######## block 1 ########
**Block 1: routed clock nets over the placement**

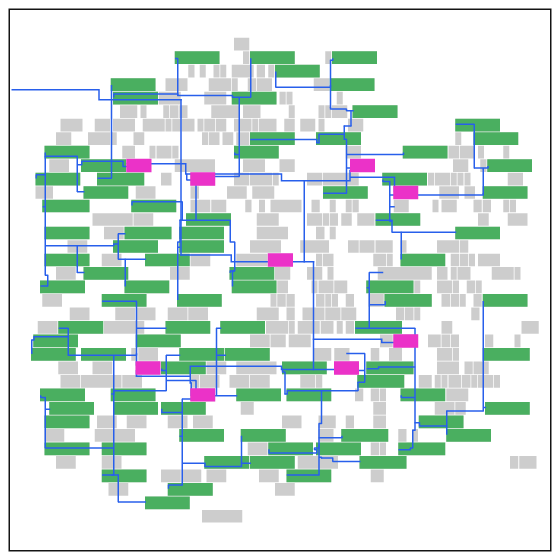

`src/rtl/uart_banner_soc.sv`:
```
// uart_banner_soc: chip-level serial top. Sends a fixed "HELLO\r\n" banner
// after reset, then echoes every correctly framed byte received on serial_rx.
// 8N1 framing, DIV = round(CLK_FREQ/BAUD) clock cycles per bit.
module uart_banner_soc #(
  parameter int unsigned CLK_FREQ = 16000000,
  parameter int unsigned BAUD     = 115200
) (
  input  logic clk16,
  input  logic rst,
  input  logic serial_rx,
  output logic serial_tx
);

  localparam int unsigned DIV   = (CLK_FREQ + BAUD / 2) / BAUD;
  localparam int unsigned HALF  = DIV / 2;
  localparam int unsigned CNT_W = $clog2(DIV);

  localparam logic       SEQ_BANNER = 1'b0;
  localparam logic       SEQ_ECHO   = 1'b1;

  localparam logic [1:0] RX_IDLE  = 2'd0;
  localparam logic [1:0] RX_START = 2'd1;
  localparam logic [1:0] RX_DATA  = 2'd2;
  localparam logic [1:0] RX_STOP  = 2'd3;

  // Transmitter state
  logic             tx_busy_q, tx_busy_d;
  logic [CNT_W-1:0] tx_cnt_q, tx_cnt_d;
  logic [3:0]       tx_bit_q, tx_bit_d;
  logic [8:0]       tx_shift_q, tx_shift_d;
  logic             tx_line_q, tx_line_d;
  logic             tx_ready_c, tx_load_c;
  logic [7:0]       tx_data_c;

  // Sequencer state
  logic             seq_q, seq_d;
  logic [2:0]       idx_q, idx_d;
  logic [7:0]       rom_c;

  // Receiver state
  logic [1:0]       sync_q, sync_d;
  logic             rx_prev_q, rx_prev_d;
  logic [1:0]       rx_state_q, rx_state_d;
  logic [CNT_W-1:0] rx_cnt_q, rx_cnt_d;
  logic [2:0]       rx_bit_q, rx_bit_d;
  logic [7:0]       rx_shift_q, rx_shift_d;
  logic             rx_push_c;

  // Echo FIFO state
  logic [3:0][7:0]  fifo_mem_q, fifo_mem_d;
  logic [1:0]       wr_ptr_q, wr_ptr_d;
  logic [1:0]       rd_ptr_q, rd_ptr_d;
  logic [2:0]       fifo_cnt_q, fifo_cnt_d;
  logic             fifo_push_c, fifo_pop_c;

  assign serial_tx = tx_line_q;

  // Ready during the last stop-bit cycle so consecutive frames abut
  assign tx_ready_c = !tx_busy_q ||
                      ((tx_cnt_q == CNT_W'(DIV - 1)) && (tx_bit_q == 4'd9));

  // Banner ROM
  always_comb begin
    rom_c = 8'h00;
    case (idx_q)
      3'd0:    rom_c = 8'h48;
      3'd1:    rom_c = 8'h45;
      3'd2:    rom_c = 8'h4C;
      3'd3:    rom_c = 8'h4C;
      3'd4:    rom_c = 8'h4F;
      3'd5:    rom_c = 8'h0D;
      3'd6:    rom_c = 8'h0A;
      default: rom_c = 8'h00;
    endcase
  end

  // Sequencer: banner once, then drain the echo FIFO into the transmitter
  always_comb begin
    seq_d      = seq_q;
    idx_d      = idx_q;
    tx_load_c  = 1'b0;
    tx_data_c  = rom_c;
    fifo_pop_c = 1'b0;
    case (seq_q)
      SEQ_BANNER: begin
        if (tx_ready_c) begin
          tx_load_c = 1'b1;
          if (idx_q == 3'd6) seq_d = SEQ_ECHO;
          else               idx_d = idx_q + 3'd1;
        end
      end
      default: begin
        if (tx_ready_c && (fifo_cnt_q != 3'd0)) begin
          tx_load_c  = 1'b1;
          tx_data_c  = fifo_mem_q[rd_ptr_q];
          fifo_pop_c = 1'b1;
        end
      end
    endcase
  end

  // Transmitter: start bit, 8 data bits LSB first, stop bit, DIV cycles each
  always_comb begin
    tx_busy_d  = tx_busy_q;
    tx_cnt_d   = tx_cnt_q;
    tx_bit_d   = tx_bit_q;
    tx_shift_d = tx_shift_q;
    tx_line_d  = tx_line_q;
    if (tx_load_c) begin
      tx_busy_d  = 1'b1;
      tx_cnt_d   = '0;
      tx_bit_d   = 4'd0;
      tx_shift_d = {1'b1, tx_data_c};
      tx_line_d  = 1'b0;
    end else if (tx_busy_q) begin
      if (tx_cnt_q == CNT_W'(DIV - 1)) begin
        tx_cnt_d = '0;
        if (tx_bit_q == 4'd9) begin
          tx_busy_d = 1'b0;
          tx_line_d = 1'b1;
        end else begin
          tx_bit_d   = tx_bit_q + 4'd1;
          tx_line_d  = tx_shift_q[0];
          tx_shift_d = {1'b1, tx_shift_q[8:1]};
        end
      end else begin
        tx_cnt_d = tx_cnt_q + CNT_W'(1);
      end
    end
  end

  // Receiver: synchronise, detect start edge, validate at half bit, sample mid-bit
  always_comb begin
    sync_d     = {sync_q[0], serial_rx};
    rx_prev_d  = sync_q[1];
    rx_state_d = rx_state_q;
    rx_cnt_d   = rx_cnt_q + CNT_W'(1);
    rx_bit_d   = rx_bit_q;
    rx_shift_d = rx_shift_q;
    rx_push_c  = 1'b0;
    case (rx_state_q)
      RX_START: begin
        if (rx_cnt_q == CNT_W'(HALF - 1)) begin
          rx_cnt_d   = '0;
          rx_bit_d   = 3'd0;
          rx_state_d = sync_q[1] ? RX_IDLE : RX_DATA;
        end
      end
      RX_DATA: begin
        if (rx_cnt_q == CNT_W'(DIV - 1)) begin
          rx_cnt_d   = '0;
          rx_shift_d = {sync_q[1], rx_shift_q[7:1]};
          rx_bit_d   = rx_bit_q + 3'd1;
          if (rx_bit_q == 3'd7) rx_state_d = RX_STOP;
        end
      end
      RX_STOP: begin
        if (rx_cnt_q == CNT_W'(DIV - 1)) begin
          rx_cnt_d   = '0;
          rx_push_c  = sync_q[1];
          rx_state_d = RX_IDLE;
        end
      end
      default: begin
        rx_cnt_d = '0;
        if (rx_prev_q && !sync_q[1]) rx_state_d = RX_START;
      end
    endcase
  end

  // Echo FIFO: drop on full unless a pop frees the slot in the same cycle
  assign fifo_push_c = rx_push_c && ((fifo_cnt_q != 3'd4) || fifo_pop_c);

  always_comb begin
    fifo_mem_d = fifo_mem_q;
    wr_ptr_d   = wr_ptr_q;
    rd_ptr_d   = rd_ptr_q;
    fifo_cnt_d = fifo_cnt_q;
    if (fifo_push_c) begin
      fifo_mem_d[wr_ptr_q] = rx_shift_q;
      wr_ptr_d             = wr_ptr_q + 2'd1;
    end
    if (fifo_pop_c) rd_ptr_d = rd_ptr_q + 2'd1;
    case ({fifo_push_c, fifo_pop_c})
      2'b10:   fifo_cnt_d = fifo_cnt_q + 3'd1;
      2'b01:   fifo_cnt_d = fifo_cnt_q - 3'd1;
      default: fifo_cnt_d = fifo_cnt_q;
    endcase
  end

  // State registers with asynchronous reset
  always_ff @(posedge clk16 or posedge rst) begin
    if (rst) begin
      tx_busy_q  <= 1'b0;
      tx_cnt_q   <= '0;
      tx_bit_q   <= 4'd0;
      tx_shift_q <= '1;
      tx_line_q  <= 1'b1;
      seq_q      <= SEQ_BANNER;
      idx_q      <= 3'd0;
      sync_q     <= 2'b11;
      rx_prev_q  <= 1'b1;
      rx_state_q <= RX_IDLE;
      rx_cnt_q   <= '0;
      rx_bit_q   <= 3'd0;
      rx_shift_q <= 8'h00;
      fifo_mem_q <= '0;
      wr_ptr_q   <= 2'd0;
      rd_ptr_q   <= 2'd0;
      fifo_cnt_q <= 3'd0;
    end else begin
      tx_busy_q  <= tx_busy_d;
      tx_cnt_q   <= tx_cnt_d;
      tx_bit_q   <= tx_bit_d;
      tx_shift_q <= tx_shift_d;
      tx_line_q  <= tx_line_d;
      seq_q      <= seq_d;
      idx_q      <= idx_d;
      sync_q     <= sync_d;
      rx_prev_q  <= rx_prev_d;
      rx_state_q <= rx_state_d;
      rx_cnt_q   <= rx_cnt_d;
      rx_bit_q   <= rx_bit_d;
      rx_shift_q <= rx_shift_d;
      fifo_mem_q <= fifo_mem_d;
      wr_ptr_q   <= wr_ptr_d;
      rd_ptr_q   <= rd_ptr_d;
      fifo_cnt_q <= fifo_cnt_d;
    end
  end

endmodule

```
`config.mk`:
```
export PLATFORM = sky130hd
export DESIGN_NAME = uart_banner_soc
export DESIGN_NICKNAME = d
export VERILOG_FILES = /design/src/rtl/uart_banner_soc.sv
export SDC_FILE = /design/constraint.sdc
export NUM_CORES = 1
export LEC_CHECK = 0
export CAP_MARGIN = 20
export CORE_MARGIN = 2
export CORE_UTILIZATION = 40
export CTS_CLUSTER_SIZE = 20
export DETAILED_ROUTE_END_ITERATION = 6
export SKIP_LAST_GASP = 1
export SLEW_MARGIN = 20
export SYNTH_ARGS = -nofsm -noshare
export SYNTH_HDL_FRONTEND = slang
export SYNTH_SLANG_ARGS = --single-unit
```
`constraint.sdc`:
```
create_clock -name clk16 -period 5.91 [get_ports clk16]
set_input_delay 1.182 -clock clk16 [delete_from_list [all_inputs] [get_ports clk16]]
set_output_delay 1.182 -clock clk16 [all_outputs]
set_load 0.05 [all_outputs]
```
######## block 2 ########
--- config.mk ---
export PLATFORM = sky130hd
export DESIGN_NAME = sticky_event_bank
export DESIGN_NICKNAME = d
export VERILOG_FILES = /design/src/rtl/seb_pkg.sv /design/src/rtl/seb_channel.sv /design/src/rtl/sticky_event_bank.sv
export SDC_FILE = /design/constraint.sdc
export NUM_CORES = 1
export LEC_CHECK = 0
export CORE_UTILIZATION = 40
export CTS_CLUSTER_DIAMETER = 120
export DETAILED_ROUTE_END_ITERATION = 10
export PLACE_DENSITY_LB_ADDON = 0.05
export SYNTH_ARGS = -nofsm -noshare
export SYNTH_HDL_FRONTEND = slang
export SYNTH_SLANG_ARGS = --single-unit
export TNS_END_PERCENT = 5
--- constraint.sdc ---
create_clock -name clk -period 2.92 [get_ports clk]
set_input_delay 0.584 -clock clk [delete_from_list [all_inputs] [get_ports clk]]
set_output_delay 0.584 -clock clk [all_outputs]
set_load 0.02 [all_outputs]
--- src/rtl/seb_pkg.sv ---
// Shared types and helpers for the sticky event bank.
// Detect modes are encoded per channel as a 2-bit field of the mode bus.
package seb_pkg;

    typedef enum logic [1:0] {
        SEB_LEVEL = 2'b00,
        SEB_RISE  = 2'b01,
        SEB_FALL  = 2'b10,
        SEB_BOTH  = 2'b11
    } seb_mode_e;

    // Event detect: current sample against previous sample under the given mode.
    function automatic logic seb_hit(input logic [1:0] mode, input logic cur, input logic prev);
        logic hit;
        case (seb_mode_e'(mode))
            SEB_LEVEL: hit = cur;
            SEB_RISE:  hit = cur & ~prev;
            SEB_FALL:  hit = ~cur & prev;
            SEB_BOTH:  hit = cur ^ prev;
            default:   hit = 1'b0;
        endcase
        return hit;
    endfunction

endpackage

--- src/rtl/seb_channel.sv ---
// One event channel: optional input synchroniser, previous-sample register,
// edge/level detect, sticky status, sticky overflow and saturating counter.
// Build option: SEB_SYNC_EN adds a 2-flop synchroniser in front of detection.
module seb_channel
    import seb_pkg::*;
#(
    parameter int CNT_W = 4
) (
    input  logic             clk,
    input  logic             rst,
    input  logic             evt_in,
    input  logic [1:0]       mode,
    input  logic             clr,
    output logic             status,
    output logic             status_next,
    output logic             overflow,
    output logic [CNT_W-1:0] cnt
);

    localparam logic [CNT_W-1:0] CNT_MAX = {CNT_W{1'b1}};
    localparam logic [CNT_W-1:0] CNT_ONE = {{(CNT_W-1){1'b0}}, 1'b1};

    logic             evt_s;
    logic             evt_d_r;
    logic             hit_s;
    logic             status_r;
    logic             status_next_s;
    logic             overflow_r;
    logic [CNT_W-1:0] cnt_r;

`ifdef SEB_SYNC_EN
    logic [1:0] sync_r;

    // Two-flop synchroniser so evt_in may come from another clock domain.
    always_ff @(posedge clk or negedge rst) begin
        if (!rst) begin
            sync_r <= 2'b00;
        end else begin
            sync_r <= {sync_r[0], evt_in};
        end
    end

    assign evt_s = sync_r[1];
`else
    assign evt_s = evt_in;
`endif

    assign hit_s         = seb_hit(mode, evt_s, evt_d_r);
    // A hit in the same cycle as a clear wins, so no event is ever dropped.
    assign status_next_s = hit_s | (status_r & ~clr);

    // Sample history, sticky flags and saturating occurrence counter.
    always_ff @(posedge clk or negedge rst) begin
        if (!rst) begin
            evt_d_r    <= 1'b0;
            status_r   <= 1'b0;
            overflow_r <= 1'b0;
            cnt_r      <= {CNT_W{1'b0}};
        end else begin
            evt_d_r  <= evt_s;
            status_r <= status_next_s;

            if (clr) begin
                overflow_r <= 1'b0;
            end else if (hit_s && status_r) begin
                overflow_r <= 1'b1;
            end else begin
                overflow_r <= overflow_r;
            end

            if (hit_s) begin
                if (clr) begin
                    cnt_r <= CNT_ONE;
                end else if (cnt_r != CNT_MAX) begin
                    cnt_r <= cnt_r + CNT_ONE;
                end else begin
                    cnt_r <= cnt_r;
                end
            end else if (clr) begin
                cnt_r <= {CNT_W{1'b0}};
            end else begin
                cnt_r <= cnt_r;
            end
        end
    end

    assign status      = status_r;
    assign status_next = status_next_s;
    assign overflow    = overflow_r;
    assign cnt         = cnt_r;

endmodule

--- src/rtl/sticky_event_bank.sv ---
// Multi-channel sticky event bank: WIDTH detect channels with W1C status,
// overflow and counters, a counter read mux and one masked registered irq.
// Build option: SEB_SYNC_EN enables per-channel input synchronisers.
module sticky_event_bank
    import seb_pkg::*;
#(
    parameter  int WIDTH = 8,
    parameter  int CNT_W = 4,
    localparam int SEL_W = (WIDTH > 1) ? $clog2(WIDTH) : 1
) (
    input  logic               clk,
    input  logic               rst,
    input  logic [WIDTH-1:0]   evt_in,
    input  logic [2*WIDTH-1:0] mode,
    input  logic               clr_we,
    input  logic [WIDTH-1:0]   clr_mask,
    input  logic [WIDTH-1:0]   irq_mask,
    input  logic [SEL_W-1:0]   cnt_sel,
    output logic [WIDTH-1:0]   status,
    output logic [WIDTH-1:0]   overflow,
    output logic [CNT_W-1:0]   cnt_out,
    output logic               irq
);

    logic [WIDTH-1:0] clr_s;
    logic [WIDTH-1:0] status_next_s;
    logic [CNT_W-1:0] cnt_arr_s [WIDTH];
    logic             irq_r;

    assign clr_s = clr_mask & {WIDTH{clr_we}};

    for (genvar i = 0; i < WIDTH; i++) begin : g_ch
        seb_channel #(
            .CNT_W(CNT_W)
        ) u_ch (
            .clk        (clk),
            .rst        (rst),
            .evt_in     (evt_in[i]),
            .mode       (mode[2*i +: 2]),
            .clr        (clr_s[i]),
            .status     (status[i]),
            .status_next(status_next_s[i]),
            .overflow   (overflow[i]),
            .cnt        (cnt_arr_s[i])
        );
    end

    // Counter read mux; a selector beyond the last channel reads as zero.
    always_comb begin
        cnt_out = {CNT_W{1'b0}};
        for (int i = 0; i < WIDTH; i++) begin
            cnt_out = cnt_out | ((cnt_sel == SEL_W'(i)) ? cnt_arr_s[i] : {CNT_W{1'b0}});
        end
    end

    // Interrupt built from next-state status so it rises with status itself.
    always_ff @(posedge clk or negedge rst) begin
        if (!rst) begin
            irq_r <= 1'b0;
        end else begin
            irq_r <= |(status_next_s & irq_mask);
        end
    end

    assign irq = irq_r;

endmodule

######## block 3 ########
File: config.mk
export PLATFORM = sky130hd
export DESIGN_NAME = dff_reg_arbiter_flat
export DESIGN_NICKNAME = d
export VERILOG_FILES = /design/src/rtl/dff_reg_arbiter_if.sv /design/src/rtl/dff_reg_arbiter.sv /design/src/flat_wrapper.sv
export SDC_FILE = /design/constraint.sdc
export NUM_CORES = 1
export LEC_CHECK = 0
export CAP_MARGIN = 0
export CORE_MARGIN = 2
export CORE_UTILIZATION = 45
export DETAILED_ROUTE_END_ITERATION = 16
export PLACE_DENSITY = 0.84
export SKIP_CTS_REPAIR_TIMING = 1
export SYNTH_ARGS = -nofsm -noshare
export SYNTH_HDL_FRONTEND = slang
export SYNTH_SLANG_ARGS = --single-unit
File: constraint.sdc
create_clock -name clk -period 5.23 [get_ports clk]
set_clock_uncertainty 0.05 [all_clocks]
set_input_delay 0.523 -clock clk [delete_from_list [all_inputs] [get_ports clk]]
set_output_delay 0.523 -clock clk [all_outputs]
set_load 0.05 [all_outputs]
File: src/rtl/dff_reg_arbiter_if.sv
`default_nettype none
// ============================================================================
// Module      : dff_reg_arbiter_if
// Description : Bundle of request/write/grant signals between N requesters
//               and the shared-register arbiter.
//               master : requesting side (drives req, we, d_in)
//               slave  : arbiter side   (drives gnt, owner, q, q_valid,
//                                        preempt)
// Ports       : req[N], we[N], d_in[N*WIDTH] (slice i = d_in[i*WIDTH +: WIDTH]),
//               gnt[N] one-hot grant, owner[clog2(N)], q[WIDTH], q_valid,
//               preempt (forced-release pulse)
// Revision    : 1.0 - initial release
// ============================================================================
interface dff_reg_arbiter_if #(
    parameter int N     = 4,
    parameter int WIDTH = 8
);
    localparam int c_ow = (N > 1) ? $clog2(N) : 1;

    logic [N-1:0]       req;
    logic [N-1:0]       we;
    logic [N*WIDTH-1:0] d_in;
    logic [N-1:0]       gnt;
    logic [c_ow-1:0]    owner;
    logic [WIDTH-1:0]   q;
    logic               q_valid;
    logic               preempt;

    modport master (
        output req, we, d_in,
        input  gnt, owner, q, q_valid, preempt
    );

    modport slave (
        input  req, we, d_in,
        output gnt, owner, q, q_valid, preempt
    );
endinterface
`default_nettype wire

File: src/rtl/dff_reg_arbiter.sv
`default_nettype none
// ============================================================================
// Module      : dff_reg_arbiter
// Description : Round-robin arbiter granting exclusive write ownership of one
//               WIDTH-bit storage register to one of N requesters. Grants are
//               registered (1-cycle latency) and a release always leaves one
//               dead cycle before the next arbitration.
// Ports       : clk  - clock, rising edge
//               rst  - synchronous active-high reset
//               bus  - dff_reg_arbiter_if.slave (req/we/d_in in;
//                      gnt/owner/q/q_valid/preempt out)
// Options     : DFF_ARB_TIMEOUT_EN - when defined, a grant held for MAX_HOLD
//               cycles is forcibly released if another requester is waiting,
//               signalled by a one-cycle preempt pulse. When undefined the
//               hold counter is absent and preempt is tied low.
// Revision    : 1.0 - initial release
// ============================================================================
module dff_reg_arbiter #(
    parameter int N        = 4,
    parameter int WIDTH    = 8,
    parameter int MAX_HOLD = 8
) (
    input  wire logic          clk,
    input  wire logic          rst,
    dff_reg_arbiter_if.slave   bus
);
    localparam int c_ow = (N > 1) ? $clog2(N) : 1;

    localparam logic [0:0] c_st_idle  = 1'b0;
    localparam logic [0:0] c_st_grant = 1'b1;

    logic [0:0]       r_state;
    logic [N-1:0]     r_gnt;
    logic [c_ow-1:0]  r_owner;
    logic [c_ow-1:0]  r_ptr;
    logic [WIDTH-1:0] r_q;
    logic             r_q_valid;

    logic [0:0]       w_state_nxt;
    logic [N-1:0]     w_gnt_nxt;
    logic [c_ow-1:0]  w_owner_nxt;
    logic [c_ow-1:0]  w_ptr_nxt;
    logic             w_grant_start;

    logic             w_found;
    logic [c_ow-1:0]  w_winner;
    logic [c_ow-1:0]  w_scan_idx;
    logic [c_ow-1:0]  w_owner_inc;
    logic             w_owner_req;
    logic             w_wr_en;
    logic [WIDTH-1:0] w_wr_data;

`ifdef DFF_ARB_TIMEOUT_EN
    localparam int                  c_hold_w   = (MAX_HOLD > 2) ? $clog2(MAX_HOLD) : 1;
    localparam logic [c_hold_w-1:0] c_hold_max = c_hold_w'(MAX_HOLD - 1);

    logic [c_hold_w-1:0] r_hold;
    logic                r_preempt;
    logic                w_preempt_nxt;
    logic                w_others;
    logic [N-1:0]        w_owner_mask;
`endif

    // ------------------------------------------------------------------
    // Round-robin search: first set req bit scanning ptr, ptr+1, ... mod N
    // ------------------------------------------------------------------
    always_comb begin
        w_found    = 1'b0;
        w_winner   = '0;
        w_scan_idx = r_ptr;
        for (int k = 0; k < N; k++) begin
            if (!w_found && bus.req[w_scan_idx]) begin
                w_found  = 1'b1;
                w_winner = w_scan_idx;
            end
            w_scan_idx = (w_scan_idx == c_ow'(N - 1)) ? '0 : w_scan_idx + c_ow'(1);
        end
    end

    assign w_owner_inc = (r_owner == c_ow'(N - 1)) ? '0 : r_owner + c_ow'(1);
    assign w_owner_req = bus.req[r_owner];

    // Owner's data slice; only the granted slice can ever reach the register
    always_comb begin
        w_wr_data = '0;
        for (int i = 0; i < N; i++) begin
            if (r_owner == c_ow'(i)) begin
                w_wr_data = bus.d_in[i*WIDTH +: WIDTH];
            end
        end
    end

    // A write needs grant, a still-high request and WE from the same requester,
    // so a WE on the release cycle is dropped.
    assign w_wr_en = r_gnt[r_owner] & w_owner_req & bus.we[r_owner];

`ifdef DFF_ARB_TIMEOUT_EN
    always_comb begin
        w_owner_mask          = '0;
        w_owner_mask[r_owner] = 1'b1;
    end
    assign w_others = |(bus.req & ~w_owner_mask);
`endif

    // ------------------------------------------------------------------
    // FSM next-state / output logic
    // ------------------------------------------------------------------
    always_comb begin
        w_state_nxt   = r_state;
        w_gnt_nxt     = r_gnt;
        w_owner_nxt   = r_owner;
        w_ptr_nxt     = r_ptr;
        w_grant_start = 1'b0;
`ifdef DFF_ARB_TIMEOUT_EN
        w_preempt_nxt = 1'b0;
`endif
        case (r_state)
            c_st_idle: begin
                if (w_found) begin
                    w_state_nxt           = c_st_grant;
                    w_gnt_nxt             = '0;
                    w_gnt_nxt[w_winner]   = 1'b1;
                    w_owner_nxt           = w_winner;
                    w_grant_start         = 1'b1;
                end
            end
            c_st_grant: begin
                if (!w_owner_req) begin
                    w_state_nxt = c_st_idle;
                    w_gnt_nxt   = '0;
                    w_ptr_nxt   = w_owner_inc;
                end
`ifdef DFF_ARB_TIMEOUT_EN
                else if ((r_hold == c_hold_max) && w_others) begin
                    w_state_nxt   = c_st_idle;
                    w_gnt_nxt     = '0;
                    w_ptr_nxt     = w_owner_inc;
                    w_preempt_nxt = 1'b1;
                end
`endif
            end
            default: begin
                w_state_nxt = c_st_idle;
                w_gnt_nxt   = '0;
            end
        endcase
    end

    // ------------------------------------------------------------------
    // State register, grant registers and the shared storage register
    // ------------------------------------------------------------------
    always_ff @(posedge clk) begin
        if (rst) begin
            r_state   <= c_st_idle;
            r_gnt     <= '0;
            r_owner   <= '0;
            r_ptr     <= '0;
            r_q       <= '0;
            r_q_valid <= 1'b0;
        end else begin
            r_state <= w_state_nxt;
            r_gnt   <= w_gnt_nxt;
            r_owner <= w_owner_nxt;
            r_ptr   <= w_ptr_nxt;
            if (w_wr_en) begin
                r_q       <= w_wr_data;
                r_q_valid <= 1'b1;
            end
        end
    end

`ifdef DFF_ARB_TIMEOUT_EN
    // Hold counter: cleared when a grant is issued, saturates at MAX_HOLD-1
    always_ff @(posedge clk) begin
        if (rst) begin
            r_hold    <= '0;
            r_preempt <= 1'b0;
        end else begin
            r_preempt <= w_preempt_nxt;
            if (w_grant_start) begin
                r_hold <= '0;
            end else if ((r_state == c_st_grant) && (r_hold != c_hold_max)) begin
                r_hold <= r_hold + c_hold_w'(1);
            end
        end
    end

    assign bus.preempt = r_preempt;
`else
    // MAX_HOLD has no effect without the timeout; both arms tie preempt low.
    if (MAX_HOLD >= 2) begin : g_no_timeout
        assign bus.preempt = 1'b0;
    end else begin : g_no_timeout_small
        assign bus.preempt = 1'b0;
    end
`endif

    assign bus.gnt     = r_gnt;
    assign bus.owner   = r_owner;
    assign bus.q       = r_q;
    assign bus.q_valid = r_q_valid;

endmodule
`default_nettype wire

File: src/flat_wrapper.sv
// flat-port wrapper written by rule: the top's interface ports become plain ports
module dff_reg_arbiter_flat 
#(
    parameter int N        = 4,
    parameter int WIDTH    = 8,
    parameter int MAX_HOLD = 8
)
  (clk, rst, bus_req, bus_we, bus_d_in, bus_gnt, bus_owner, bus_q, bus_q_valid, bus_preempt);
  dff_reg_arbiter_if #(.N(N), .WIDTH(WIDTH)) bus_i ();
  input  wire logic clk;
  input  wire logic rst;
  input wire logic [$bits(bus_i.req)-1:0] bus_req;
  input wire logic [$bits(bus_i.we)-1:0] bus_we;
  input wire logic [$bits(bus_i.d_in)-1:0] bus_d_in;
  output wire logic [$bits(bus_i.gnt)-1:0] bus_gnt;
  output wire logic [$bits(bus_i.owner)-1:0] bus_owner;
  output wire logic [$bits(bus_i.q)-1:0] bus_q;
  output wire logic [$bits(bus_i.q_valid)-1:0] bus_q_valid;
  output wire logic [$bits(bus_i.preempt)-1:0] bus_preempt;
  assign bus_i.req = bus_req;
  assign bus_i.we = bus_we;
  assign bus_i.d_in = bus_d_in;
  assign bus_gnt = bus_i.gnt;
  assign bus_owner = bus_i.owner;
  assign bus_q = bus_i.q;
  assign bus_q_valid = bus_i.q_valid;
  assign bus_preempt = bus_i.preempt;
  dff_reg_arbiter #(.N(N), .WIDTH(WIDTH), .MAX_HOLD(MAX_HOLD)) u_core (.clk(clk), .rst(rst), .bus(bus_i));
endmodule
######## block 4 ########
<file path="config.mk">
export PLATFORM = sky130hd
export DESIGN_NAME = ram_arbiter_np
export DESIGN_NICKNAME = d
export VERILOG_FILES = /design/src/rtl/ram_arbiter_np.sv
export SDC_FILE = /design/constraint.sdc
export NUM_CORES = 1
export LEC_CHECK = 0
export ABC_AREA = 1
export CAP_MARGIN = 5
export CORE_AREA = 2 2 132 134
export DETAILED_ROUTE_END_ITERATION = 12
export DIE_AREA = 0 0 134 136
export PLACE_DENSITY_LB_ADDON = 0.3
export SLEW_MARGIN = 0
export SYNTH_ARGS = -nofsm -noshare
export SYNTH_HDL_FRONTEND = slang
export SYNTH_SLANG_ARGS = --single-unit
</file>
<file path="constraint.sdc">
create_clock -name clk -period 2.5 [get_ports clk]
set_input_delay 0.375 -clock clk [delete_from_list [all_inputs] [get_ports clk]]
set_output_delay 0.375 -clock clk [all_outputs]
set_load 0.05 [all_outputs]
</file>
<file path="src/rtl/ram_arbiter_np.sv">
// N-port round-robin arbiter in front of one single-port RAM; grant is combinational, rvalid follows one cycle later.
// Define RAM_ARB_PORT0_PRIO_EN to give port 0 fixed priority over a round-robin among ports 1..N-1.
module ram_arbiter_np #(
  parameter int NUM_PORTS  = 4,
  parameter int ADDR_WIDTH = 15,
  parameter int DATA_WIDTH = 32,
  parameter int BE_WIDTH   = DATA_WIDTH / 8,
  parameter int ID_WIDTH   = $clog2(NUM_PORTS)
) (
  input  logic                             clk,
  input  logic                             rst,
  input  logic [NUM_PORTS-1:0]             port_req_i,
  input  logic [NUM_PORTS*ADDR_WIDTH-1:0]  port_addr_i,
  input  logic [NUM_PORTS-1:0]             port_we_i,
  input  logic [NUM_PORTS*BE_WIDTH-1:0]    port_be_i,
  input  logic [NUM_PORTS*DATA_WIDTH-1:0]  port_wdata_i,
  output logic [NUM_PORTS-1:0]             port_gnt_o,
  output logic [NUM_PORTS-1:0]             port_rvalid_o,
  output logic [DATA_WIDTH-1:0]            port_rdata_o,
  output logic                             ram_en_o,
  output logic [ADDR_WIDTH-1:0]            ram_addr_o,
  output logic                             ram_we_o,
  output logic [BE_WIDTH-1:0]              ram_be_o,
  output logic [DATA_WIDTH-1:0]            ram_wdata_o,
  input  logic [DATA_WIDTH-1:0]            ram_rdata_i
);

`ifdef RAM_ARB_PORT0_PRIO_EN
  localparam logic [ID_WIDTH-1:0] PTR_MIN = ID_WIDTH'(1);
`else
  localparam logic [ID_WIDTH-1:0] PTR_MIN = '0;
`endif
  localparam logic [ID_WIDTH-1:0] PTR_MAX = ID_WIDTH'(NUM_PORTS - 1);

  logic [ID_WIDTH-1:0]   r_rr_ptr;
  logic [NUM_PORTS-1:0]  r_rvalid;

  logic                  w_found;
  logic [ID_WIDTH-1:0]   w_winner;
  logic [ID_WIDTH-1:0]   w_rr_ptr_next;
  logic [NUM_PORTS-1:0]  w_gnt;

  logic [ADDR_WIDTH-1:0] w_addr_m  [NUM_PORTS];
  logic [BE_WIDTH-1:0]   w_be_m    [NUM_PORTS];
  logic [DATA_WIDTH-1:0] w_wdata_m [NUM_PORTS];
  logic [NUM_PORTS-1:0]  w_we_m;

  // Walk ports starting at r_rr_ptr; the wrap is explicit so non-power-of-2 counts stay in range.
  always_comb begin : winner_search
    int                  idx;
    logic [ID_WIDTH-1:0] sel;
    w_found  = 1'b0;
    w_winner = '0;
    idx      = 0;
    sel      = '0;
`ifdef RAM_ARB_PORT0_PRIO_EN
    if (port_req_i[0]) begin
      w_found = 1'b1;
    end else begin
      for (int k = 0; k < NUM_PORTS - 1; k++) begin
        idx = int'(r_rr_ptr) + k;
        if (idx > NUM_PORTS - 1) idx = idx - (NUM_PORTS - 1);
        sel = ID_WIDTH'(idx);
        if (!w_found && port_req_i[sel]) begin
          w_found  = 1'b1;
          w_winner = sel;
        end
      end
    end
`else
    for (int k = 0; k < NUM_PORTS; k++) begin
      idx = int'(r_rr_ptr) + k;
      if (idx >= NUM_PORTS) idx = idx - NUM_PORTS;
      sel = ID_WIDTH'(idx);
      if (!w_found && port_req_i[sel]) begin
        w_found  = 1'b1;
        w_winner = sel;
      end
    end
`endif
  end

  always_comb begin : ptr_update
    w_rr_ptr_next = r_rr_ptr;
`ifdef RAM_ARB_PORT0_PRIO_EN
    if (w_found && (w_winner != '0)) begin
`else
    if (w_found) begin
`endif
      w_rr_ptr_next = (w_winner == PTR_MAX) ? PTR_MIN : w_winner + 1'b1;
    end
  end

  always_comb begin : grant_decode
    w_gnt = '0;
    if (w_found && !rst) w_gnt[w_winner] = 1'b1;
  end

  // Each port's fields are gated by its own grant, so the OR below is zero when nobody wins.
  genvar gi;
  generate
    for (gi = 0; gi < NUM_PORTS; gi++) begin : g_port
      assign w_addr_m[gi]  = w_gnt[gi] ? port_addr_i[gi*ADDR_WIDTH +: ADDR_WIDTH] : '0;
      assign w_be_m[gi]    = w_gnt[gi] ? port_be_i[gi*BE_WIDTH +: BE_WIDTH] : '0;
      assign w_wdata_m[gi] = w_gnt[gi] ? port_wdata_i[gi*DATA_WIDTH +: DATA_WIDTH] : '0;
      assign w_we_m[gi]    = w_gnt[gi] & port_we_i[gi];
    end
  endgenerate

  always_comb begin : field_mux
    ram_addr_o  = '0;
    ram_be_o    = '0;
    ram_wdata_o = '0;
    for (int i = 0; i < NUM_PORTS; i++) begin
      ram_addr_o  = ram_addr_o  | w_addr_m[i];
      ram_be_o    = ram_be_o    | w_be_m[i];
      ram_wdata_o = ram_wdata_o | w_wdata_m[i];
    end
  end

  always_ff @(posedge clk or posedge rst) begin
    if (rst) begin
      r_rr_ptr <= PTR_MIN;
      r_rvalid <= '0;
    end else begin
      r_rr_ptr <= w_rr_ptr_next;
      r_rvalid <= w_gnt;
    end
  end

  assign port_gnt_o    = w_gnt;
  assign port_rvalid_o = r_rvalid;
  assign port_rdata_o  = ram_rdata_i;
  assign ram_en_o      = (|port_req_i) & ~rst;
  assign ram_we_o      = |w_we_m;

endmodule
</file>
**Block 2: sequential cells colored by netlist name**

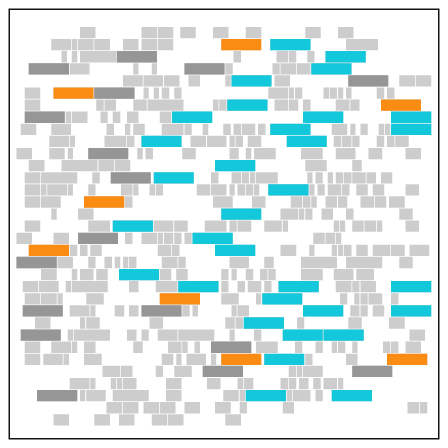
| netlist name | color | flops |
|---|---|---|
| g_ch.u_ch.cnt | cyan | 32 |
| g_ch.u_ch.overflow | orange | 8 |

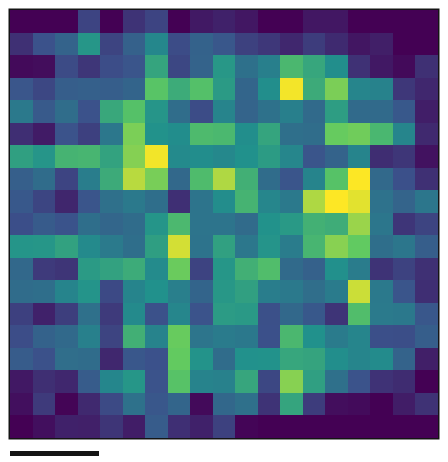
**Above:** block 2 (wiring heat map).
Bar = 20 µm. 19 x 19 tiles, from dark purple (low) to yellow (high), scaled to the fullest tile. Values are wire area over tile area, all layers added.
mean over tiles: 0.14
densest ninth of the die: center
nearly empty tiles: 7.2%

==> flow_metrics.env, block 2 <==
# implementation run metrics
export IMPL_route_top_layer_used="met4"
export IMPL_row_count=33
export IMPL_cts_max_level=3
export IMPL_comb_power_uw=819
export IMPL_synth_simple_area_share_pct=16.1
export IMPL_final_layout_clock_buffer_total=11
export IMPL_commonest_cells_in_the_synthesized_netlist="sky130_fd_sc_hd__dfrtp_1 (57), sky130_fd_sc_hd__a21oi_1 (44), sky130_fd_sc_hd__nand2_1 (36)"
export IMPL_worstPathArrival_ps=2160
export IMPL_timing_critical_path_cells="clkdlybuf4s50_1, nor2b_1, a221oi_1, a31oi_1, a211o_1, dlygate4sd2_1"
export IMPL_grt_util_met2_pct=30.5
export IMPL_worst_hold_slack_ps=385
export IMPL_synth_nets=434
export IMPL_yosysWarnings=0
export IMPL_post_cts_resized=5
export IMPL_outcome="finished, final reports clean"
export IMPL_layout_comb_gates_multi_input=259
export IMPL_yosys_stat_area_mm2=0.00355
export IMPL_power_share_sequential_pct=44.5
export IMPL_top_power_group="registers"
export IMPL_drt_wirelength_per_cell_um=15.1
export IMPL_worstPathMaxFanout=4
export IMPL_synth_edff_count=0
export IMPL_post_synth_ao_oa_area_fraction_pct=13.8
export IMPL_dr_wl_met2_mm=3.67
export IMPL_n_fill_cell=763
export IMPL_synth_largest_type_area_fraction_pct=40.2
export IMPL_reg2regPathDepth=6
export IMPL_synth_xor_xnor_area_share_pct=3.46
export IMPL_comb_share_pct=42.3
export IMPL_remaining_drc_errors=0
export IMPL_fin_cells=536
## block 2: registers in the layout, summed over array words and instances, names as in the netlist
name	flops
g_ch.u_ch.status	8
g_ch.u_ch.overflow	8
g_ch.u_ch.cnt	32
g_ch.u_ch.evt_d_r	8
irq	1
## block 2: worst reg2reg max path: stages, from the launching register on
cell                      delay, ps
sky130_fd_sc_hd__dfrtp_1        390
sky130_fd_sc_hd__ha_1           290
sky130_fd_sc_hd__inv_1           40
sky130_fd_sc_hd__mux4_2         550
sky130_fd_sc_hd__nand2_1        150
sky130_fd_sc_hd__mux2i_1        190
sky130_fd_sc_hd__a21oi_1         60
## block 2: worst max-delay path by stage
stage | startpoint | endpoint | slack (ps) | cells past startpoint
2_1_floorplan | cnt_sel[2] | cnt_out[0] | 620 | 5
3_3_place_gp | cnt_sel[0] | cnt_out[3] | -200 | 4
3_5_place_dp | cnt_sel[0] | cnt_out[3] | -250 | 4
4_1_cts | cnt_sel[2] | cnt_out[0] | 90 | 7
5_1_grt | cnt_sel[1] | cnt_out[1] | 70 | 6
6_report | cnt_sel[1] | cnt_out[1] | 180 | 6
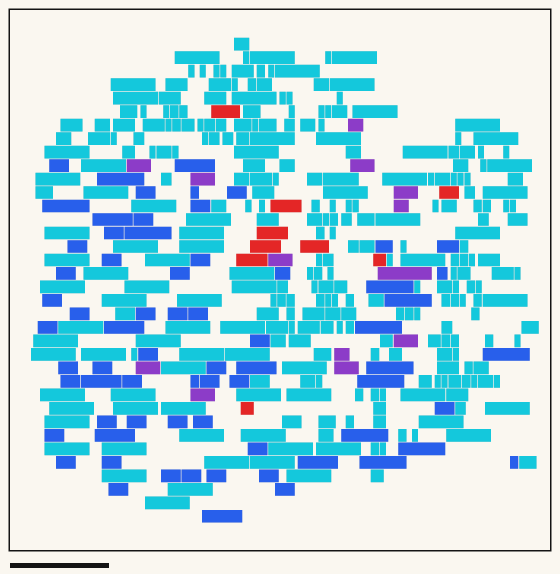
**Above:** block 1 (cells by drive strength).
Bar = 20 µm.
| size | color | cells | share |
|---|---|---|---|
| x1 and smaller | cyan | 286 | 76% |
| x6 and larger | purple | 13 | 3.5% |
| x2 | blue | 68 | 18% |
| x3 and x4 | red | 9 | 2.4% |

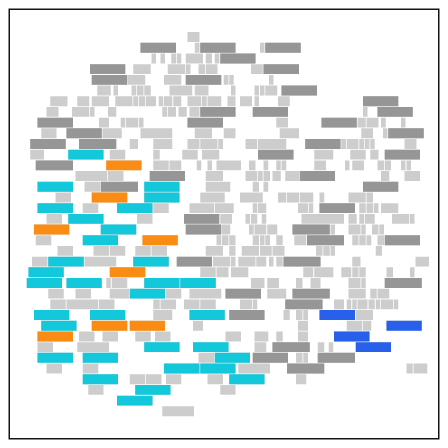
**Above:** block 1 (sequential cells colored by netlist name).
| netlist name | color | flops |
|---|---|---|
| tx_bit_q | blue | 4 |
| rx_shift_q | orange | 8 |
| fifo_mem_q | cyan | 32 |

## Picture notes: 'routed clock nets over the placement' of block 1
[clock wires] blue | length: 1120 µm
[clock-net drivers] magenta | count: 9
[flip-flops] green | count: 89
flops lie: all over the die
routed clock nets: 10

==> flow_metrics.env, block 1 <==
# implementation run metrics
export IMPL_outcome="finished, final reports clean"
export IMPL_synth_largest_type_area_fraction_pct=43.8
export IMPL_die_size_x_um=109
export IMPL_dr_wl_met2_mm=3.84
export IMPL_layout_comb_gates_multi_input=244
export IMPL_route_vias_total=2713
export IMPL_route_top_layer_used="met4"
export IMPL_route_detailed_vias_per_inst=5.26
export IMPL_cp_slowest_stage_delay_ps=790
export IMPL_synth_top_cell_by_area="sky130_fd_sc_hd__dfrtp_1"
export IMPL_ys_seq_elements=89
export IMPL_cts_repair_timing_setup_buffer_count=0
export IMPL_grt_pass1_vias=2768
export IMPL_dp_slack_ps=3130
export IMPL_io_buffers=3
export IMPL_critical_path_slowest_cell="sky130_fd_sc_hd__clkdlybuf4s50_1"
export IMPL_yosys_stat_area_mm2=0.00440
export IMPL_post_dp_hpwl_mm=5.58
export IMPL_area_leaders="sky130_fd_sc_hd__dfrtp_1 (44%), sky130_fd_sc_hd__mux2_2 (10%), sky130_fd_sc_hd__dfstp_2 (7.2%)"
export IMPL_nonClockInverterCount=22
export IMPL_synth_edff_count=0
export IMPL_largest_register_ffs=32
export IMPL_critical_path_n_buffers_inverters=1
export IMPL_finish_instance_area_mm2=0.00480
export IMPL_n_all_buffers=5
export IMPL_postRouteAntennaNets=0
export IMPL_yosys_stat_seqShare_pct=51.0
export IMPL_routed_wirelength_mm=7.99
block 1: synth_stat cells, drive strengths merged (10+ instances only):
cell    n
xnor2  11
ha     22
inv    22
nor2   28
nand3  10
o21ai  22
dfstp  12
nand2  23
dfrtp  77
mux2   44
block 1: cell usage in the layout (no fill, tap or decap), drive strengths merged, types with 11 or more instances in the layout:
master	instances
dfrtp	77
dfstp	12
ha	22
inv	24
mux2	44
nand2	23
nor2	28
o21ai	22
xnor2	11
block 1: logic make-up after synthesis:
kind of cell             after synthesis  synth area share [%]
AND-OR/OR-AND                         55                  8.30
flip-flops                            89                  51.0
AND/OR/NAND/NOR                       91                  11.8
XOR/XNOR                              19                  3.78
multiplexers                          56                  16.3
buffers and inverters                 25                  2.19
adder cells (fa/ha/maj)               23                  6.71
block 1: per-layer routing:
layer	GRT usage [%]	vias to the layer above
li1	-	1296
met1	20.3	1381
met2	24.5	29
met3	4.30	7
met4	3.57	0
met5	0	-
block 1: where the power goes:
group / internal (mW) / total, mW / switching [mW]
combinational: 0.0426 / 0.120 / 0.0773
sequential: 0.622 / 0.633 / 0.0113
clock: 0.199 / 0.422 / 0.223
total: 0.864 / 1.18 / 0.311
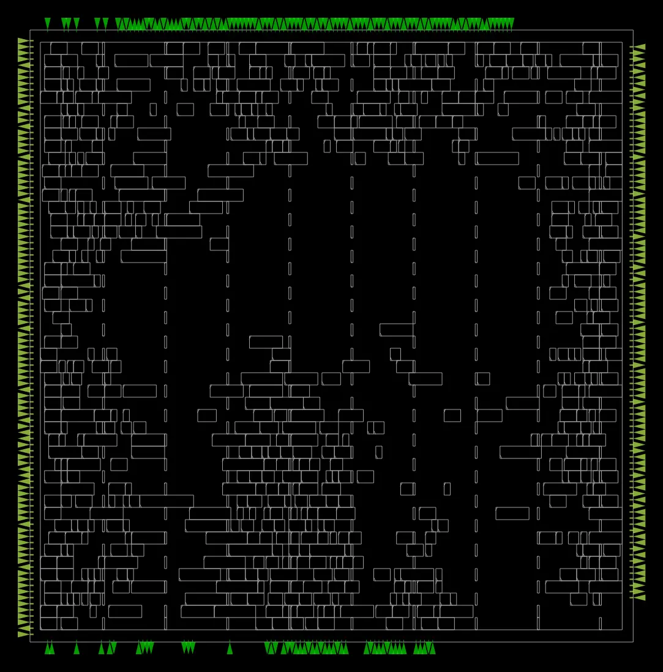
**Above:** block 4 (placed standard cells).
final core utilization: 38.8%
placement row count: 48
fill cell total of the finished layout: 1682
core outline area: 0.0169 mm²
Final Instance Count excl. Fillers: 913

==> flow_metrics.env, block 4 <==
# implementation run metrics
export IMPL_n_all_buffers=343
export IMPL_largest_net_degree_at_the_start_of_global_routing=16
export IMPL_violated_checks="negative setup slack"
export IMPL_clock_fmax_mhz=348
export IMPL_nonClockInverterCount=20
export IMPL_cts_buffer_depth=2
export IMPL_floorplan_initialDensity_pct=12.5
export IMPL_fin_ws_ps=-373
export IMPL_finalSetupViolations=57
export IMPL_synthArstFlopShare_pct=100
export IMPL_worstPathMaxFanout=8
export IMPL_grt_pass1_vias=3827
export IMPL_power_report_internal_total_mw=6.07
export IMPL_top_power_group="combinational logic"
export IMPL_outcome="finished with violations"
export IMPL_finalPower_mw=12.7
export IMPL_groute_layer_met1_usage_pct=16.1
export IMPL_clk_power_uw=255
export IMPL_grt_first_pass_wirelength_mm=20.9
export IMPL_worstPathArrival_ps=2500
==> block 4: kinds of logic after synthesis <==
logic type,count (synthesis),synth area share [%]
buffers and inverters,70,25.4
adder cells (fa/ha/maj),4,2.37
AND-OR/OR-AND,2,0.474
AND/OR/NAND/NOR,310,64.6
flip-flops,6,7.11
==> block 4: registers in the layout, indices dropped and copies added, names as in the netlist <==
signal	flops
port_rvalid_o	4
r_rr_ptr	2
==> block 4: timing repair <==
action / CTS / global route
gates resized: 75 / 50
hold endpoints to repair: 0 / 0
endpoints found under the setup margin: 56 / 57
pin swaps: 50 / 23
hold buffers: 0 / 0
setup buffers: 22 / 5
gates cloned: 9 / 2
==> block 4: final timing paths <==
check	start	to	slack [ps]	cells after the start
worst max-delay path	r_rr_ptr[0]	ram_addr_o[7]	-370	17
worst min-delay path	rst	port_rvalid_o[0]	450	3
worst max register to register	r_rr_ptr[0]	r_rr_ptr[0]	-350	22
worst min register to register	r_rr_ptr[0]	r_rr_ptr[0]	720	3
max in group asynchronous	rst	r_rr_ptr[1]	1930	3
min in group clk	r_rr_ptr[0]	r_rr_ptr[0]	720	3
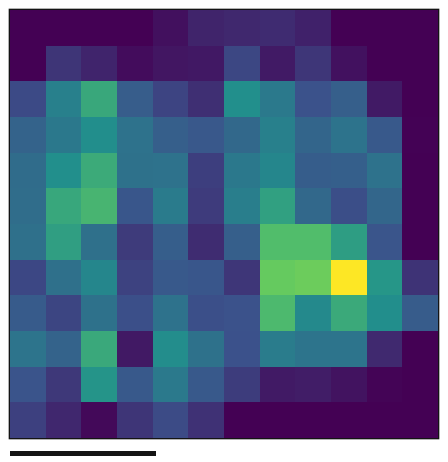
**Above:** block 3 (wiring heat map).
Bar = 20 µm. 12 x 12 tiles, from dark purple (low) to yellow (high), scaled to the fullest tile. Values are wire area over tile area, all layers added.
mean over tiles: 0.17
nearly empty tiles: 17%
densest ninth of the die: west
fullest tile: 0.62

==> flow_metrics.env, block 3 <==
# implementation run metrics
export IMPL_outcome="finished, final reports clean"
export IMPL_drive_gt1_share_pct=6.22
export IMPL_timing_final_crit_share_pct=55.3
export IMPL_synth_main_ff_cell="sky130_fd_sc_hd__dfxtp_1"
export IMPL_nets=257
export IMPL_critical_path_slowest_cell="sky130_fd_sc_hd__dfxtp_1"
export IMPL_area_leaders="sky130_fd_sc_hd__dfxtp_1 (27%), sky130_fd_sc_hd__a221oi_1 (5.9%), sky130_fd_sc_hd__nor2_1 (5.1%)"
export IMPL_dr_wl_met2_mm=1.71
export IMPL_die_size_x_um=58.5
export IMPL_tns_ps=0
export IMPL_crit_path_end_kind="flip-flop"
export IMPL_regToRegStartpoint="u_core.r_ptr[0]"
export IMPL_fin_cells=240
export IMPL_row_count=19
export IMPL_core_area_mm2=0.00278
export IMPL_yosys_stat_seqShare_pct=26.9
export IMPL_commonest_cells_in_the_synthesized_netlist="sky130_fd_sc_hd__dfxtp_1 (18), sky130_fd_sc_hd__nor2_1 (18), sky130_fd_sc_hd__a21oi_1 (11)"
export IMPL_worst_hold_slack_ps=432
export IMPL_final_layout_clock_buffer_total=4
export IMPL_finalPower_uw=783
export IMPL_worst_setup_path_startpoint="u_core.r_ptr[0]"
export IMPL_peakVddDrop_mv=0.401
export IMPL_most_instantiated_logic_cell_after_routing="sky130_fd_sc_hd__clkdlybuf4s50_1"
export IMPL_postRouteAntennaNets=0
export IMPL_min_delay_path_depth=2
## block 3: state kept, by name, summed over array words and instances (netlist names)
signal              cells
u_core.r_ptr            2
u_core.r_state          1
u_core.bus.q_valid      1
u_core.bus.gnt          4
u_core.bus.owner        2
u_core.bus.q            8
## block 3: worst max-delay path, delay by kind of cell, from the launching register on
| family | cells | cell delay, ps |
|---|---|---|
| AND-OR/OR-AND | 4 | 860 |
| XOR/XNOR | 1 | 340 |
| adder cells (fa/ha/maj) | 1 | 480 |
| flip-flops | 1 | 750 |
| AND/OR/NAND/NOR | 1 | 350 |
## block 3: cells by family (layout without fill, tap and decap cells)
logic type | Yosys count | in the layout | share of synthesized area [%]
multiplexers | 6 | 6 | 7.39
flip-flops | 18 | 18 | 26.9
AND-OR/OR-AND | 56 | 56 | 31.6
AND/OR/NAND/NOR | 58 | 58 | 21.9
buffers and inverters | 19 | 64 | 6.55
adder cells (fa/ha/maj) | 5 | 5 | 4.68
XOR/XNOR | 1 | 1 | 0.655
other | 1 | 1 | 0.280
## block 3: power breakdown
group,switching (mW),leakage (nW),internal [mW]
registers,0.0409,0.147,0.171
logic,0.284,0.512,0.204
clock network,0.0407,0.0210,0.0424
total,0.365,0.681,0.417

######## block 5 ########
**Block 5: sequential cells colored by netlist name**

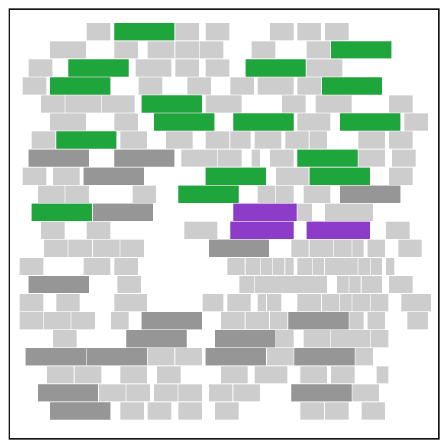

**src/rtl/fetch_sequencer.sv**
```systemverilog
// rtl/fetch_sequencer.sv - instruction fetch sequencer driving PC control pins and an instruction register
module fetch_sequencer #(
    parameter int                    DATA_WIDTH   = 16,
    parameter logic [DATA_WIDTH-1:0] RESET_VECTOR = 16'h0
) (
    input  logic                  clock,
    input  logic                  notReset,
    output logic                  pc_notOE,
    output logic                  pc_notLoad,
    output logic                  pc_inc,
    output logic [DATA_WIDTH-1:0] pc_load_data,
    output logic                  mem_notRead,
    input  logic                  mem_ready,
    input  logic [DATA_WIDTH-1:0] mem_data,
    input  logic                  jump_req,
    input  logic [DATA_WIDTH-1:0] jump_addr,
    input  logic                  halt,
    output logic [DATA_WIDTH-1:0] ir,
    output logic                  ir_valid,
    input  logic                  ir_accept
);

    typedef enum logic [2:0] {
        S_LOAD,
        S_ADDR,
        S_WAIT,
        S_FULL,
        S_IDLE
    } state_t;

    state_t                  state;
    state_t                  state_nxt;
    logic                    jump_pend;
    logic [DATA_WIDTH-1:0]   jtarget;
    logic                    ir_load;
    logic                    valid_set;
    logic                    valid_clr;
    logic                    pend_clr;

    // State register; reset restarts the sequence with a load of the reset vector
    always_ff @(posedge clock or negedge notReset) begin
        if (!notReset) begin
            state <= S_LOAD;
        end else begin
            state <= state_nxt;
        end
    end

    // Next-state logic and the single-cycle action strobes of each state
    always_comb begin
        state_nxt = state;
        ir_load   = 1'b0;
        valid_set = 1'b0;
        valid_clr = 1'b0;
        pend_clr  = 1'b0;
        case (state)
            S_LOAD: begin
                pend_clr  = 1'b1;
                state_nxt = halt ? S_IDLE : S_ADDR;
            end
            S_ADDR: begin
                state_nxt = S_WAIT;
            end
            S_WAIT: begin
                if (mem_ready) begin
                    if (jump_pend || jump_req) begin
                        // Word belongs to the abandoned stream: drop it and redirect
                        state_nxt = S_LOAD;
                    end else begin
                        ir_load   = 1'b1;
                        valid_set = 1'b1;
                        state_nxt = S_FULL;
                    end
                end
            end
            S_FULL: begin
                if (jump_req || jump_pend) begin
                    valid_clr = 1'b1;
                    state_nxt = S_LOAD;
                end else if (ir_accept) begin
                    valid_clr = 1'b1;
                    state_nxt = halt ? S_IDLE : S_ADDR;
                end
            end
            S_IDLE: begin
                if (jump_pend) begin
                    state_nxt = S_LOAD;
                end else if (!halt) begin
                    state_nxt = S_ADDR;
                end
            end
            default: begin
                state_nxt = S_LOAD;
            end
        endcase
    end

    // Instruction register and its valid flag
    always_ff @(posedge clock or negedge notReset) begin
        if (!notReset) begin
            ir       <= '0;
            ir_valid <= 1'b0;
        end else begin
            if (ir_load) begin
                ir <= mem_data;
            end
            if (valid_set) begin
                ir_valid <= 1'b1;
            end else if (valid_clr) begin
                ir_valid <= 1'b0;
            end
        end
    end

    // Jump capture in any state; a new request wins over the clear done by S_LOAD
    always_ff @(posedge clock or negedge notReset) begin
        if (!notReset) begin
            jump_pend <= 1'b0;
            jtarget   <= RESET_VECTOR;
        end else if (jump_req) begin
            jump_pend <= 1'b1;
            jtarget   <= jump_addr;
        end else if (pend_clr) begin
            jump_pend <= 1'b0;
        end
    end

    assign pc_notLoad   = (state != S_LOAD);
    assign pc_notOE     = !((state == S_ADDR) || (state == S_WAIT));
    assign mem_notRead  = !((state == S_ADDR) || (state == S_WAIT));
    assign pc_inc       = ir_load;
    assign pc_load_data = jtarget;

endmodule

```
**config.mk**
```make
export PLATFORM = sky130hd
export DESIGN_NAME = fetch_sequencer
export DESIGN_NICKNAME = d
export VERILOG_FILES = /design/src/rtl/fetch_sequencer.sv
export SDC_FILE = /design/constraint.sdc
export NUM_CORES = 1
export LEC_CHECK = 0
export CORE_UTILIZATION = 40
export CTS_CLUSTER_DIAMETER = 120
export DETAILED_ROUTE_END_ITERATION = 8
export PLACE_DENSITY_LB_ADDON = 0.25
export SYNTH_ARGS = -nofsm -noshare
export SYNTH_HDL_FRONTEND = slang
export SYNTH_SLANG_ARGS = --single-unit
```
**constraint.sdc**
```tcl
create_clock -name clock -period 2.2 [get_ports clock]
set_clock_uncertainty 0.05 [all_clocks]
set_input_delay 0.55 -clock clock [delete_from_list [all_inputs] [get_ports clock]]
set_output_delay 0.55 -clock clock [all_outputs]
set_load 0.005 [all_outputs]
```
######## block 6 ########
`src/rtl/traffic_phase_ctrl_if.sv`:
```
// Bus between a traffic_phase_ctrl and its host.
// The host supplies the phase table and requests; the controller returns lamps and status.
interface traffic_phase_ctrl_if #(
  parameter int NUM_APPR   = 4,
  parameter int NUM_PHASES = 6,
  parameter int CNT_W      = 8
);
  localparam int IDX_W = (NUM_PHASES > 1) ? $clog2(NUM_PHASES) : 1;

  logic [NUM_PHASES*NUM_APPR-1:0] green_mask;
  logic [NUM_PHASES*CNT_W-1:0]    green_time;
  logic [NUM_PHASES-1:0]          phase_en;
  logic                           flash;
  logic                           emg;
  logic [IDX_W-1:0]               emg_phase;
  logic [NUM_APPR-1:0]            lamp_r;
  logic [NUM_APPR-1:0]            lamp_y;
  logic [NUM_APPR-1:0]            lamp_g;
  logic [IDX_W-1:0]               phase_idx;
  logic [2:0]                     state;
  logic                           tick;

  modport master (
    output green_mask, green_time, phase_en, flash, emg, emg_phase,
    input  lamp_r, lamp_y, lamp_g, phase_idx, state, tick
  );

  modport slave (
    input  green_mask, green_time, phase_en, flash, emg, emg_phase,
    output lamp_r, lamp_y, lamp_g, phase_idx, state, tick
  );
endinterface

```
`src/rtl/traffic_phase_ctrl.sv`:
```
// Round-robin multi-phase traffic-light sequencer with yellow/all-red clearance,
// phase skipping, flashing-yellow mode and emergency pre-emption, stepped by a tick prescaler.
module traffic_phase_ctrl #(
  parameter int DIVISOR    = 12000000,
  parameter int NUM_APPR   = 4,
  parameter int NUM_PHASES = 6,
  parameter int CNT_W      = 8,
  parameter int YELLOW_T   = 2,
  parameter int ALLRED_T   = 1
) (
  input logic                clk,
  input logic                rst,
  traffic_phase_ctrl_if.slave bus
);

  localparam int IDX_W = (NUM_PHASES > 1) ? $clog2(NUM_PHASES) : 1;
  localparam int PS_W  = (DIVISOR > 1) ? $clog2(DIVISOR) : 1;

  localparam logic [PS_W-1:0]  PS_LAST  = PS_W'(DIVISOR - 1);
  localparam logic [PS_W-1:0]  PS_ONE   = PS_W'(1);
  localparam logic [CNT_W-1:0] CNT_ONE  = CNT_W'(1);
  localparam logic [CNT_W-1:0] Y_LOAD   = CNT_W'(YELLOW_T - 1);
  localparam logic [CNT_W-1:0] AR_LOAD  = CNT_W'(ALLRED_T - 1);
  localparam logic [IDX_W:0]   NPH      = (IDX_W + 1)'(NUM_PHASES);
  localparam logic [IDX_W:0]   IDXP_ONE = (IDX_W + 1)'(1);

  typedef enum logic [2:0] {
    ST_ALLRED  = 3'd0,
    ST_GREEN   = 3'd1,
    ST_YELLOW  = 3'd2,
    ST_FLASH   = 3'd3,
    ST_PREEMPT = 3'd4
  } state_t;

  state_t              state_r, state_s;
  logic [CNT_W-1:0]    timer_r, timer_s;
  logic [IDX_W-1:0]    idx_r, idx_s;
  logic [IDX_W-1:0]    emg_ph_r, emg_ph_s;
  logic [IDX_W-1:0]    nxt_s;
  logic                incl_r, incl_s;
  logic                pend_r, pend_s;
  logic                fy_r, fy_s;
  logic [PS_W-1:0]     ps_r, ps_s;
  logic                tick_r;
  logic [NUM_APPR-1:0] m_s;
  logic [NUM_APPR-1:0] lamp_r_r, lamp_y_r, lamp_g_r;
  logic [NUM_APPR-1:0] lamp_r_s, lamp_y_s, lamp_g_s;

  function automatic logic [NUM_APPR-1:0] mask_of(
    input logic [NUM_PHASES*NUM_APPR-1:0] gm,
    input logic [IDX_W-1:0]               idx
  );
    logic [NUM_APPR-1:0] m;
    m = '0;
    for (int p = 0; p < NUM_PHASES; p++) begin
      if (idx == IDX_W'(p)) m = gm[p*NUM_APPR +: NUM_APPR];
    end
    return m;
  endfunction

  // A programmed green time of zero still yields one tick of green.
  function automatic logic [CNT_W-1:0] green_load(
    input logic [NUM_PHASES*CNT_W-1:0] gt,
    input logic [IDX_W-1:0]            idx
  );
    logic [CNT_W-1:0] t;
    t = '0;
    for (int p = 0; p < NUM_PHASES; p++) begin
      if (idx == IDX_W'(p)) t = gt[p*CNT_W +: CNT_W];
    end
    return (t == '0) ? '0 : (t - CNT_ONE);
  endfunction

  // First enabled phase after cur (cur itself last), or from phase 0 inclusive when from_zero.
  function automatic logic [IDX_W-1:0] next_phase(
    input logic [NUM_PHASES-1:0] en,
    input logic [IDX_W-1:0]      cur,
    input logic                  from_zero
  );
    logic [IDX_W:0]           base;
    logic [IDX_W:0]           cand;
    logic [2*NUM_PHASES-1:0]  dbl;
    logic [IDX_W-1:0]         res;
    base = from_zero ? '0 : ({1'b0, cur} + IDXP_ONE);
    if (base >= NPH) base = '0;
    dbl  = {en, en} >> base;
    res  = '0;
    cand = '0;
    for (int k = NUM_PHASES - 1; k >= 0; k--) begin
      if (dbl[k]) begin
        cand = base + (IDX_W + 1)'(k);
        if (cand >= NPH) cand = cand - NPH;
        res = cand[IDX_W-1:0];
      end
    end
    return res;
  endfunction

  // Prescaler next count.
  always_comb begin
    ps_s = (ps_r == PS_LAST) ? '0 : (ps_r + PS_ONE);
  end

  // Prescaler register; tick_r is high exactly while ps_r == DIVISOR-1.
  always_ff @(posedge clk or posedge rst) begin
    if (rst) begin
      ps_r   <= '0;
      tick_r <= 1'b0;
    end else begin
      ps_r   <= ps_s;
      tick_r <= (ps_s == PS_LAST);
    end
  end

  // Next-state, timer, phase and pre-emption bookkeeping; everything moves only on tick edges.
  always_comb begin
    state_s  = state_r;
    timer_s  = timer_r;
    idx_s    = idx_r;
    incl_s   = incl_r;
    pend_s   = pend_r;
    emg_ph_s = emg_ph_r;
    fy_s     = fy_r;
    nxt_s    = next_phase(bus.phase_en, idx_r, incl_r);

    if (!tick_r) begin
      state_s = state_r;
    end else if (bus.flash && (state_r != ST_FLASH)) begin
      state_s = ST_FLASH;
      fy_s    = 1'b1;
      pend_s  = 1'b0;
    end else begin
      // The target phase is frozen once PREEMPT is reached.
      if (bus.emg && !bus.flash && (state_r != ST_PREEMPT)) begin
        pend_s   = 1'b1;
        emg_ph_s = bus.emg_phase;
      end else begin
        pend_s   = pend_r;
      end

      case (state_r)
        ST_ALLRED: begin
          if (timer_r != '0) begin
            timer_s = timer_r - CNT_ONE;
          end else if (pend_s) begin
            state_s = ST_PREEMPT;
            idx_s   = emg_ph_s;
            pend_s  = 1'b0;
            incl_s  = 1'b0;
          end else if (!(|bus.phase_en)) begin
            state_s = ST_FLASH;
            fy_s    = 1'b1;
          end else begin
            state_s = ST_GREEN;
            idx_s   = nxt_s;
            timer_s = green_load(bus.green_time, nxt_s);
            incl_s  = 1'b0;
          end
        end
        ST_GREEN: begin
          if (bus.emg && (bus.emg_phase == idx_r)) begin
            state_s = ST_PREEMPT;
            pend_s  = 1'b0;
          end else if (bus.emg || (timer_r == '0)) begin
            state_s = ST_YELLOW;
            timer_s = Y_LOAD;
          end else begin
            timer_s = timer_r - CNT_ONE;
          end
        end
        ST_YELLOW: begin
          if (timer_r != '0) begin
            timer_s = timer_r - CNT_ONE;
          end else begin
            state_s = ST_ALLRED;
            timer_s = AR_LOAD;
          end
        end
        ST_FLASH: begin
          if (!bus.flash && (|bus.phase_en)) begin
            state_s = ST_ALLRED;
            timer_s = AR_LOAD;
            idx_s   = '0;
            incl_s  = 1'b1;
            fy_s    = 1'b0;
          end else begin
            fy_s    = ~fy_r;
          end
        end
        ST_PREEMPT: begin
          if (!bus.emg) begin
            state_s = ST_YELLOW;
            timer_s = Y_LOAD;
          end else begin
            state_s = ST_PREEMPT;
          end
        end
        default: begin
          state_s = ST_ALLRED;
          timer_s = AR_LOAD;
          idx_s   = '0;
          incl_s  = 1'b1;
          pend_s  = 1'b0;
        end
      endcase
    end
  end

  // Lamp decode from the upcoming state so lamps register alongside it; one lamp per approach at most.
  always_comb begin
    m_s      = mask_of(bus.green_mask, idx_s);
    lamp_r_s = '1;
    lamp_y_s = '0;
    lamp_g_s = '0;
    case (state_s)
      ST_GREEN, ST_PREEMPT: begin
        lamp_g_s = m_s;
        lamp_r_s = ~m_s;
      end
      ST_YELLOW: begin
        lamp_y_s = m_s;
        lamp_r_s = ~m_s;
      end
      ST_FLASH: begin
        lamp_r_s = '0;
        lamp_y_s = {NUM_APPR{fy_s}};
      end
      default: begin
        lamp_r_s = '1;
      end
    endcase
  end

  // Sequencer state and lamp registers.
  always_ff @(posedge clk or posedge rst) begin
    if (rst) begin
      state_r  <= ST_ALLRED;
      timer_r  <= AR_LOAD;
      idx_r    <= '0;
      incl_r   <= 1'b1;
      pend_r   <= 1'b0;
      emg_ph_r <= '0;
      fy_r     <= 1'b0;
      lamp_r_r <= '1;
      lamp_y_r <= '0;
      lamp_g_r <= '0;
    end else begin
      state_r  <= state_s;
      timer_r  <= timer_s;
      idx_r    <= idx_s;
      incl_r   <= incl_s;
      pend_r   <= pend_s;
      emg_ph_r <= emg_ph_s;
      fy_r     <= fy_s;
      lamp_r_r <= lamp_r_s;
      lamp_y_r <= lamp_y_s;
      lamp_g_r <= lamp_g_s;
    end
  end

  assign bus.lamp_r    = lamp_r_r;
  assign bus.lamp_y    = lamp_y_r;
  assign bus.lamp_g    = lamp_g_r;
  assign bus.phase_idx = idx_r;
  assign bus.state     = state_r;
  assign bus.tick      = tick_r;

endmodule

```
`src/flat_wrapper.sv`:
```
// flat-port wrapper written by rule: the top's interface ports become plain ports
module traffic_phase_ctrl_flat 
#(
  parameter int DIVISOR    = 12000000,
  parameter int NUM_APPR   = 4,
  parameter int NUM_PHASES = 6,
  parameter int CNT_W      = 8,
  parameter int YELLOW_T   = 2,
  parameter int ALLRED_T   = 1
)
  (clk, rst, bus_green_mask, bus_green_time, bus_phase_en, bus_flash, bus_emg, bus_emg_phase, bus_lamp_r, bus_lamp_y, bus_lamp_g, bus_phase_idx, bus_state, bus_tick);
  traffic_phase_ctrl_if #(.NUM_APPR(NUM_APPR), .NUM_PHASES(NUM_PHASES), .CNT_W(CNT_W)) bus_i ();
  input logic clk;
  input logic rst;
  input wire logic [$bits(bus_i.green_mask)-1:0] bus_green_mask;
  input wire logic [$bits(bus_i.green_time)-1:0] bus_green_time;
  input wire logic [$bits(bus_i.phase_en)-1:0] bus_phase_en;
  input wire logic [$bits(bus_i.flash)-1:0] bus_flash;
  input wire logic [$bits(bus_i.emg)-1:0] bus_emg;
  input wire logic [$bits(bus_i.emg_phase)-1:0] bus_emg_phase;
  output wire logic [$bits(bus_i.lamp_r)-1:0] bus_lamp_r;
  output wire logic [$bits(bus_i.lamp_y)-1:0] bus_lamp_y;
  output wire logic [$bits(bus_i.lamp_g)-1:0] bus_lamp_g;
  output wire logic [$bits(bus_i.phase_idx)-1:0] bus_phase_idx;
  output wire logic [$bits(bus_i.state)-1:0] bus_state;
  output wire logic [$bits(bus_i.tick)-1:0] bus_tick;
  assign bus_i.green_mask = bus_green_mask;
  assign bus_i.green_time = bus_green_time;
  assign bus_i.phase_en = bus_phase_en;
  assign bus_i.flash = bus_flash;
  assign bus_i.emg = bus_emg;
  assign bus_i.emg_phase = bus_emg_phase;
  assign bus_lamp_r = bus_i.lamp_r;
  assign bus_lamp_y = bus_i.lamp_y;
  assign bus_lamp_g = bus_i.lamp_g;
  assign bus_phase_idx = bus_i.phase_idx;
  assign bus_state = bus_i.state;
  assign bus_tick = bus_i.tick;
  traffic_phase_ctrl #(.DIVISOR(DIVISOR), .NUM_APPR(NUM_APPR), .NUM_PHASES(NUM_PHASES), .CNT_W(CNT_W), .YELLOW_T(YELLOW_T), .ALLRED_T(ALLRED_T)) u_core (.clk(clk), .rst(rst), .bus(bus_i));
endmodule
```
`config.mk`:
```
export PLATFORM = sky130hd
export DESIGN_NAME = traffic_phase_ctrl_flat
export DESIGN_NICKNAME = d
export VERILOG_FILES = /design/src/rtl/traffic_phase_ctrl_if.sv /design/src/rtl/traffic_phase_ctrl.sv /design/src/flat_wrapper.sv
export SDC_FILE = /design/constraint.sdc
export NUM_CORES = 1
export LEC_CHECK = 0
export CORE_MARGIN = 2
export CORE_UTILIZATION = 50
export DETAILED_ROUTE_END_ITERATION = 8
export PLACE_DENSITY_LB_ADDON = 0.12
export SLEW_MARGIN = 20
export SYNTH_ARGS = -nofsm -noshare
export SYNTH_HDL_FRONTEND = slang
export SYNTH_SLANG_ARGS = --single-unit
```
`constraint.sdc`:
```
create_clock -name clk -period 6 [get_ports clk]
set_input_delay 0.9 -clock clk [delete_from_list [all_inputs] [get_ports clk]]
set_output_delay 0.9 -clock clk [all_outputs]
set_load 0.02 [all_outputs]
```
######## block 7 ########
<file path="config.mk">
export PLATFORM = sky130hd
export DESIGN_NAME = data_receiver
export DESIGN_NICKNAME = d
export VERILOG_FILES = /design/src/rtl/data_receiver.sv
export SDC_FILE = /design/constraint.sdc
export NUM_CORES = 1
export LEC_CHECK = 0
export CAP_MARGIN = 20
export CELL_PAD_IN_SITES_DETAIL_PLACEMENT = 0
export CELL_PAD_IN_SITES_GLOBAL_PLACEMENT = 1
export CORE_MARGIN = 2
export CORE_UTILIZATION = 34
export DETAILED_ROUTE_END_ITERATION = 8
export HOLD_SLACK_MARGIN = 0.12
export PLACE_DENSITY_LB_ADDON = 0.1
export SLEW_MARGIN = 20
export SYNTH_ARGS = -nofsm -noshare
export SYNTH_HDL_FRONTEND = slang
export SYNTH_SLANG_ARGS = --single-unit
</file>
<file path="constraint.sdc">
create_clock -name clk -period 1.9 [get_ports clk]
set_input_delay 0.57 -clock clk [delete_from_list [all_inputs] [get_ports clk]]
set_output_delay 0.57 -clock clk [all_outputs]
set_load 0.02 [all_outputs]
</file>
<file path="src/rtl/data_receiver.sv">
// Serial receive endpoint: hunts serial_in for SYNC_WORD, then shifts in one ENC_DATA_BITS payload MSB first.
// Define DATA_RECEIVER_TIMEOUT_EN to abandon a hunt after SYNC_TIMEOUT cycles without a match.
module data_receiver #(
  parameter int                   ENC_DATA_BITS = 216,
  parameter int                   SYNC_BITS     = 8,
  parameter logic [SYNC_BITS-1:0] SYNC_WORD     = 8'hF0,
  parameter int                   SYNC_TIMEOUT  = 1024
) (
  input  logic                     clk,
  input  logic                     rst_l,
  input  logic                     receive_start,
  input  logic                     serial_in,
  output logic                     receive_done,
  output logic [ENC_DATA_BITS-1:0] data_out
);

  // state   | meaning
  // IDLE    | waiting for receive_start; last result held on data_out/receive_done
  // SYNC    | hunting serial_in for SYNC_WORD
  // RECEIVE | shifting in payload bits, MSB first
  typedef enum logic [1:0] {
    IDLE    = 2'd0,
    SYNC    = 2'd1,
    RECEIVE = 2'd2
  } state_t;

  localparam logic [7:0] LAST_BIT = 8'(ENC_DATA_BITS - 1);

  if (ENC_DATA_BITS < 2 || ENC_DATA_BITS > 255 || SYNC_BITS < 2 || SYNC_TIMEOUT < 1) begin : g_param_check
    $error("data_receiver: unsupported parameter combination");
  end

  state_t                   state;
  state_t                   state_next;
  logic                     sync_en;
  logic [SYNC_BITS-1:0]     sync_reg;
  logic [SYNC_BITS-1:0]     sync_reg_next;
  logic [SYNC_BITS-1:0]     sync_shift;
  logic                     sync_done;
  logic                     sync_done_next;
  logic [7:0]               receive_count;
  logic [7:0]               receive_count_next;
  logic                     receive_done_next;
  logic [ENC_DATA_BITS-1:0] data_out_next;
  logic [ENC_DATA_BITS-1:0] data_shift;

`ifdef DATA_RECEIVER_TIMEOUT_EN
  localparam int              HUNT_W    = $clog2(SYNC_TIMEOUT + 1);
  localparam logic [HUNT_W-1:0] HUNT_LOAD = HUNT_W'(SYNC_TIMEOUT - 1);

  logic [HUNT_W-1:0] hunt_count;
  logic [HUNT_W-1:0] hunt_count_next;
`endif

  assign sync_en    = (state == SYNC);
  assign sync_shift = (sync_reg << 1) | SYNC_BITS'(serial_in);
  assign data_shift = (data_out << 1) | ENC_DATA_BITS'(serial_in);

  always_comb begin
    state_next         = state;
    sync_reg_next      = sync_en ? sync_shift : sync_reg;
    sync_done_next     = sync_done;
    receive_count_next = receive_count;
    receive_done_next  = receive_done;
    data_out_next      = data_out;
`ifdef DATA_RECEIVER_TIMEOUT_EN
    hunt_count_next    = hunt_count;
`endif

    case (state)
      IDLE: begin
        if (receive_start) begin
          state_next         = SYNC;
          sync_reg_next      = '0;
          sync_done_next     = 1'b0;
          receive_count_next = '0;
          receive_done_next  = 1'b0;
          data_out_next      = '0;
`ifdef DATA_RECEIVER_TIMEOUT_EN
          hunt_count_next    = HUNT_LOAD;
`endif
        end
      end

      SYNC: begin
        // Compare against the shifted value so the match lands on the edge sampling the last sync bit.
        if (sync_shift == SYNC_WORD) begin
          state_next         = RECEIVE;
          sync_done_next     = 1'b1;
          receive_count_next = '0;
        end
`ifdef DATA_RECEIVER_TIMEOUT_EN
        else if (hunt_count == '0) begin
          state_next        = IDLE;
          sync_done_next    = 1'b0;
          receive_done_next = 1'b0;
        end else begin
          hunt_count_next = hunt_count - 1'b1;
        end
`endif
      end

      RECEIVE: begin
        data_out_next      = data_shift;
        receive_count_next = receive_count + 8'd1;
        if (sync_done && receive_count == LAST_BIT) begin
          receive_done_next = 1'b1;
          state_next        = IDLE;
        end
      end

      default: state_next = IDLE;
    endcase
  end

  always_ff @(posedge clk or negedge rst_l) begin
    if (!rst_l) begin
      state <= IDLE;
    end else begin
      state <= state_next;
    end
  end

  always_ff @(posedge clk or negedge rst_l) begin
    if (!rst_l) begin
      sync_reg      <= '0;
      sync_done     <= 1'b0;
      receive_count <= '0;
      receive_done  <= 1'b0;
      data_out      <= '0;
`ifdef DATA_RECEIVER_TIMEOUT_EN
      hunt_count    <= '0;
`endif
    end else begin
      sync_reg      <= sync_reg_next;
      sync_done     <= sync_done_next;
      receive_count <= receive_count_next;
      receive_done  <= receive_done_next;
      data_out      <= data_out_next;
`ifdef DATA_RECEIVER_TIMEOUT_EN
      hunt_count    <= hunt_count_next;
`endif
    end
  end

endmodule

</file>
**Block 5: routed clock nets over the placement**

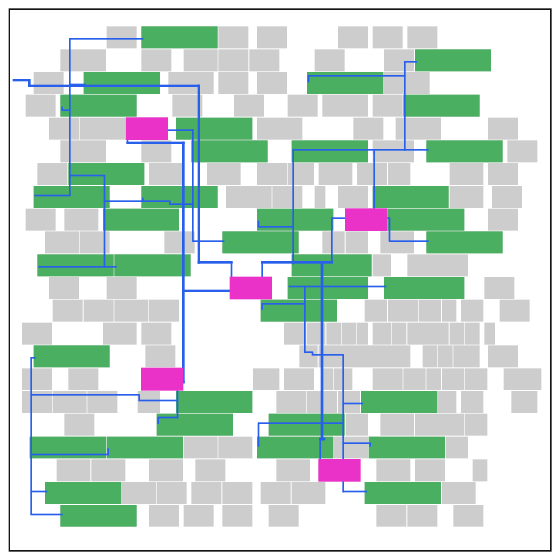
[flip-flops] green | count: 37
[clock wires] blue | length: 441 µm
[clock-net drivers] magenta | count: 5
flops lie: all over the die
Clk. pwr: 607 µW
clock latency on the worst-skew pair: 290 ps
Clk network pwr share: 23.2%

About 'sequential cells colored by netlist name' of block 5:
| netlist name | color | flops |
|---|---|---|
| state | purple | 3 |
| ir | green | 16 |
not colored: 18

==> flow_metrics.env, block 5 <==
# implementation run metrics
export IMPL_chipArea_mm2=0.00416
export IMPL_synth_largest_type_area_fraction_pct=59.3
export IMPL_timing_critical_path_cells="buf_4, or3_4, dlygate4sd2_1"
export IMPL_yosysWarnings=0
export IMPL_yosys_stat_area_mm2=0.00156
export IMPL_antenna_found_initial=0
export IMPL_drt_wirelength_per_cell_um=15.1
export IMPL_worstMarginPinSlew_ps=810
export IMPL_clock_pin_slew_on_the_worst_setup_and_hold_paths_ps=70
export IMPL_synth_edff_count=0
export IMPL_drive_gt1_share_pct=30.0
export IMPL_final_util_pct=67.8
export IMPL_peakVddDrop_mv=0.563
export IMPL_row_count=22
export IMPL_outcome="finished, final reports clean"
export IMPL_yosys_stat_seqShare_pct=59.3
export IMPL_clock_fmax_mhz=468
export IMPL_post_cts_resized=7
export IMPL_i_o_pin_count=75
export IMPL_dp_cells=225
export IMPL_die_h_um=64.5
export IMPL_synth_xor_xnor_area_share_pct=0
export IMPL_synth_nets=142
block 5: layout make-up:
cell class | count | area (µm²) | area share, %
inverters | 1 | 3.75 | 0.149
clock inverters | 2 | 37.5 | 1.49
clock buffers | 6 | 82.6 | 3.28
well taps | 48 | 60.1 | 2.38
flip-flops and latches | 37 | 930 | 36.9
multi-input cells | 61 | 604 | 24.0
repair buffers | 83 | 801 | 31.8
block 5: worst max-delay path, delay by kind of cell, from the launching register on:
family                 cells  cell delay (ps)
buffers and inverters      2              430
flip-flops                 1              420
AND/OR/NAND/NOR            1              400
block 5: power breakdown:
group	leakage [nW]	internal, mW	switching, mW
Sequential	0.448	0.878	0.136
Combinational	0.617	0.687	0.304
Clock	0.0574	0.368	0.239
block 5: placed cells by master, fill, tap and decap left out, drive strengths merged:
master,count
nand2,1
dfrtp,37
nand3b,1
or3,1
mux2,32
or2b,1
o21ai,6
o22ai,1
nor3,2
nor2b,2
nor3b,1
inv,1
clkinvlp,1
and2,1
dlymetal6s2s,1
clkbuf,6
buf,10
bufinv,1
dlygate4sd2,4
a32o,1
a21o,2
a211oi,1
a31oi,1
nand2b,2
a22oi,1
a21oi,2
clkdlybuf4s50,68
nor2,2
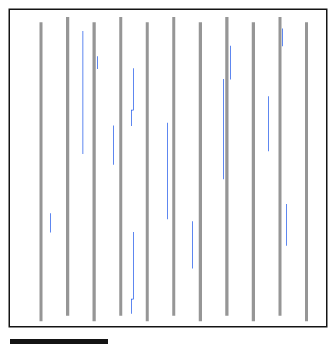
**Above:** block 7 (signal wires on met4).
Bar = 50 µm. Supply wires on this layer in gray.
share of all routed wire: 1.8%
longest straight run: 62.6 µm
wire length on this layer: 369 µm
drt total wl: 21.1 mm
vias post-DR: 5900

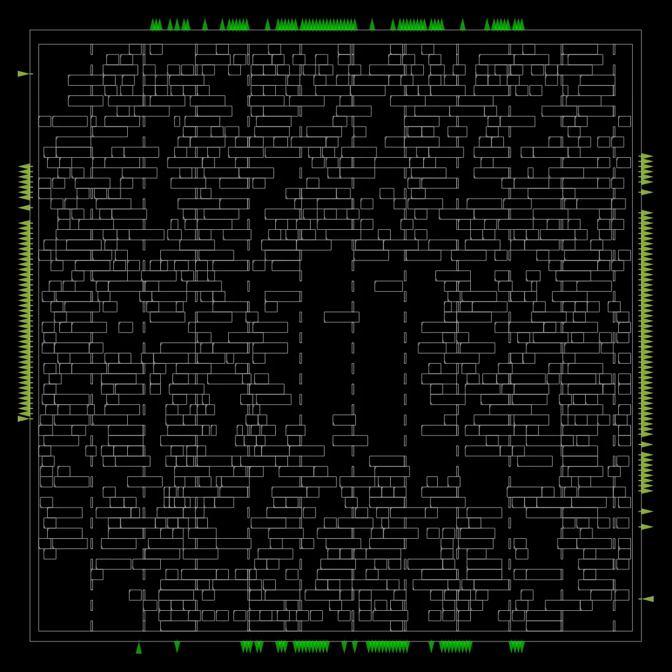
**Above:** block 7 (placed standard cells).
placement row count: 57
final core utilization: 48.9%
core outline area: 0.0243 mm²
count of sequential standard cells: 235
Final Instance Count excl. Fillers: 1131

==> flow_metrics.env, block 7 <==
# implementation run metrics
export IMPL_worst_clock_skew_ps=19.9
export IMPL_clock_fmax_mhz=540
export IMPL_grt_pass1_vias=5932
export IMPL_largest_register_ffs=216
export IMPL_lay_top_cells="sky130_fd_sc_hd__dfrtp_1 (235), sky130_fd_sc_hd__a22o_1 (221), sky130_fd_sc_hd__dlygate4sd2_1 (173), sky130_fd_sc_hd__clkdlybuf4s15_1 (38), sky130_fd_sc_hd__clkbuf_16 (26)"
export IMPL_worst_hold_slack_ps=493
export IMPL_drt_wirelength_per_cell_um=18.7
export IMPL_power_report_internal_total_mw=8.26
export IMPL_synth_area_mm2=0.00844
export IMPL_outcome="finished, final reports clean"
export IMPL_most_instantiated_logic_cell_after_routing="sky130_fd_sc_hd__dfrtp_1"
export IMPL_cp_slowest_stage_delay_ps=380
export IMPL_worstPathArrival_ps=1280
export IMPL_ys_seq_elements=235
export IMPL_cts_max_level=1
export IMPL_area_dominant_class="flip-flops and latches"
export IMPL_antenna_diode_count=0
export IMPL_slew_headroom_pct=67.1
export IMPL_reg2regPathDepth=3
export IMPL_comb_share_pct=19.5
export IMPL_groute_usage_overall_pct=15.9
export IMPL_area_leaders="sky130_fd_sc_hd__dfrtp_1 (70%), sky130_fd_sc_hd__a22o_1 (23%), sky130_fd_sc_hd__clkbuf_1 (1.1%)"
export IMPL_cts_repair_timing_setup_buffer_count=0
==> block 7: what timing repair did <==
item	4_1_cts	5_1_grt
hold endpoints to repair	46	0
gates resized	224	43
pin swaps	0	0
hold buffers	1	0
setup endpoints to repair	217	40
==> block 7: worst min path at each step <==
stage                        startpoint             to  slack, ps  cells after the start
final                     data_out[215]  data_out[215]        490                      1
after global routing        sync_reg[6]    sync_reg[6]        510                      1
after CTS                   sync_reg[6]    sync_reg[6]        510                      1
after detailed placement    sync_reg[6]    sync_reg[6]        490                      1
after global placement      sync_reg[6]    sync_reg[6]        490                      1
after floorplan                   rst_l    data_out[0]        270                      0
==> block 7: routing by layer <==
layer | up-vias | part of all wire, % | global-route usage (%) | wire length (µm)
li1 | 2641 | - | - | -
met1 | 3037 | 44 | 21.7 | 9260
met2 | 189 | 47 | 25.2 | 9870
met3 | 33 | 7.7 | 4.60 | 1620
met4 | 0 | 1.7 | 3.98 | 369
met5 | - | 0 | 0 | 0
==> block 7: kinds of logic after synthesis <==
logic type | synth area share [%]
DFF | 69.7
muxes | 0.133
adders and majority gates | 0.148
and+or+nand+nor | 1.76
AOI/OAI and AO/OA | 25.2
buffers and inverters | 3.08
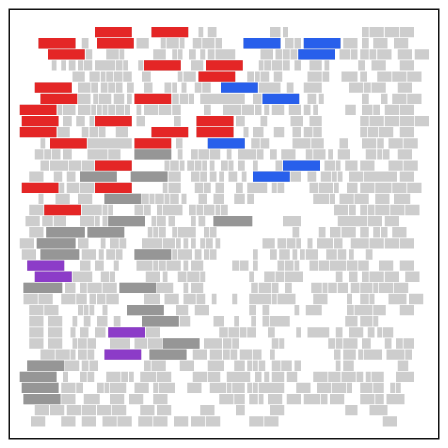
**Above:** block 6 (sequential cells colored by netlist name).
| netlist name | color | flops |
|---|---|---|
| u_core.timer_r | blue | 8 |
| u_core.bus.lamp_g | purple | 4 |
| u_core.ps_r | red | 24 |
fraction of area in registers: 22.5%
Sequential Power: 390 µW
flip-flop and latch area: 0.00143 mm²

==> flow_metrics.env, block 6 <==
# implementation run metrics
export IMPL_outcome="finished, final reports clean"
export IMPL_commonest_cells_in_the_synthesized_netlist="sky130_fd_sc_hd__nor2_1 (66), sky130_fd_sc_hd__dfrtp_1 (52), sky130_fd_sc_hd__nand3_1 (42)"
export IMPL_clock_pin_slew_on_the_worst_setup_and_hold_paths_ps=70
export IMPL_clock_latency_late_pin_ps=350
export IMPL_setup_worst_path_class="flip-flop to flip-flop"
export IMPL_final_util_pct=64.9
export IMPL_area_growth_synth_to_final_pct=25.7
export IMPL_synth_edff_count=0
export IMPL_post_dp_hpwl_mm=11.0
export IMPL_die_size_x_um=105
export IMPL_cts_buffers_inserted=9
export IMPL_timing_reg2reg_setup_slack_ps=560
export IMPL_drt_wirelength_per_cell_um=17.3
export IMPL_crit_path_end_kind="flip-flop"
export IMPL_nets=808
export IMPL_post_cts_resized=0
export IMPL_finalPower_mw=1.18
export IMPL_floorplan_initialDensity_pct=51.6
export IMPL_remaining_drc_errors=0
export IMPL_maxCapViolCount=0
export IMPL_i_o_pin_count=104
export IMPL_ys_seq_elements=57
export IMPL_synth_adder_area_share_pct=3.46
export IMPL_synth_stat_cells=618
export IMPL_row_count=36
export IMPL_type_of_the_tightest_min_delay_check="flip-flop to flip-flop"
export IMPL_yosysWarnings=0
export IMPL_cts_buffer_depth=2
export IMPL_crit_family="AND-OR/OR-AND gates"
export IMPL_synthDistinctLibCells=81
[block 6: power breakdown]
| part | total (mW) | switching (mW) | internal, mW |
|---|---|---|---|
| combinational | 0.384 | 0.212 | 0.172 |
| clock | 0.410 | 0.172 | 0.238 |
| sequential | 0.390 | 0.00328 | 0.387 |
[block 6: path summary, 6_finish.rpt]
check	cells past startpoint	endpoint	from
worst max-delay path	18	u_core.timer_r[3]	u_core.bus.phase_idx[0]
worst min-delay path	1	u_core.fy_r	u_core.fy_r
worst max register to register	18	u_core.timer_r[3]	u_core.bus.phase_idx[0]
worst min register to register	1	u_core.fy_r	u_core.fy_r
max in group asynchronous	3	u_core.bus.phase_idx[0]	rst
min in group asynchronous	3	u_core.ps_r[2]	rst
[block 6: layout make-up]
class	instances	area, µm²
fill	905	3450
multi-input combinational	505	3370
clock inverter	7	104
sequential	57	1430
clock buffer	9	124
timing repair buffer	107	1060
tap	133	166
inverter	29	111
[block 6: routing by layer]
metal / vias up / share of wire (%) / track usage [%]
met5: - / 0 / 0
li1: 2469 / - / -
met3: 16 / 6.0 / 5.36
met1: 2374 / 44 / 34.9
met2: 210 / 48 / 46.4
met4: 0 / 1.3 / 6.76

######## block 8 ########
**Block 8: cells by drive strength**

Bar = 20 µm.
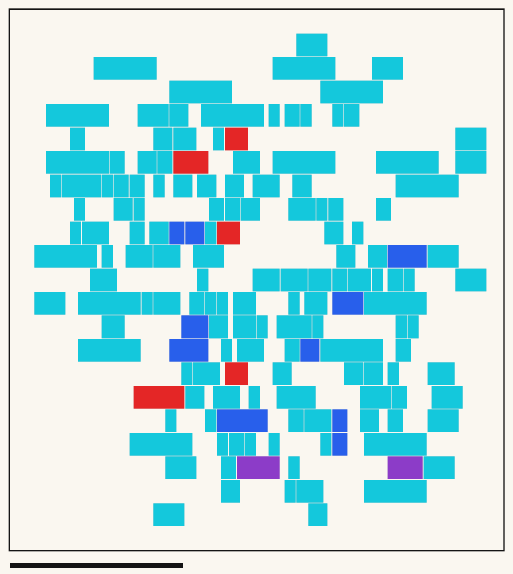

## src/rtl/pie_pkg.sv

```systemverilog
// Shared state encoding and default PIE timing for the reader-side encoder.
// Timing values are in clk cycles.
package pie_pkg;

    typedef enum logic [2:0] {
        IDLE,
        DELIM,
        D0CAL,
        RTCAL,
        TRCAL,
        DATA
    } pie_state_t;

    typedef enum logic {
        PH_HIGH,
        PH_LOW
    } pie_phase_t;

    localparam int DEF_DELIM_CYC = 24;
    localparam int DEF_PW_CYC    = 12;
    localparam int DEF_DATA0_CYC = 24;
    localparam int DEF_DATA1_CYC = 40;
    localparam int DEF_TRCAL_CYC = 96;
    localparam int DEF_CNT_W     = 8;

endpackage

```

## src/rtl/pie_symbol_timer.sv

```systemverilog
// Phase down-counter: loads length-1 on load, counts down, and flags
// expired while it sits at zero.
module pie_symbol_timer #(
    parameter int CNT_W = 8
) (
    input  logic             clk,
    input  logic             reset,
    input  logic             load,
    input  logic [CNT_W-1:0] length,
    output logic             expired
);

    logic [CNT_W-1:0] count;

    always_ff @(posedge clk) begin
        if (reset) begin
            count <= '0;
        end else if (load) begin
            count <= length - CNT_W'(1);
        end else if (count != '0) begin
            count <= count - CNT_W'(1);
        end
    end

    assign expired = (count == '0);

endmodule

```

## src/rtl/pie_encoder.sv

```systemverilog
// PIE frame encoder: delimiter, calibration symbols and data bits shaped as
// high-then-low pulses on a registered modulation output.
module pie_encoder
    import pie_pkg::*;
#(
    parameter int DELIM_CYC = DEF_DELIM_CYC,
    parameter int PW_CYC    = DEF_PW_CYC,
    parameter int DATA0_CYC = DEF_DATA0_CYC,
    parameter int DATA1_CYC = DEF_DATA1_CYC,
    parameter int TRCAL_CYC = DEF_TRCAL_CYC,
    parameter int CNT_W     = DEF_CNT_W
) (
    input  logic clk,
    input  logic reset,
    input  logic start,
    input  logic preamble_sel,
    input  logic abort,
    input  logic data_bit,
    input  logic data_last,
    input  logic data_valid,
    output logic data_ready,
    output logic mod_out,
    output logic busy,
    output logic done,
    output logic underrun
);

    localparam int RTCAL_CYC = DATA0_CYC + DATA1_CYC;

    if (DELIM_CYC >= 2**CNT_W || DATA1_CYC >= 2**CNT_W || RTCAL_CYC >= 2**CNT_W ||
        TRCAL_CYC >= 2**CNT_W || DATA0_CYC >= 2**CNT_W) begin : g_bad_width
        $error("pie_encoder: a phase length does not fit in CNT_W bits");
    end
    if (PW_CYC < 1 || DELIM_CYC < 1 || PW_CYC >= DATA0_CYC || DATA1_CYC <= DATA0_CYC) begin : g_bad_pw
        $error("pie_encoder: PW_CYC must be at least 1 and shorter than DATA0_CYC");
    end
    if (10 * TRCAL_CYC < 11 * RTCAL_CYC || TRCAL_CYC > 3 * RTCAL_CYC) begin : g_bad_trcal
        $error("pie_encoder: TRCAL_CYC must lie between 1.1x and 3x RTcal");
    end

    localparam logic [CNT_W-1:0] LEN_DELIM = CNT_W'(DELIM_CYC);
    localparam logic [CNT_W-1:0] LEN_PW    = CNT_W'(PW_CYC);
    localparam logic [CNT_W-1:0] LEN_D0_HI = CNT_W'(DATA0_CYC - PW_CYC);
    localparam logic [CNT_W-1:0] LEN_D1_HI = CNT_W'(DATA1_CYC - PW_CYC);
    localparam logic [CNT_W-1:0] LEN_RT_HI = CNT_W'(RTCAL_CYC - PW_CYC);
    localparam logic [CNT_W-1:0] LEN_TR_HI = CNT_W'(TRCAL_CYC - PW_CYC);

    pie_state_t       state_q, state_n;
    pie_phase_t       phase_q, phase_n;
    logic             sel_q, sel_n;
    logic             last_q, last_n;
    logic             underrun_n;
    logic             done_n;
    logic             mod_n;
    logic             want_bit;
    logic             timer_load;
    logic [CNT_W-1:0] timer_len;
    logic             timer_expired;

    pie_symbol_timer #(.CNT_W(CNT_W)) u_timer (
        .clk     (clk),
        .reset   (reset),
        .load    (timer_load),
        .length  (timer_len),
        .expired (timer_expired)
    );

    always_comb begin
        state_n    = state_q;
        phase_n    = phase_q;
        sel_n      = sel_q;
        last_n     = last_q;
        underrun_n = underrun;
        done_n     = 1'b0;
        timer_load = 1'b0;
        timer_len  = '0;
        data_ready = 1'b0;
        want_bit   = 1'b0;

        case (state_q)
            IDLE: begin
                if (start) begin
                    state_n    = DELIM;
                    phase_n    = PH_LOW;
                    sel_n      = preamble_sel;
                    underrun_n = 1'b0;
                    timer_load = 1'b1;
                    timer_len  = LEN_DELIM;
                end
            end
            DELIM: begin
                if (timer_expired) begin
                    state_n    = D0CAL;
                    phase_n    = PH_HIGH;
                    timer_load = 1'b1;
                    timer_len  = LEN_D0_HI;
                end
            end
            default: begin
                if (timer_expired) begin
                    if (phase_q == PH_HIGH) begin
                        phase_n    = PH_LOW;
                        timer_load = 1'b1;
                        timer_len  = LEN_PW;
                    end else begin
                        case (state_q)
                            D0CAL: begin
                                state_n    = RTCAL;
                                phase_n    = PH_HIGH;
                                timer_load = 1'b1;
                                timer_len  = LEN_RT_HI;
                            end
                            RTCAL: begin
                                if (sel_q) begin
                                    state_n    = TRCAL;
                                    phase_n    = PH_HIGH;
                                    timer_load = 1'b1;
                                    timer_len  = LEN_TR_HI;
                                end else begin
                                    want_bit = 1'b1;
                                end
                            end
                            TRCAL: want_bit = 1'b1;
                            default: begin
                                if (last_q) begin
                                    state_n = IDLE;
                                    phase_n = PH_HIGH;
                                    done_n  = 1'b1;
                                end else begin
                                    want_bit = 1'b1;
                                end
                            end
                        endcase
                    end
                end
            end
        endcase

        // The bit handshake sits on the last low cycle so the next symbol starts with no gap;
        // a missing bit ends the frame cleanly instead of emitting a partial symbol.
        if (want_bit) begin
            data_ready = 1'b1;
            if (data_valid) begin
                state_n    = DATA;
                phase_n    = PH_HIGH;
                last_n     = data_last;
                timer_load = 1'b1;
                timer_len  = data_bit ? LEN_D1_HI : LEN_D0_HI;
            end else begin
                state_n    = IDLE;
                phase_n    = PH_HIGH;
                underrun_n = 1'b1;
                done_n     = 1'b1;
            end
        end

        if (abort && state_q != IDLE) begin
            state_n    = IDLE;
            phase_n    = PH_HIGH;
            data_ready = 1'b0;
            underrun_n = underrun;
            done_n     = 1'b0;
            timer_load = 1'b0;
        end

        case (state_n)
            IDLE:    mod_n = 1'b1;
            DELIM:   mod_n = 1'b0;
            default: mod_n = (phase_n == PH_HIGH);
        endcase
    end

    always_ff @(posedge clk) begin
        if (reset) begin
            state_q  <= IDLE;
            phase_q  <= PH_HIGH;
            sel_q    <= 1'b0;
            last_q   <= 1'b0;
            mod_out  <= 1'b1;
            busy     <= 1'b0;
            done     <= 1'b0;
            underrun <= 1'b0;
        end else begin
            state_q  <= state_n;
            phase_q  <= phase_n;
            sel_q    <= sel_n;
            last_q   <= last_n;
            mod_out  <= mod_n;
            busy     <= (state_n != IDLE);
            done     <= done_n;
            underrun <= underrun_n;
        end
    end

endmodule
```

## config.mk

```make
export PLATFORM = sky130hd
export DESIGN_NAME = pie_encoder
export DESIGN_NICKNAME = d
export VERILOG_FILES = /design/src/rtl/pie_pkg.sv /design/src/rtl/pie_symbol_timer.sv /design/src/rtl/pie_encoder.sv
export SDC_FILE = /design/constraint.sdc
export NUM_CORES = 1
export LEC_CHECK = 0
export CORE_ASPECT_RATIO = 1.1
export CORE_MARGIN = 1.5
export CORE_UTILIZATION = 35
export CTS_CLUSTER_DIAMETER = 120
export DETAILED_ROUTE_END_ITERATION = 12
export GPL_ROUTABILITY_DRIVEN = 0
export GPL_TIMING_DRIVEN = 0
export HOLD_SLACK_MARGIN = 0.05
export PLACE_DENSITY_LB_ADDON = 0.1
export SKIP_LAST_GASP = 1
export SYNTH_ARGS = -nofsm -noshare
export SYNTH_HDL_FRONTEND = slang
export SYNTH_SLANG_ARGS = --single-unit
```

## constraint.sdc

```tcl
create_clock -name clk -period 4.25 [get_ports clk]
set_clock_uncertainty 0.1 [all_clocks]
set_input_delay 1.275 -clock clk [delete_from_list [all_inputs] [get_ports clk]]
set_output_delay 1.275 -clock clk [all_outputs]
set_load 0.02 [all_outputs]
```

######## block 9 ########
`config.mk`:
```
export PLATFORM = sky130hd
export DESIGN_NAME = rr_mux_reg
export DESIGN_NICKNAME = d
export VERILOG_FILES = /design/src/rtl/rr_mux_reg.sv
export SDC_FILE = /design/constraint.sdc
export NUM_CORES = 1
export LEC_CHECK = 0
export CORE_MARGIN = 8
export CORE_UTILIZATION = 36
export CTS_CLUSTER_DIAMETER = 200
export CTS_CLUSTER_SIZE = 24
export DETAILED_ROUTE_END_ITERATION = 6
export PLACE_DENSITY_LB_ADDON = 0.12
export RECOVER_POWER = 50
export REMOVE_ABC_BUFFERS = 1
export SLEW_MARGIN = 25
export SYNTH_ARGS = -nofsm -noshare
export SYNTH_HDL_FRONTEND = slang
export SYNTH_SLANG_ARGS = --single-unit
```
`constraint.sdc`:
```
create_clock -name clk -period 2.9 [get_ports clk]
set_input_delay 0.435 -clock clk [delete_from_list [all_inputs] [get_ports clk]]
set_output_delay 0.435 -clock clk [all_outputs]
set_load 0.05 [all_outputs]
```
`src/rtl/rr_mux_reg.sv`:
```
// rr_mux_reg: N-channel, W-bit registered multiplexer with valid/ready on
// every input and on the output. Channel selection is either round-robin
// (starting from ptr_q) or an explicit channel index on sel.
module rr_mux_reg #(
    parameter int W    = 8,
    parameter int N    = 4,
    parameter int SELW = (N > 1) ? $clog2(N) : 1
) (
    input  logic             clk,
    input  logic             rst_n,
    input  logic [N*W-1:0]   in_data,
    input  logic [N-1:0]     in_valid,
    output logic [N-1:0]     in_ready,
    input  logic             mode,
    input  logic [SELW-1:0]  sel,
    output logic [W-1:0]     out_data,
    output logic [SELW-1:0]  out_ch,
    output logic             out_valid,
    input  logic             out_ready
);

    logic [W-1:0]    out_data_q, out_data_d;
    logic [SELW-1:0] out_ch_q, out_ch_d;
    logic            out_valid_q, out_valid_d;
    logic [SELW-1:0] ptr_q, ptr_d;

    logic            load_en;
    logic            gnt_any;
    logic [SELW-1:0] gnt_idx;
    logic [N-1:0]    grant;

    // The output register may take a new word when empty or being drained.
    assign load_en = !out_valid_q || out_ready;

    // Arbitration: manual mode only ever grants sel; round-robin grants the
    // first valid channel at or after ptr_q, wrapping modulo N.
    always_comb begin
        gnt_any = 1'b0;
        gnt_idx = '0;
        if (mode) begin
            for (int i = 0; i < N; i++) begin
                if (sel == SELW'(i) && in_valid[i]) begin
                    gnt_any = 1'b1;
                    gnt_idx = SELW'(i);
                end
            end
        end else begin
            for (int k = 0; k < N; k++) begin
                if (!gnt_any && in_valid[(int'(ptr_q) + k) % N]) begin
                    gnt_any = 1'b1;
                    gnt_idx = SELW'((int'(ptr_q) + k) % N);
                end
            end
        end
    end

    // One-hot grant vector; ready is the grant gated by load enable.
    always_comb begin
        grant = '0;
        for (int i = 0; i < N; i++) begin
            grant[i] = gnt_any && (gnt_idx == SELW'(i));
        end
    end

    assign in_ready = load_en ? grant : '0;

    // Next state of the output register and round-robin pointer.
    always_comb begin
        out_data_d  = out_data_q;
        out_ch_d    = out_ch_q;
        out_valid_d = out_valid_q;
        ptr_d       = ptr_q;
        if (load_en) begin
            out_valid_d = gnt_any;
            if (gnt_any) begin
                for (int i = 0; i < N; i++) begin
                    if (grant[i]) begin
                        out_data_d = in_data[i*W +: W];
                    end
                end
                out_ch_d = gnt_idx;
                // Manual grants leave the pointer alone so round-robin resumes
                // where it left off.
                if (!mode) begin
                    ptr_d = (int'(gnt_idx) == N - 1) ? '0 : gnt_idx + SELW'(1);
                end
            end
        end
    end

    // State registers; asynchronous reset discards any held word.
    always_ff @(posedge clk or negedge rst_n) begin
        if (!rst_n) begin
            out_data_q  <= '0;
            out_ch_q    <= '0;
            out_valid_q <= 1'b0;
            ptr_q       <= '0;
        end else begin
            out_data_q  <= out_data_d;
            out_ch_q    <= out_ch_d;
            out_valid_q <= out_valid_d;
            ptr_q       <= ptr_d;
        end
    end

    assign out_data  = out_data_q;
    assign out_ch    = out_ch_q;
    assign out_valid = out_valid_q;

endmodule

```
######## block 10 ########
File: src/rtl/biquad8_pkg.sv
// rtl/biquad8_pkg.sv - shared constants and FSM state type for the biquad8 pole coefficient loader
// Optional frame-synchronised update: BIQUAD8_COEFF_SYNC_EN adds the WAIT_SYNC state.
package biquad8_pkg;

  localparam int NCOEFF          = 4;
  localparam int COEFF_BITS      = 18;
  localparam int COEFF_FRAC_BITS = 14;
  localparam int CNT_BITS        = $clog2(NCOEFF);
  localparam logic [CNT_BITS-1:0] CNT_LAST = CNT_BITS'(NCOEFF - 1);

  localparam int SYNC_TIMEOUT  = 1023;
  localparam int SYNC_CNT_BITS = $clog2(SYNC_TIMEOUT + 1);

  typedef enum logic [1:0] {
    ST_IDLE,
    ST_SHIFT,
    ST_UPDATE
`ifdef BIQUAD8_COEFF_SYNC_EN
    , ST_WAIT_SYNC
`endif
  } state_e;

endpackage

File: src/rtl/biquad8_pole_coeff_loader.sv
// rtl/biquad8_pole_coeff_loader.sv - shadow/snapshot coefficient loader driving the pole IIR B-cascade
// Build option BIQUAD8_COEFF_SYNC_EN holds the final update until sync_i or a timeout.
module biquad8_pole_coeff_loader
  import biquad8_pkg::*;
(
  input  logic                  clk,
  input  logic                  rst,
  input  logic [1:0]            cfg_addr_i,
  input  logic [COEFF_BITS-1:0] cfg_dat_i,
  input  logic                  cfg_wr_i,
  input  logic                  cfg_commit_i,
  input  logic                  sync_i,
  output logic                  busy_o,
  output logic                  done_o,
  output logic                  pending_o,
  output logic [COEFF_BITS-1:0] coeff_dat_o,
  output logic                  coeff_wr_o,
  output logic                  coeff_update_o
);

  logic [COEFF_BITS-1:0] shadow_q [NCOEFF];
  logic [COEFF_BITS-1:0] snap_q   [NCOEFF];
  state_e                state_q;
  logic [CNT_BITS-1:0]   cnt_q;
  logic                  pending_q;
  logic                  busy_q;
  logic                  done_q;
  logic                  wr_q;
  logic                  upd_q;
  logic [COEFF_BITS-1:0] dat_q;
  logic                  shadow_we_d;

  assign shadow_we_d = cfg_wr_i && (32'(cfg_addr_i) < NCOEFF);

`ifdef BIQUAD8_COEFF_SYNC_EN
  logic [SYNC_CNT_BITS-1:0] sync_cnt_q;
`else
  logic unused_sync;
  assign unused_sync = sync_i;
`endif

  always_ff @(posedge clk or posedge rst) begin
    if (rst) begin
      for (int i = 0; i < NCOEFF; i++) shadow_q[i] <= '0;
    end else if (shadow_we_d) begin
      shadow_q[cfg_addr_i] <= cfg_dat_i;
    end
  end

  // dat_q always carries the word for the cycle after the edge, so cnt_q
  // names the DSP whose coefficient is currently on coeff_dat_o.
  always_ff @(posedge clk or posedge rst) begin
    if (rst) begin
      for (int i = 0; i < NCOEFF; i++) snap_q[i] <= '0;
      state_q   <= ST_IDLE;
      cnt_q     <= '0;
      pending_q <= 1'b0;
      busy_q    <= 1'b0;
      done_q    <= 1'b0;
      wr_q      <= 1'b0;
      upd_q     <= 1'b0;
      dat_q     <= '0;
`ifdef BIQUAD8_COEFF_SYNC_EN
      sync_cnt_q <= '0;
`endif
    end else begin
      done_q <= 1'b0;
      upd_q  <= 1'b0;
      wr_q   <= 1'b0;
      dat_q  <= '0;
      unique case (state_q)
        ST_IDLE: begin
          if (cfg_commit_i || pending_q) begin
            snap_q    <= shadow_q;
            cnt_q     <= CNT_LAST;
            pending_q <= 1'b0;
            busy_q    <= 1'b1;
            wr_q      <= 1'b1;
            dat_q     <= shadow_q[CNT_LAST];
            state_q   <= ST_SHIFT;
          end
        end
        ST_SHIFT: begin
          if (cfg_commit_i) pending_q <= 1'b1;
          if (cnt_q != '0) begin
            cnt_q <= cnt_q - 1'b1;
            wr_q  <= 1'b1;
            dat_q <= snap_q[cnt_q - 1'b1];
          end else begin
`ifdef BIQUAD8_COEFF_SYNC_EN
            sync_cnt_q <= '0;
            state_q    <= ST_WAIT_SYNC;
`else
            upd_q   <= 1'b1;
            done_q  <= 1'b1;
            state_q <= ST_UPDATE;
`endif
          end
        end
`ifdef BIQUAD8_COEFF_SYNC_EN
        ST_WAIT_SYNC: begin
          if (cfg_commit_i) pending_q <= 1'b1;
          if (sync_i || (sync_cnt_q == SYNC_CNT_BITS'(SYNC_TIMEOUT - 1))) begin
            upd_q   <= 1'b1;
            done_q  <= 1'b1;
            state_q <= ST_UPDATE;
          end else begin
            sync_cnt_q <= sync_cnt_q + 1'b1;
          end
        end
`endif
        ST_UPDATE: begin
          // A commit seen in this cycle only queues; the next state follows the old flag.
          pending_q <= cfg_commit_i;
          if (pending_q) begin
            snap_q  <= shadow_q;
            cnt_q   <= CNT_LAST;
            wr_q    <= 1'b1;
            dat_q   <= shadow_q[CNT_LAST];
            state_q <= ST_SHIFT;
          end else begin
            busy_q  <= 1'b0;
            state_q <= ST_IDLE;
          end
        end
        default: begin
          busy_q  <= 1'b0;
          state_q <= ST_IDLE;
        end
      endcase
    end
  end

  assign busy_o         = busy_q;
  assign done_o         = done_q;
  assign pending_o      = pending_q;
  assign coeff_dat_o    = dat_q;
  assign coeff_wr_o     = wr_q;
  assign coeff_update_o = upd_q;

endmodule

File: config.mk
export PLATFORM = sky130hd
export DESIGN_NAME = biquad8_pole_coeff_loader
export DESIGN_NICKNAME = d
export VERILOG_FILES = /design/src/rtl/biquad8_pkg.sv /design/src/rtl/biquad8_pole_coeff_loader.sv
export SDC_FILE = /design/constraint.sdc
export NUM_CORES = 1
export LEC_CHECK = 0
export ABC_AREA = 1
export CORE_MARGIN = 2
export CORE_UTILIZATION = 64
export DETAILED_ROUTE_END_ITERATION = 7
export GPL_ROUTABILITY_DRIVEN = 0
export MAX_ROUTING_LAYER = met4
export PLACE_DENSITY = 0.84
export SLEW_MARGIN = 20
export SYNTH_ARGS = -nofsm -noshare
export SYNTH_HDL_FRONTEND = slang
export SYNTH_SLANG_ARGS = --single-unit
File: constraint.sdc
create_clock -name clk -period 15.5 [get_ports clk]
set_input_delay 1.55 -clock clk [delete_from_list [all_inputs] [get_ports clk]]
set_output_delay 1.55 -clock clk [all_outputs]
set_load 0.01 [all_outputs]
**Block 10: wiring heat map**

Bar = 20 µm. 23 x 23 tiles, from dark purple (low) to yellow (high), scaled to the fullest tile. Values are wire area over tile area, all layers added.
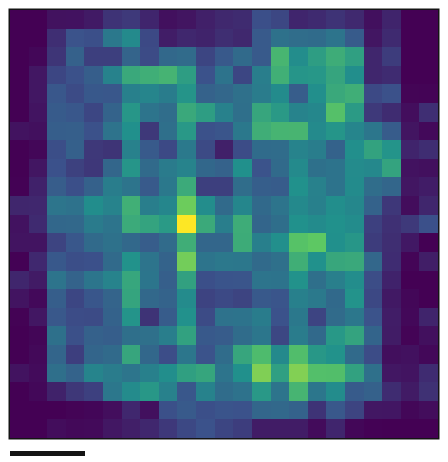
fullest tile: 0.69
tiles over half the peak: 15%
mean over tiles: 0.20
densest ninth of the die: center
nearly empty tiles: 9.3%
drt total wl: 16.3 mm
vias post-DR: 5703

==> flow_metrics.env, block 10 <==
# implementation run metrics
export IMPL_outcome="finished, final reports clean"
export IMPL_first_pass_iters=5
export IMPL_cts_max_level=4
export IMPL_die_size_x_um=114
export IMPL_reg2regPathDepth=7
export IMPL_grt_overflow_total=0
export IMPL_cts_buffer_depth=2
export IMPL_remaining_drc_errors=0
export IMPL_rsz0062_at_grt="false"
export IMPL_critical_path_sink="coeff_dat_o[12]"
export IMPL_nonClockInverterCount=90
export IMPL_cts_root_buf="sky130_fd_sc_hd__clkbuf_16"
export IMPL_groute_layer_met1_usage_pct=36.9
export IMPL_timing_critical_path_cells="inv_2, ha_1, inv_2, nand3_1, nand2_1, nand2_1, a21oi_1"
export IMPL_crit_cells=7
export IMPL_worstPathArrival_ps=3830
export IMPL_tns_ps=0
export IMPL_synthDistinctLibCells=22
export IMPL_cts_repair_timing_setup_buffer_count=0
export IMPL_route_detailed_vias_per_inst=5.31
export IMPL_final_clk_cell_share_pct=7.35
export IMPL_worstPathMaxFanout=39
export IMPL_postRouteAntennaNets=0
export IMPL_drt_wirelength_per_cell_um=15.2
export IMPL_holdPathEnd="snap_q[50]"
export IMPL_yosysWarnings=0
export IMPL_setup_worst_path_class="flip-flop to flip-flop"
export IMPL_dr_wl_met2_mm=7.83
export IMPL_synth_main_ff_cell="sky130_fd_sc_hd__dfrtp_1"
export IMPL_worst_hold_startpoint="shadow_q[50]"
export IMPL_drive_gt1_share_pct=20.0
block 10: power groups by stage:
stage | sequential [mW] | clock [mW] | combinational (mW)
after floorplan | 0.659 | 0 | 0.674
after global routing | 0.693 | 0.483 | 0.873
after CTS | 0.676 | 0.462 | 0.780
after global placement | 0.676 | 0 | 0.739
after detailed placement | 0.680 | 0 | 0.760
final | 0.678 | 0.459 | 0.778
block 10: metrics by stage:
| step | cell area [µm²] | power (mW) | std cells | setup WS (ps) | hold slack [ps] |
|---|---|---|---|---|---|
| after floorplan | 7730 | 1.33 | 888 | 9350 | 449 |
| after global placement | 8100 | 1.41 | 1044 | 11860 | 463 |
| after detailed placement | 8100 | 1.44 | 1044 | 11870 | 466 |
| after CTS | 8750 | 1.92 | 1075 | 11980 | 482 |
| after global routing | 8750 | 2.05 | 1075 | 11730 | 493 |
| final | 8750 | 1.92 | 1075 | 11900 | 481 |
block 10: flip-flops by register name, indices dropped and copies added, names as in the netlist:
| name | cells |
|---|---|
| busy_o | 1 |
| cnt_q | 2 |
| coeff_dat_o | 18 |
| coeff_update_o | 1 |
| coeff_wr_o | 1 |
| pending_o | 1 |
| shadow_q | 72 |
| snap_q | 72 |
| state_q | 2 |
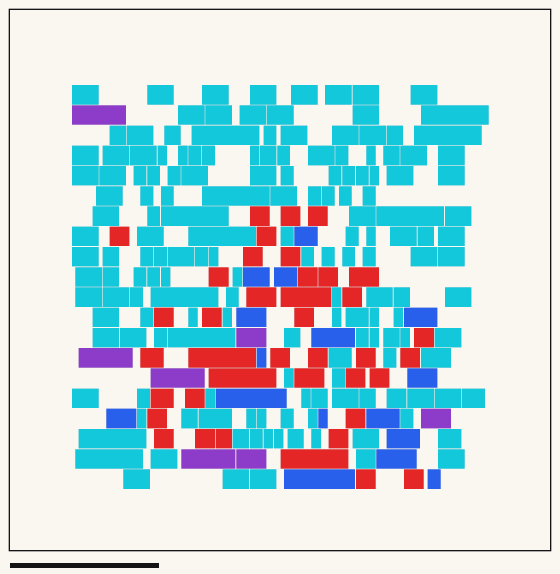
**Above:** block 9 (cells by drive strength).
Bar = 20 µm.
| size | color | cells | share |
|---|---|---|---|
| x3 and x4 | red | 39 | 17% |
| x6 and larger | purple | 7 | 3.1% |
| x1 and smaller | cyan | 164 | 73% |
| x2 | blue | 16 | 7.1% |

==> flow_metrics.env, block 9 <==
# implementation run metrics
export IMPL_synth_xor_xnor_area_share_pct=0
export IMPL_rsz0062_at_grt="true"
export IMPL_synthArstFlopShare_pct=100
export IMPL_p_leak_nw=0.864
export IMPL_outcome="finished, final reports clean"
export IMPL_die_h_um=72.6
export IMPL_cts_hold_buffers_added=0
export IMPL_cts_buffers_inserted=3
export IMPL_warnings=29
export IMPL_synth_largest_type_area_fraction_pct=28.2
export IMPL_fin_ws_ps=37.2
export IMPL_clock_latency_late_pin_ps=270
export IMPL_critical_path_n_buffers_inverters=3
export IMPL_setup_worst_path_class="input port to flip-flop"
export IMPL_synth_stat_cells=144
export IMPL_synth_edff_count=0
==> block 9: through the flow <==
step	hold slack [ps]	util [%]	TNS, ps	std cells
after floorplan	139	-	-4170	137
after global placement	495	63.3	-4960	259
after detailed placement	498	63.3	-5910	259
after CTS	522	66.7	0	267
after global routing	539	68.8	-603	270
final	519	68.8	0	270
==> block 9: area by class of cell <==
type                       count  area, µm²
multi-input combinational    118        843
tap                           44       55.1
sequential                    13        328
timing repair buffer          85        822
fill                         280        953
inverter                       6       25.0
clock buffer                   4       26.3
==> block 9: registers in the layout (all words and copies together), names as in the netlist <==
signal / flops
out_ch: 2
ptr_q: 2
out_data: 8
out_valid: 1
==> block 9: path summary, 6_finish.rpt <==
kind | startpoint | to | depth (start not counted)
worst max-delay path | in_valid[3] | out_data[3] | 13
worst min-delay path | out_data[0] | out_data[0] | 1
worst max register to register | ptr_q[1] | out_data[3] | 11
worst min register to register | out_data[0] | out_data[0] | 1
max in group asynchronous | rst_n | ptr_q[1] | 1
min in group asynchronous | rst_n | out_ch[0] | 1
==> block 9: layer usage <==
layer	track usage (%)	routed length, µm	vias up
met1	18.2	1840	670
li1	-	-	704
met2	25.4	2030	51
met4	2.67	10	0
met3	5.77	351	2
met5	0	0	-
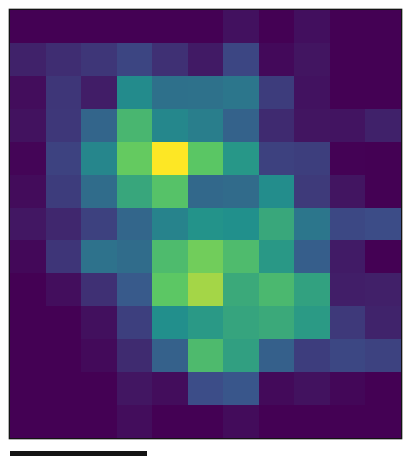
**Above:** block 8 (wiring heat map).
Bar = 20 µm. 11 x 13 tiles, from dark purple (low) to yellow (high), scaled to the fullest tile. Values are wire area over tile area, all layers added.
nearly empty tiles: 26%
emptiest ninth of the die: south-west
fullest tile: 0.58

## Picture notes: 'cells by drive strength' of block 8
| size | color | cells | share |
|---|---|---|---|
| x1 and smaller | cyan | 139 | 89% |
| x6 and larger | purple | 2 | 1.3% |
| x2 | blue | 10 | 6.4% |
| x3 and x4 | red | 5 | 3.2% |

==> flow_metrics.env, block 8 <==
# implementation run metrics
export IMPL_outcome="finished, final reports clean"
export IMPL_grt_busiest_layer="met2"
export IMPL_groute_usage_overall_pct=17.0
export IMPL_drt_wirelength_per_cell_um=15.3
export IMPL_nets=166
export IMPL_critical_path_n_buffers_inverters=3
export IMPL_clk_power_uw=110
export IMPL_finish_instance_area_mm2=0.00133
export IMPL_rsz0062_at_grt="false"
export IMPL_die_size_x_um=57.1
export IMPL_comb_power_uw=377
export IMPL_slew_viol_final=0
export IMPL_type_of_the_tightest_min_delay_check="flip-flop to flip-flop"
export IMPL_yosys_stat_area_mm2=0.00113
export IMPL_slew_headroom_pct=65.0
export IMPL_comb_share_pct=53.9
export IMPL_dp_cells=186
==> block 8: synthesized netlist by cell type (2+ instances only) <==
cell type / number
sky130_fd_sc_hd__o211ai_1: 2
sky130_fd_sc_hd__or3_1: 2
sky130_fd_sc_hd__buf_2: 3
sky130_fd_sc_hd__nor3_1: 7
sky130_fd_sc_hd__nand2_1: 14
sky130_fd_sc_hd__and3_1: 2
sky130_fd_sc_hd__and2_1: 2
sky130_fd_sc_hd__nor4_1: 6
sky130_fd_sc_hd__nand4_1: 2
sky130_fd_sc_hd__o21ai_0: 4
sky130_fd_sc_hd__xor2_1: 2
sky130_fd_sc_hd__a21oi_1: 6
sky130_fd_sc_hd__nor2b_1: 2
sky130_fd_sc_hd__clkbuf_1: 3
sky130_fd_sc_hd__a211oi_1: 2
sky130_fd_sc_hd__nand3_1: 4
sky130_fd_sc_hd__dfxtp_1: 18
sky130_fd_sc_hd__inv_1: 4
sky130_fd_sc_hd__nand2b_1: 2
sky130_fd_sc_hd__nor2_1: 16
sky130_fd_sc_hd__o32a_1: 2
sky130_fd_sc_hd__nand4b_1: 2
sky130_fd_sc_hd__xnor2_1: 2

==> screenshots <==
Placed standard cells.
image #1
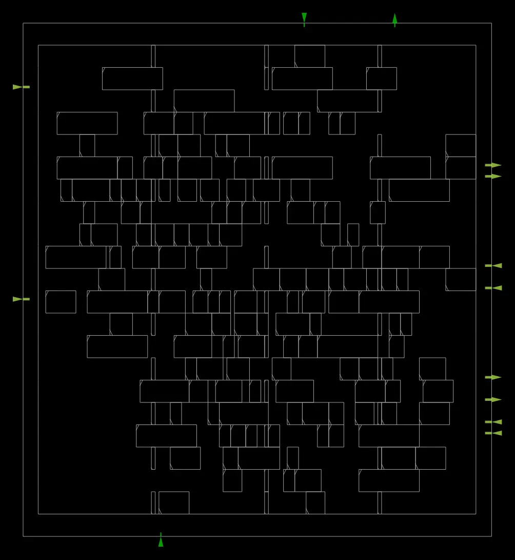
image #2
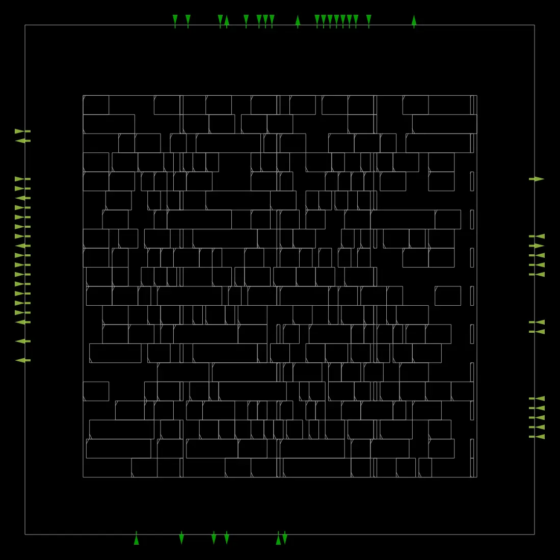
image #3
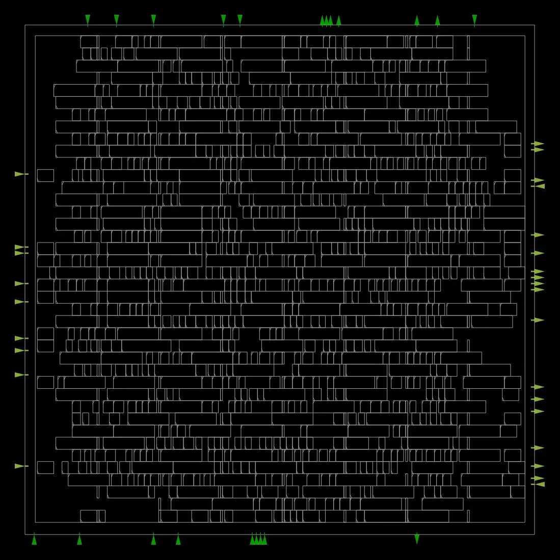
image #1 -> block 8
image #2 -> block 9
image #3 -> block 10


######## block 11 ########
**config.mk**
```make
export PLATFORM = sky130hd
export DESIGN_NAME = pipe_cla_adder
export DESIGN_NICKNAME = d
export VERILOG_FILES = /design/src/rtl/pipe_cla_adder.sv
export SDC_FILE = /design/constraint.sdc
export NUM_CORES = 1
export LEC_CHECK = 0
export CAP_MARGIN = 20
export CORE_ASPECT_RATIO = 0.75
export CORE_UTILIZATION = 54
export DETAILED_ROUTE_END_ITERATION = 8
export GPL_TIMING_DRIVEN = 0
export HOLD_SLACK_MARGIN = 0.05
export PLACE_DENSITY = 0.79
export SETUP_SLACK_MARGIN = 0.3
export SLEW_MARGIN = 20
export SYNTH_ARGS = -nofsm -noshare
export SYNTH_HDL_FRONTEND = slang
export SYNTH_SLANG_ARGS = --single-unit
```
**constraint.sdc**
```tcl
create_clock -name clk_i -period 7.8 [get_ports clk_i]
set_input_delay 0.78 -clock clk_i [delete_from_list [all_inputs] [get_ports clk_i]]
set_output_delay 0.78 -clock clk_i [all_outputs]
set_load 0.05 [all_outputs]
```
**src/rtl/pipe_cla_adder.sv**
```systemverilog
// pipe_cla_adder
//   Pipelined adder: sum_o = (a_i + b_i + cin_i) mod 2^WIDTH, cout_o = carry out
//   of bit WIDTH-1. The operands are cut into STAGES segments of SEG bits. Each
//   rank adds one segment with a two-level carry-lookahead adder. Higher operand
//   segments travel forward in skew registers. Finished lower sums travel
//   forward in deskew registers, so the full sum is aligned at the last rank.
//   One global advance enable moves every rank together (valid/ready handshake).
//
// Parameters
//   WIDTH   operand/sum width, a multiple of STAGES*4
//   STAGES  number of register ranks (latency), 1..WIDTH/4
//   GROUP   lookahead group width, must divide WIDTH/STAGES
//
// Ports
//   clk_i        clock, rising edge
//   rst_i        asynchronous active-high reset
//   in_valid_i   a_i/b_i/cin_i valid
//   in_ready_o   operands accepted this cycle (combinational advance enable)
//   a_i, b_i     operands
//   cin_i        carry-in
//   out_valid_o  sum_o/cout_o hold a valid result
//   out_ready_i  downstream consumes the result this cycle
//   sum_o        registered sum
//   cout_o       registered carry-out
//   ovf_o        registered signed overflow; exists only when the macro
//                PIPE_CLA_OVF_EN is defined
module pipe_cla_adder #(
    parameter int WIDTH  = 64,
    parameter int STAGES = 4,
    parameter int GROUP  = 4
) (
    input  logic             clk_i,
    input  logic             rst_i,
    input  logic             in_valid_i,
    output logic             in_ready_o,
    input  logic [WIDTH-1:0] a_i,
    input  logic [WIDTH-1:0] b_i,
    input  logic             cin_i,
    output logic             out_valid_o,
    input  logic             out_ready_i,
    output logic [WIDTH-1:0] sum_o,
    output logic             cout_o
`ifdef PIPE_CLA_OVF_EN
    ,
    output logic             ovf_o
`endif
);

    localparam int SEG = WIDTH / STAGES;
    localparam int NG  = SEG / GROUP;

    // Two-level carry-lookahead add of one segment; returns {carry_out, sum}.
    // Level 1 forms group propagate/generate. Level 2 forms the carry into each
    // group from those terms. The bit sums inside a group are then formed from
    // the group carry.
    function automatic logic [SEG:0] cla_add(input logic [SEG-1:0] a,
                                             input logic [SEG-1:0] b,
                                             input logic           c_in);
        logic [SEG-1:0] p;
        logic [SEG-1:0] g;
        logic [SEG-1:0] s;
        logic [NG:0]    gc;
        logic           gp;
        logic           gg;
        logic           c;
        p     = a ^ b;
        g     = a & b;
        s     = '0;
        gc    = '0;
        gc[0] = c_in;
        for (int j = 0; j < NG; j++) begin
            gp = 1'b1;
            gg = 1'b0;
            for (int i = 0; i < GROUP; i++) begin
                gg = g[j*GROUP+i] | (p[j*GROUP+i] & gg);
                gp = gp & p[j*GROUP+i];
            end
            gc[j+1] = gg | (gp & gc[j]);
        end
        for (int j = 0; j < NG; j++) begin
            c = gc[j];
            for (int i = 0; i < GROUP; i++) begin
                s[j*GROUP+i] = p[j*GROUP+i] ^ c;
                c            = g[j*GROUP+i] | (p[j*GROUP+i] & c);
            end
        end
        return {gc[NG], s};
    endfunction

    // A stalled output slot blocks the whole pipeline; otherwise every rank moves.
    logic en;
    assign en         = out_ready_i | ~out_valid_o;
    assign in_ready_o = en;

    for (genvar k = 0; k < STAGES; k++) begin : g_stage
        // Operand bits that rank k has not added yet (its own segment plus the
        // segments above it).
        localparam int REM = WIDTH - k*SEG;

        logic [REM-1:0]       src_a;
        logic [REM-1:0]       src_b;
        logic                 src_c;
        logic                 src_v;
        logic [SEG:0]         seg_res;
        logic [(k+1)*SEG-1:0] next_sum;
        logic                 valid_q;
        logic                 carry_q;
        logic [(k+1)*SEG-1:0] sum_q;

        if (k == 0) begin : g_src
            assign src_a    = a_i;
            assign src_b    = b_i;
            assign src_c    = cin_i;
            assign src_v    = in_valid_i;
            assign next_sum = seg_res[SEG-1:0];
        end else begin : g_src
            assign src_a    = g_stage[k-1].g_reg.a_q;
            assign src_b    = g_stage[k-1].g_reg.b_q;
            assign src_c    = g_stage[k-1].carry_q;
            assign src_v    = g_stage[k-1].valid_q;
            assign next_sum = {seg_res[SEG-1:0], g_stage[k-1].sum_q};
        end

        assign seg_res = cla_add(src_a[SEG-1:0], src_b[SEG-1:0], src_c);

        if (k < STAGES-1) begin : g_reg
            logic [REM-SEG-1:0] a_q;
            logic [REM-SEG-1:0] b_q;

            // NOTE: state registers use non-blocking assignments so that every
            // rank samples the old value of the rank before it on the same edge.
            always_ff @(posedge clk_i or posedge rst_i) begin
                if (rst_i) begin
                    valid_q <= 1'b0;
                end else if (en) begin
                    valid_q <= src_v;
                end
            end

            // NOTE: the datapath registers have no reset. Their contents only
            // matter when the matching valid bit is set, and the valid bits are reset.
            always_ff @(posedge clk_i) begin
                if (en) begin
                    carry_q <= seg_res[SEG];
                    sum_q   <= next_sum;
                    a_q     <= src_a[REM-1:SEG];
                    b_q     <= src_b[REM-1:SEG];
                end
            end
        end else begin : g_out
            // Output rank: the visible result changes only when a valid slot arrives.
            always_ff @(posedge clk_i or posedge rst_i) begin
                if (rst_i) begin
                    valid_q <= 1'b0;
                    carry_q <= 1'b0;
                    sum_q   <= '0;
                end else if (en) begin
                    valid_q <= src_v;
                    if (src_v) begin
                        carry_q <= seg_res[SEG];
                        sum_q   <= next_sum;
                    end
                end
            end

`ifdef PIPE_CLA_OVF_EN
            // The carry into the MSB equals a ^ b ^ sum at the MSB.
            logic ovf_q;
            always_ff @(posedge clk_i or posedge rst_i) begin
                if (rst_i) begin
                    ovf_q <= 1'b0;
                end else if (en && src_v) begin
                    ovf_q <= seg_res[SEG] ^ src_a[SEG-1] ^ src_b[SEG-1] ^ seg_res[SEG-1];
                end
            end
`endif
        end
    end

    assign out_valid_o = g_stage[STAGES-1].valid_q;
    assign sum_o       = g_stage[STAGES-1].sum_q;
    assign cout_o      = g_stage[STAGES-1].carry_q;
`ifdef PIPE_CLA_OVF_EN
    assign ovf_o       = g_stage[STAGES-1].g_out.ovf_q;
`endif

endmodule
```
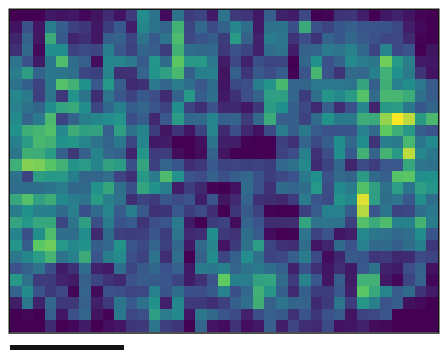
**Above:** block 11 (wiring heat map).
Bar = 50 µm. 37 x 28 tiles, from dark purple (low) to yellow (high), scaled to the fullest tile. Values are wire area over tile area, all layers added.
nearly empty tiles: 5.2%
mean over tiles: 0.14
fullest tile: 0.45
emptiest ninth of the die: center
tiles over half the peak: 15%
drt total wl: 22.0 mm
vias post-DR: 6545

==> flow_metrics.env <==
# implementation run metrics
export IMPL_cts_sinks=360
export IMPL_crit_path_end_kind="output port"
export IMPL_groute_layer_met3_usage_pct=6.10
export IMPL_slew_viol_final=0
export IMPL_yosysWarnings=0
export IMPL_most_instantiated_logic_cell_after_routing="sky130_fd_sc_hd__edfxtp_1"
export IMPL_p_leak_nw=6.78
export IMPL_i_o_pin_count=200
export IMPL_remaining_drc_errors=0
export IMPL_tap_cell_count=338
export IMPL_antenna_found_initial=2
export IMPL_hold_viol_final=0
export IMPL_layout_comb_gates_multi_input=301
export IMPL_floorplan_initialDensity_pct=55.3
export IMPL_largest_net_degree_at_the_start_of_global_routing=112
export IMPL_post_dp_hpwl_mm=15.3
export IMPL_timing_reg2reg_setup_slack_ps=4440
export IMPL_synth_stat_cells=690
export IMPL_power_per_cell_area_mw_per_mm2=404
export IMPL_synth_most_common_cell="sky130_fd_sc_hd__edfxtp_1"
export IMPL_final_layout_clock_buffer_total=47
export IMPL_holdPathEnd="g_stage[2].sum_q[22]"
export IMPL_sequential_cell_area_mm2=0.0105
export IMPL_setup_worst_path_class="input port to output port"
export IMPL_worst_clock_skew_ps=8.43
export IMPL_rsz0062_at_grt="false"
export IMPL_nets=1175
export IMPL_cts_buffers_inserted=36
export IMPL_post_synth_ao_oa_area_fraction_pct=3.17
export IMPL_min_delay_path_depth=0
export IMPL_outcome="finished, final reports clean"
export IMPL_type_of_the_tightest_min_delay_check="flip-flop to flip-flop"
export IMPL_maxCapViolCount=0
export IMPL_synth_largest_type_area_fraction_pct=63.0
export IMPL_synth_top_cell_by_area="sky130_fd_sc_hd__edfxtp_1"
export IMPL_antenna_diode_count=0
export IMPL_area_dominant_class="flip-flops and latches"
export IMPL_die_size_x_um=187
export IMPL_grt_first_pass_wirelength_mm=35.0
export IMPL_timing_critical_path_cells="clkdlybuf4s50_1, nand2b_1, buf_8, buf_16, clkdlybuf4s50_1"
export IMPL_worst_hold_startpoint="g_stage[1].sum_q[22]"
export IMPL_crit_family="buffers and inverters"
export IMPL_grt_overflow_total=0
export IMPL_p_clk_share_pct=24.3
export IMPL_clock_latency_late_pin_ps=500
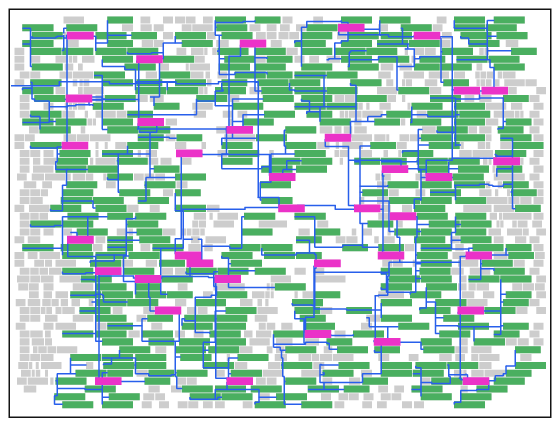
**Above:** block 11 (routed clock nets over the placement).
[flip-flops] green | count: 360
[clock wires] blue | length: 3780 µm
[clock-net drivers] magenta | count: 36
flops lie: all over the die

## metal layers
layer,vias up,part of all wire [%]
li1,3100,-
met1,3206,43
met2,202,46
met3,37,9.1
met4,0,1.8
met5,-,0
## power by group through the flow
stage	registers (mW)	logic, mW	clock network (mW)
2_1_floorplan	3.82	0.839	0
6_report	3.18	2.19	1.73
5_1_grt	3.26	2.39	1.84
4_1_cts	3.19	2.23	1.77
3_5_place_dp	3.23	2.22	0
3_3_place_gp	3.26	2.13	0
## registers in the layout, summed over array words and instances (netlist names)
name,count
g_stage.valid_q,3
cout_o,1
sum_o,64
g_stage.g_reg.b_q,96
g_stage.carry_q,3
g_stage.g_reg.a_q,96
g_stage.sum_q,96
out_valid_o,1
## stage by stage
stage	total power, mW	TNS (ps)	worst slack, ps	utilization (%)	area [µm²]
detailed placement	5.44	0	3630	65.3	16400
global placement	5.39	-44390	-821	64.9	16300
floorplan	4.66	0	1660	-	13900
finish	7.10	0	3600	70.1	17600
global route	7.49	0	3470	70.1	17600
CTS	7.20	0	3620	70.1	17600


==> notes/layouts.md <==
Pictures saved along the way, in no particular order.

Placed standard cells.
shot_01.png
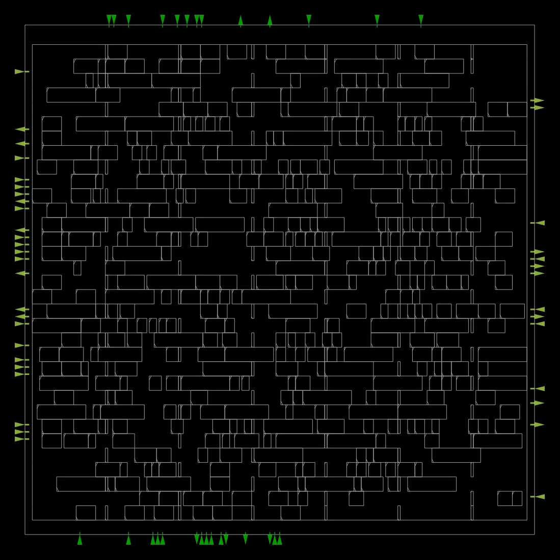
shot_02.png
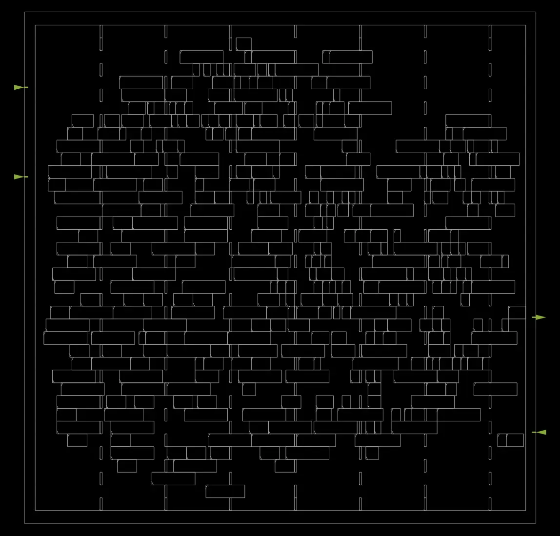
shot_03.png
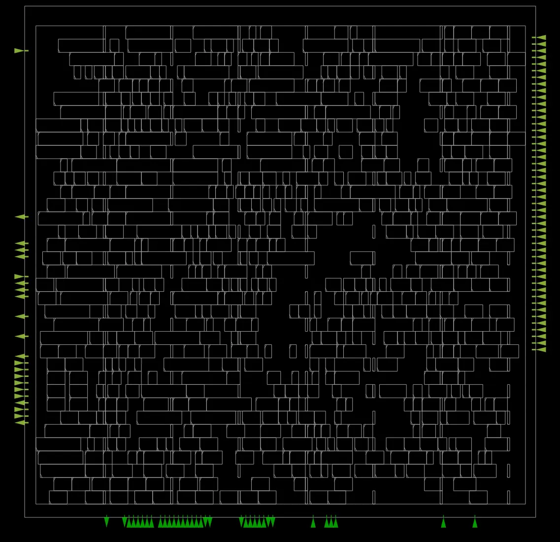
shot_04.png
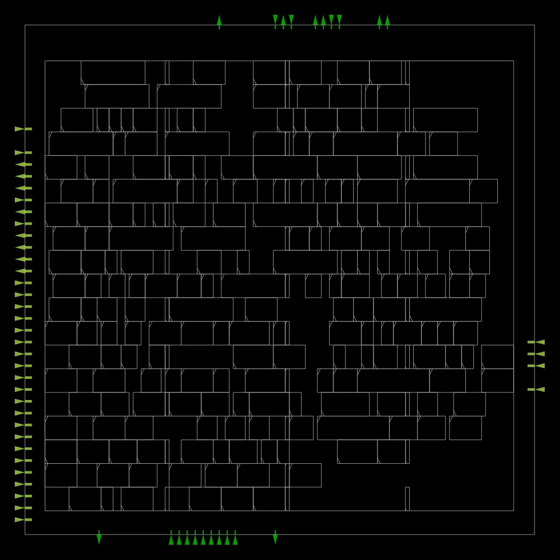
shot_05.png
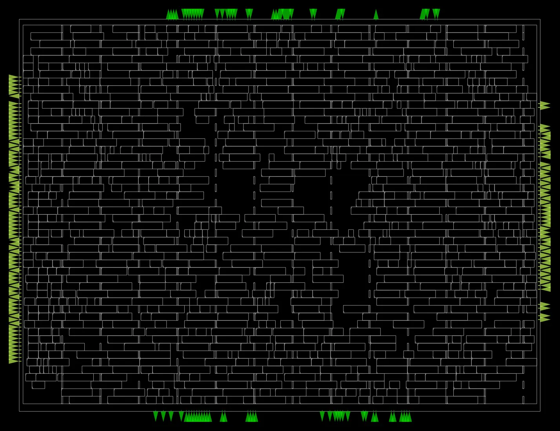
shot_06.png
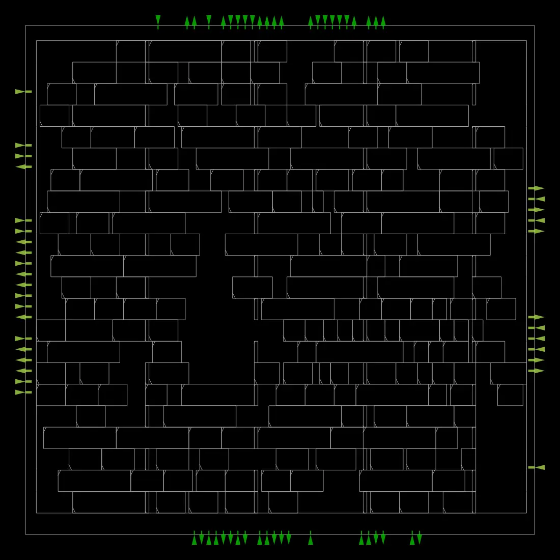
The one with the most sequential cells is shot_05.png.
The one with the fewest sequential cells is shot_04.png.
Block 11 is shot_05.png.
Block 5 is shot_06.png.
Block 6 is shot_03.png.
Block 2 is shot_01.png.
Block 1 is shot_02.png.
Block 3 is shot_04.png.


## Gallery

Sequential cells colored by netlist name.
picture 1
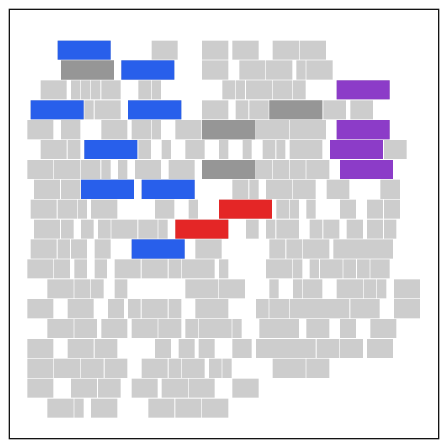
picture 2
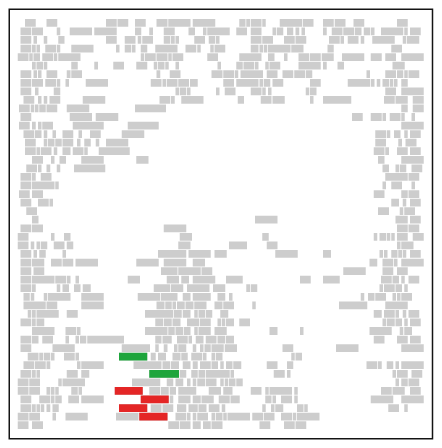
picture 3
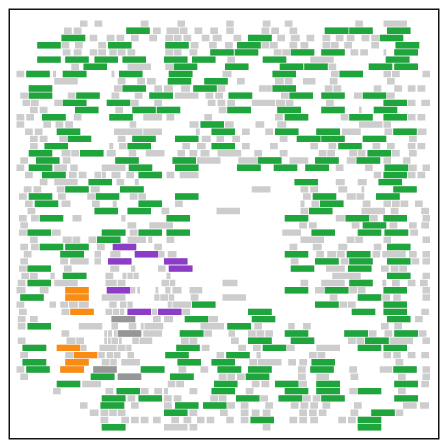
block 4: picture 2
block 3: picture 1
block 7: picture 3
The one with the fewest sequential cells is picture 2.

Power figures rest on the tool's default switching activity, not on a simulated workload.
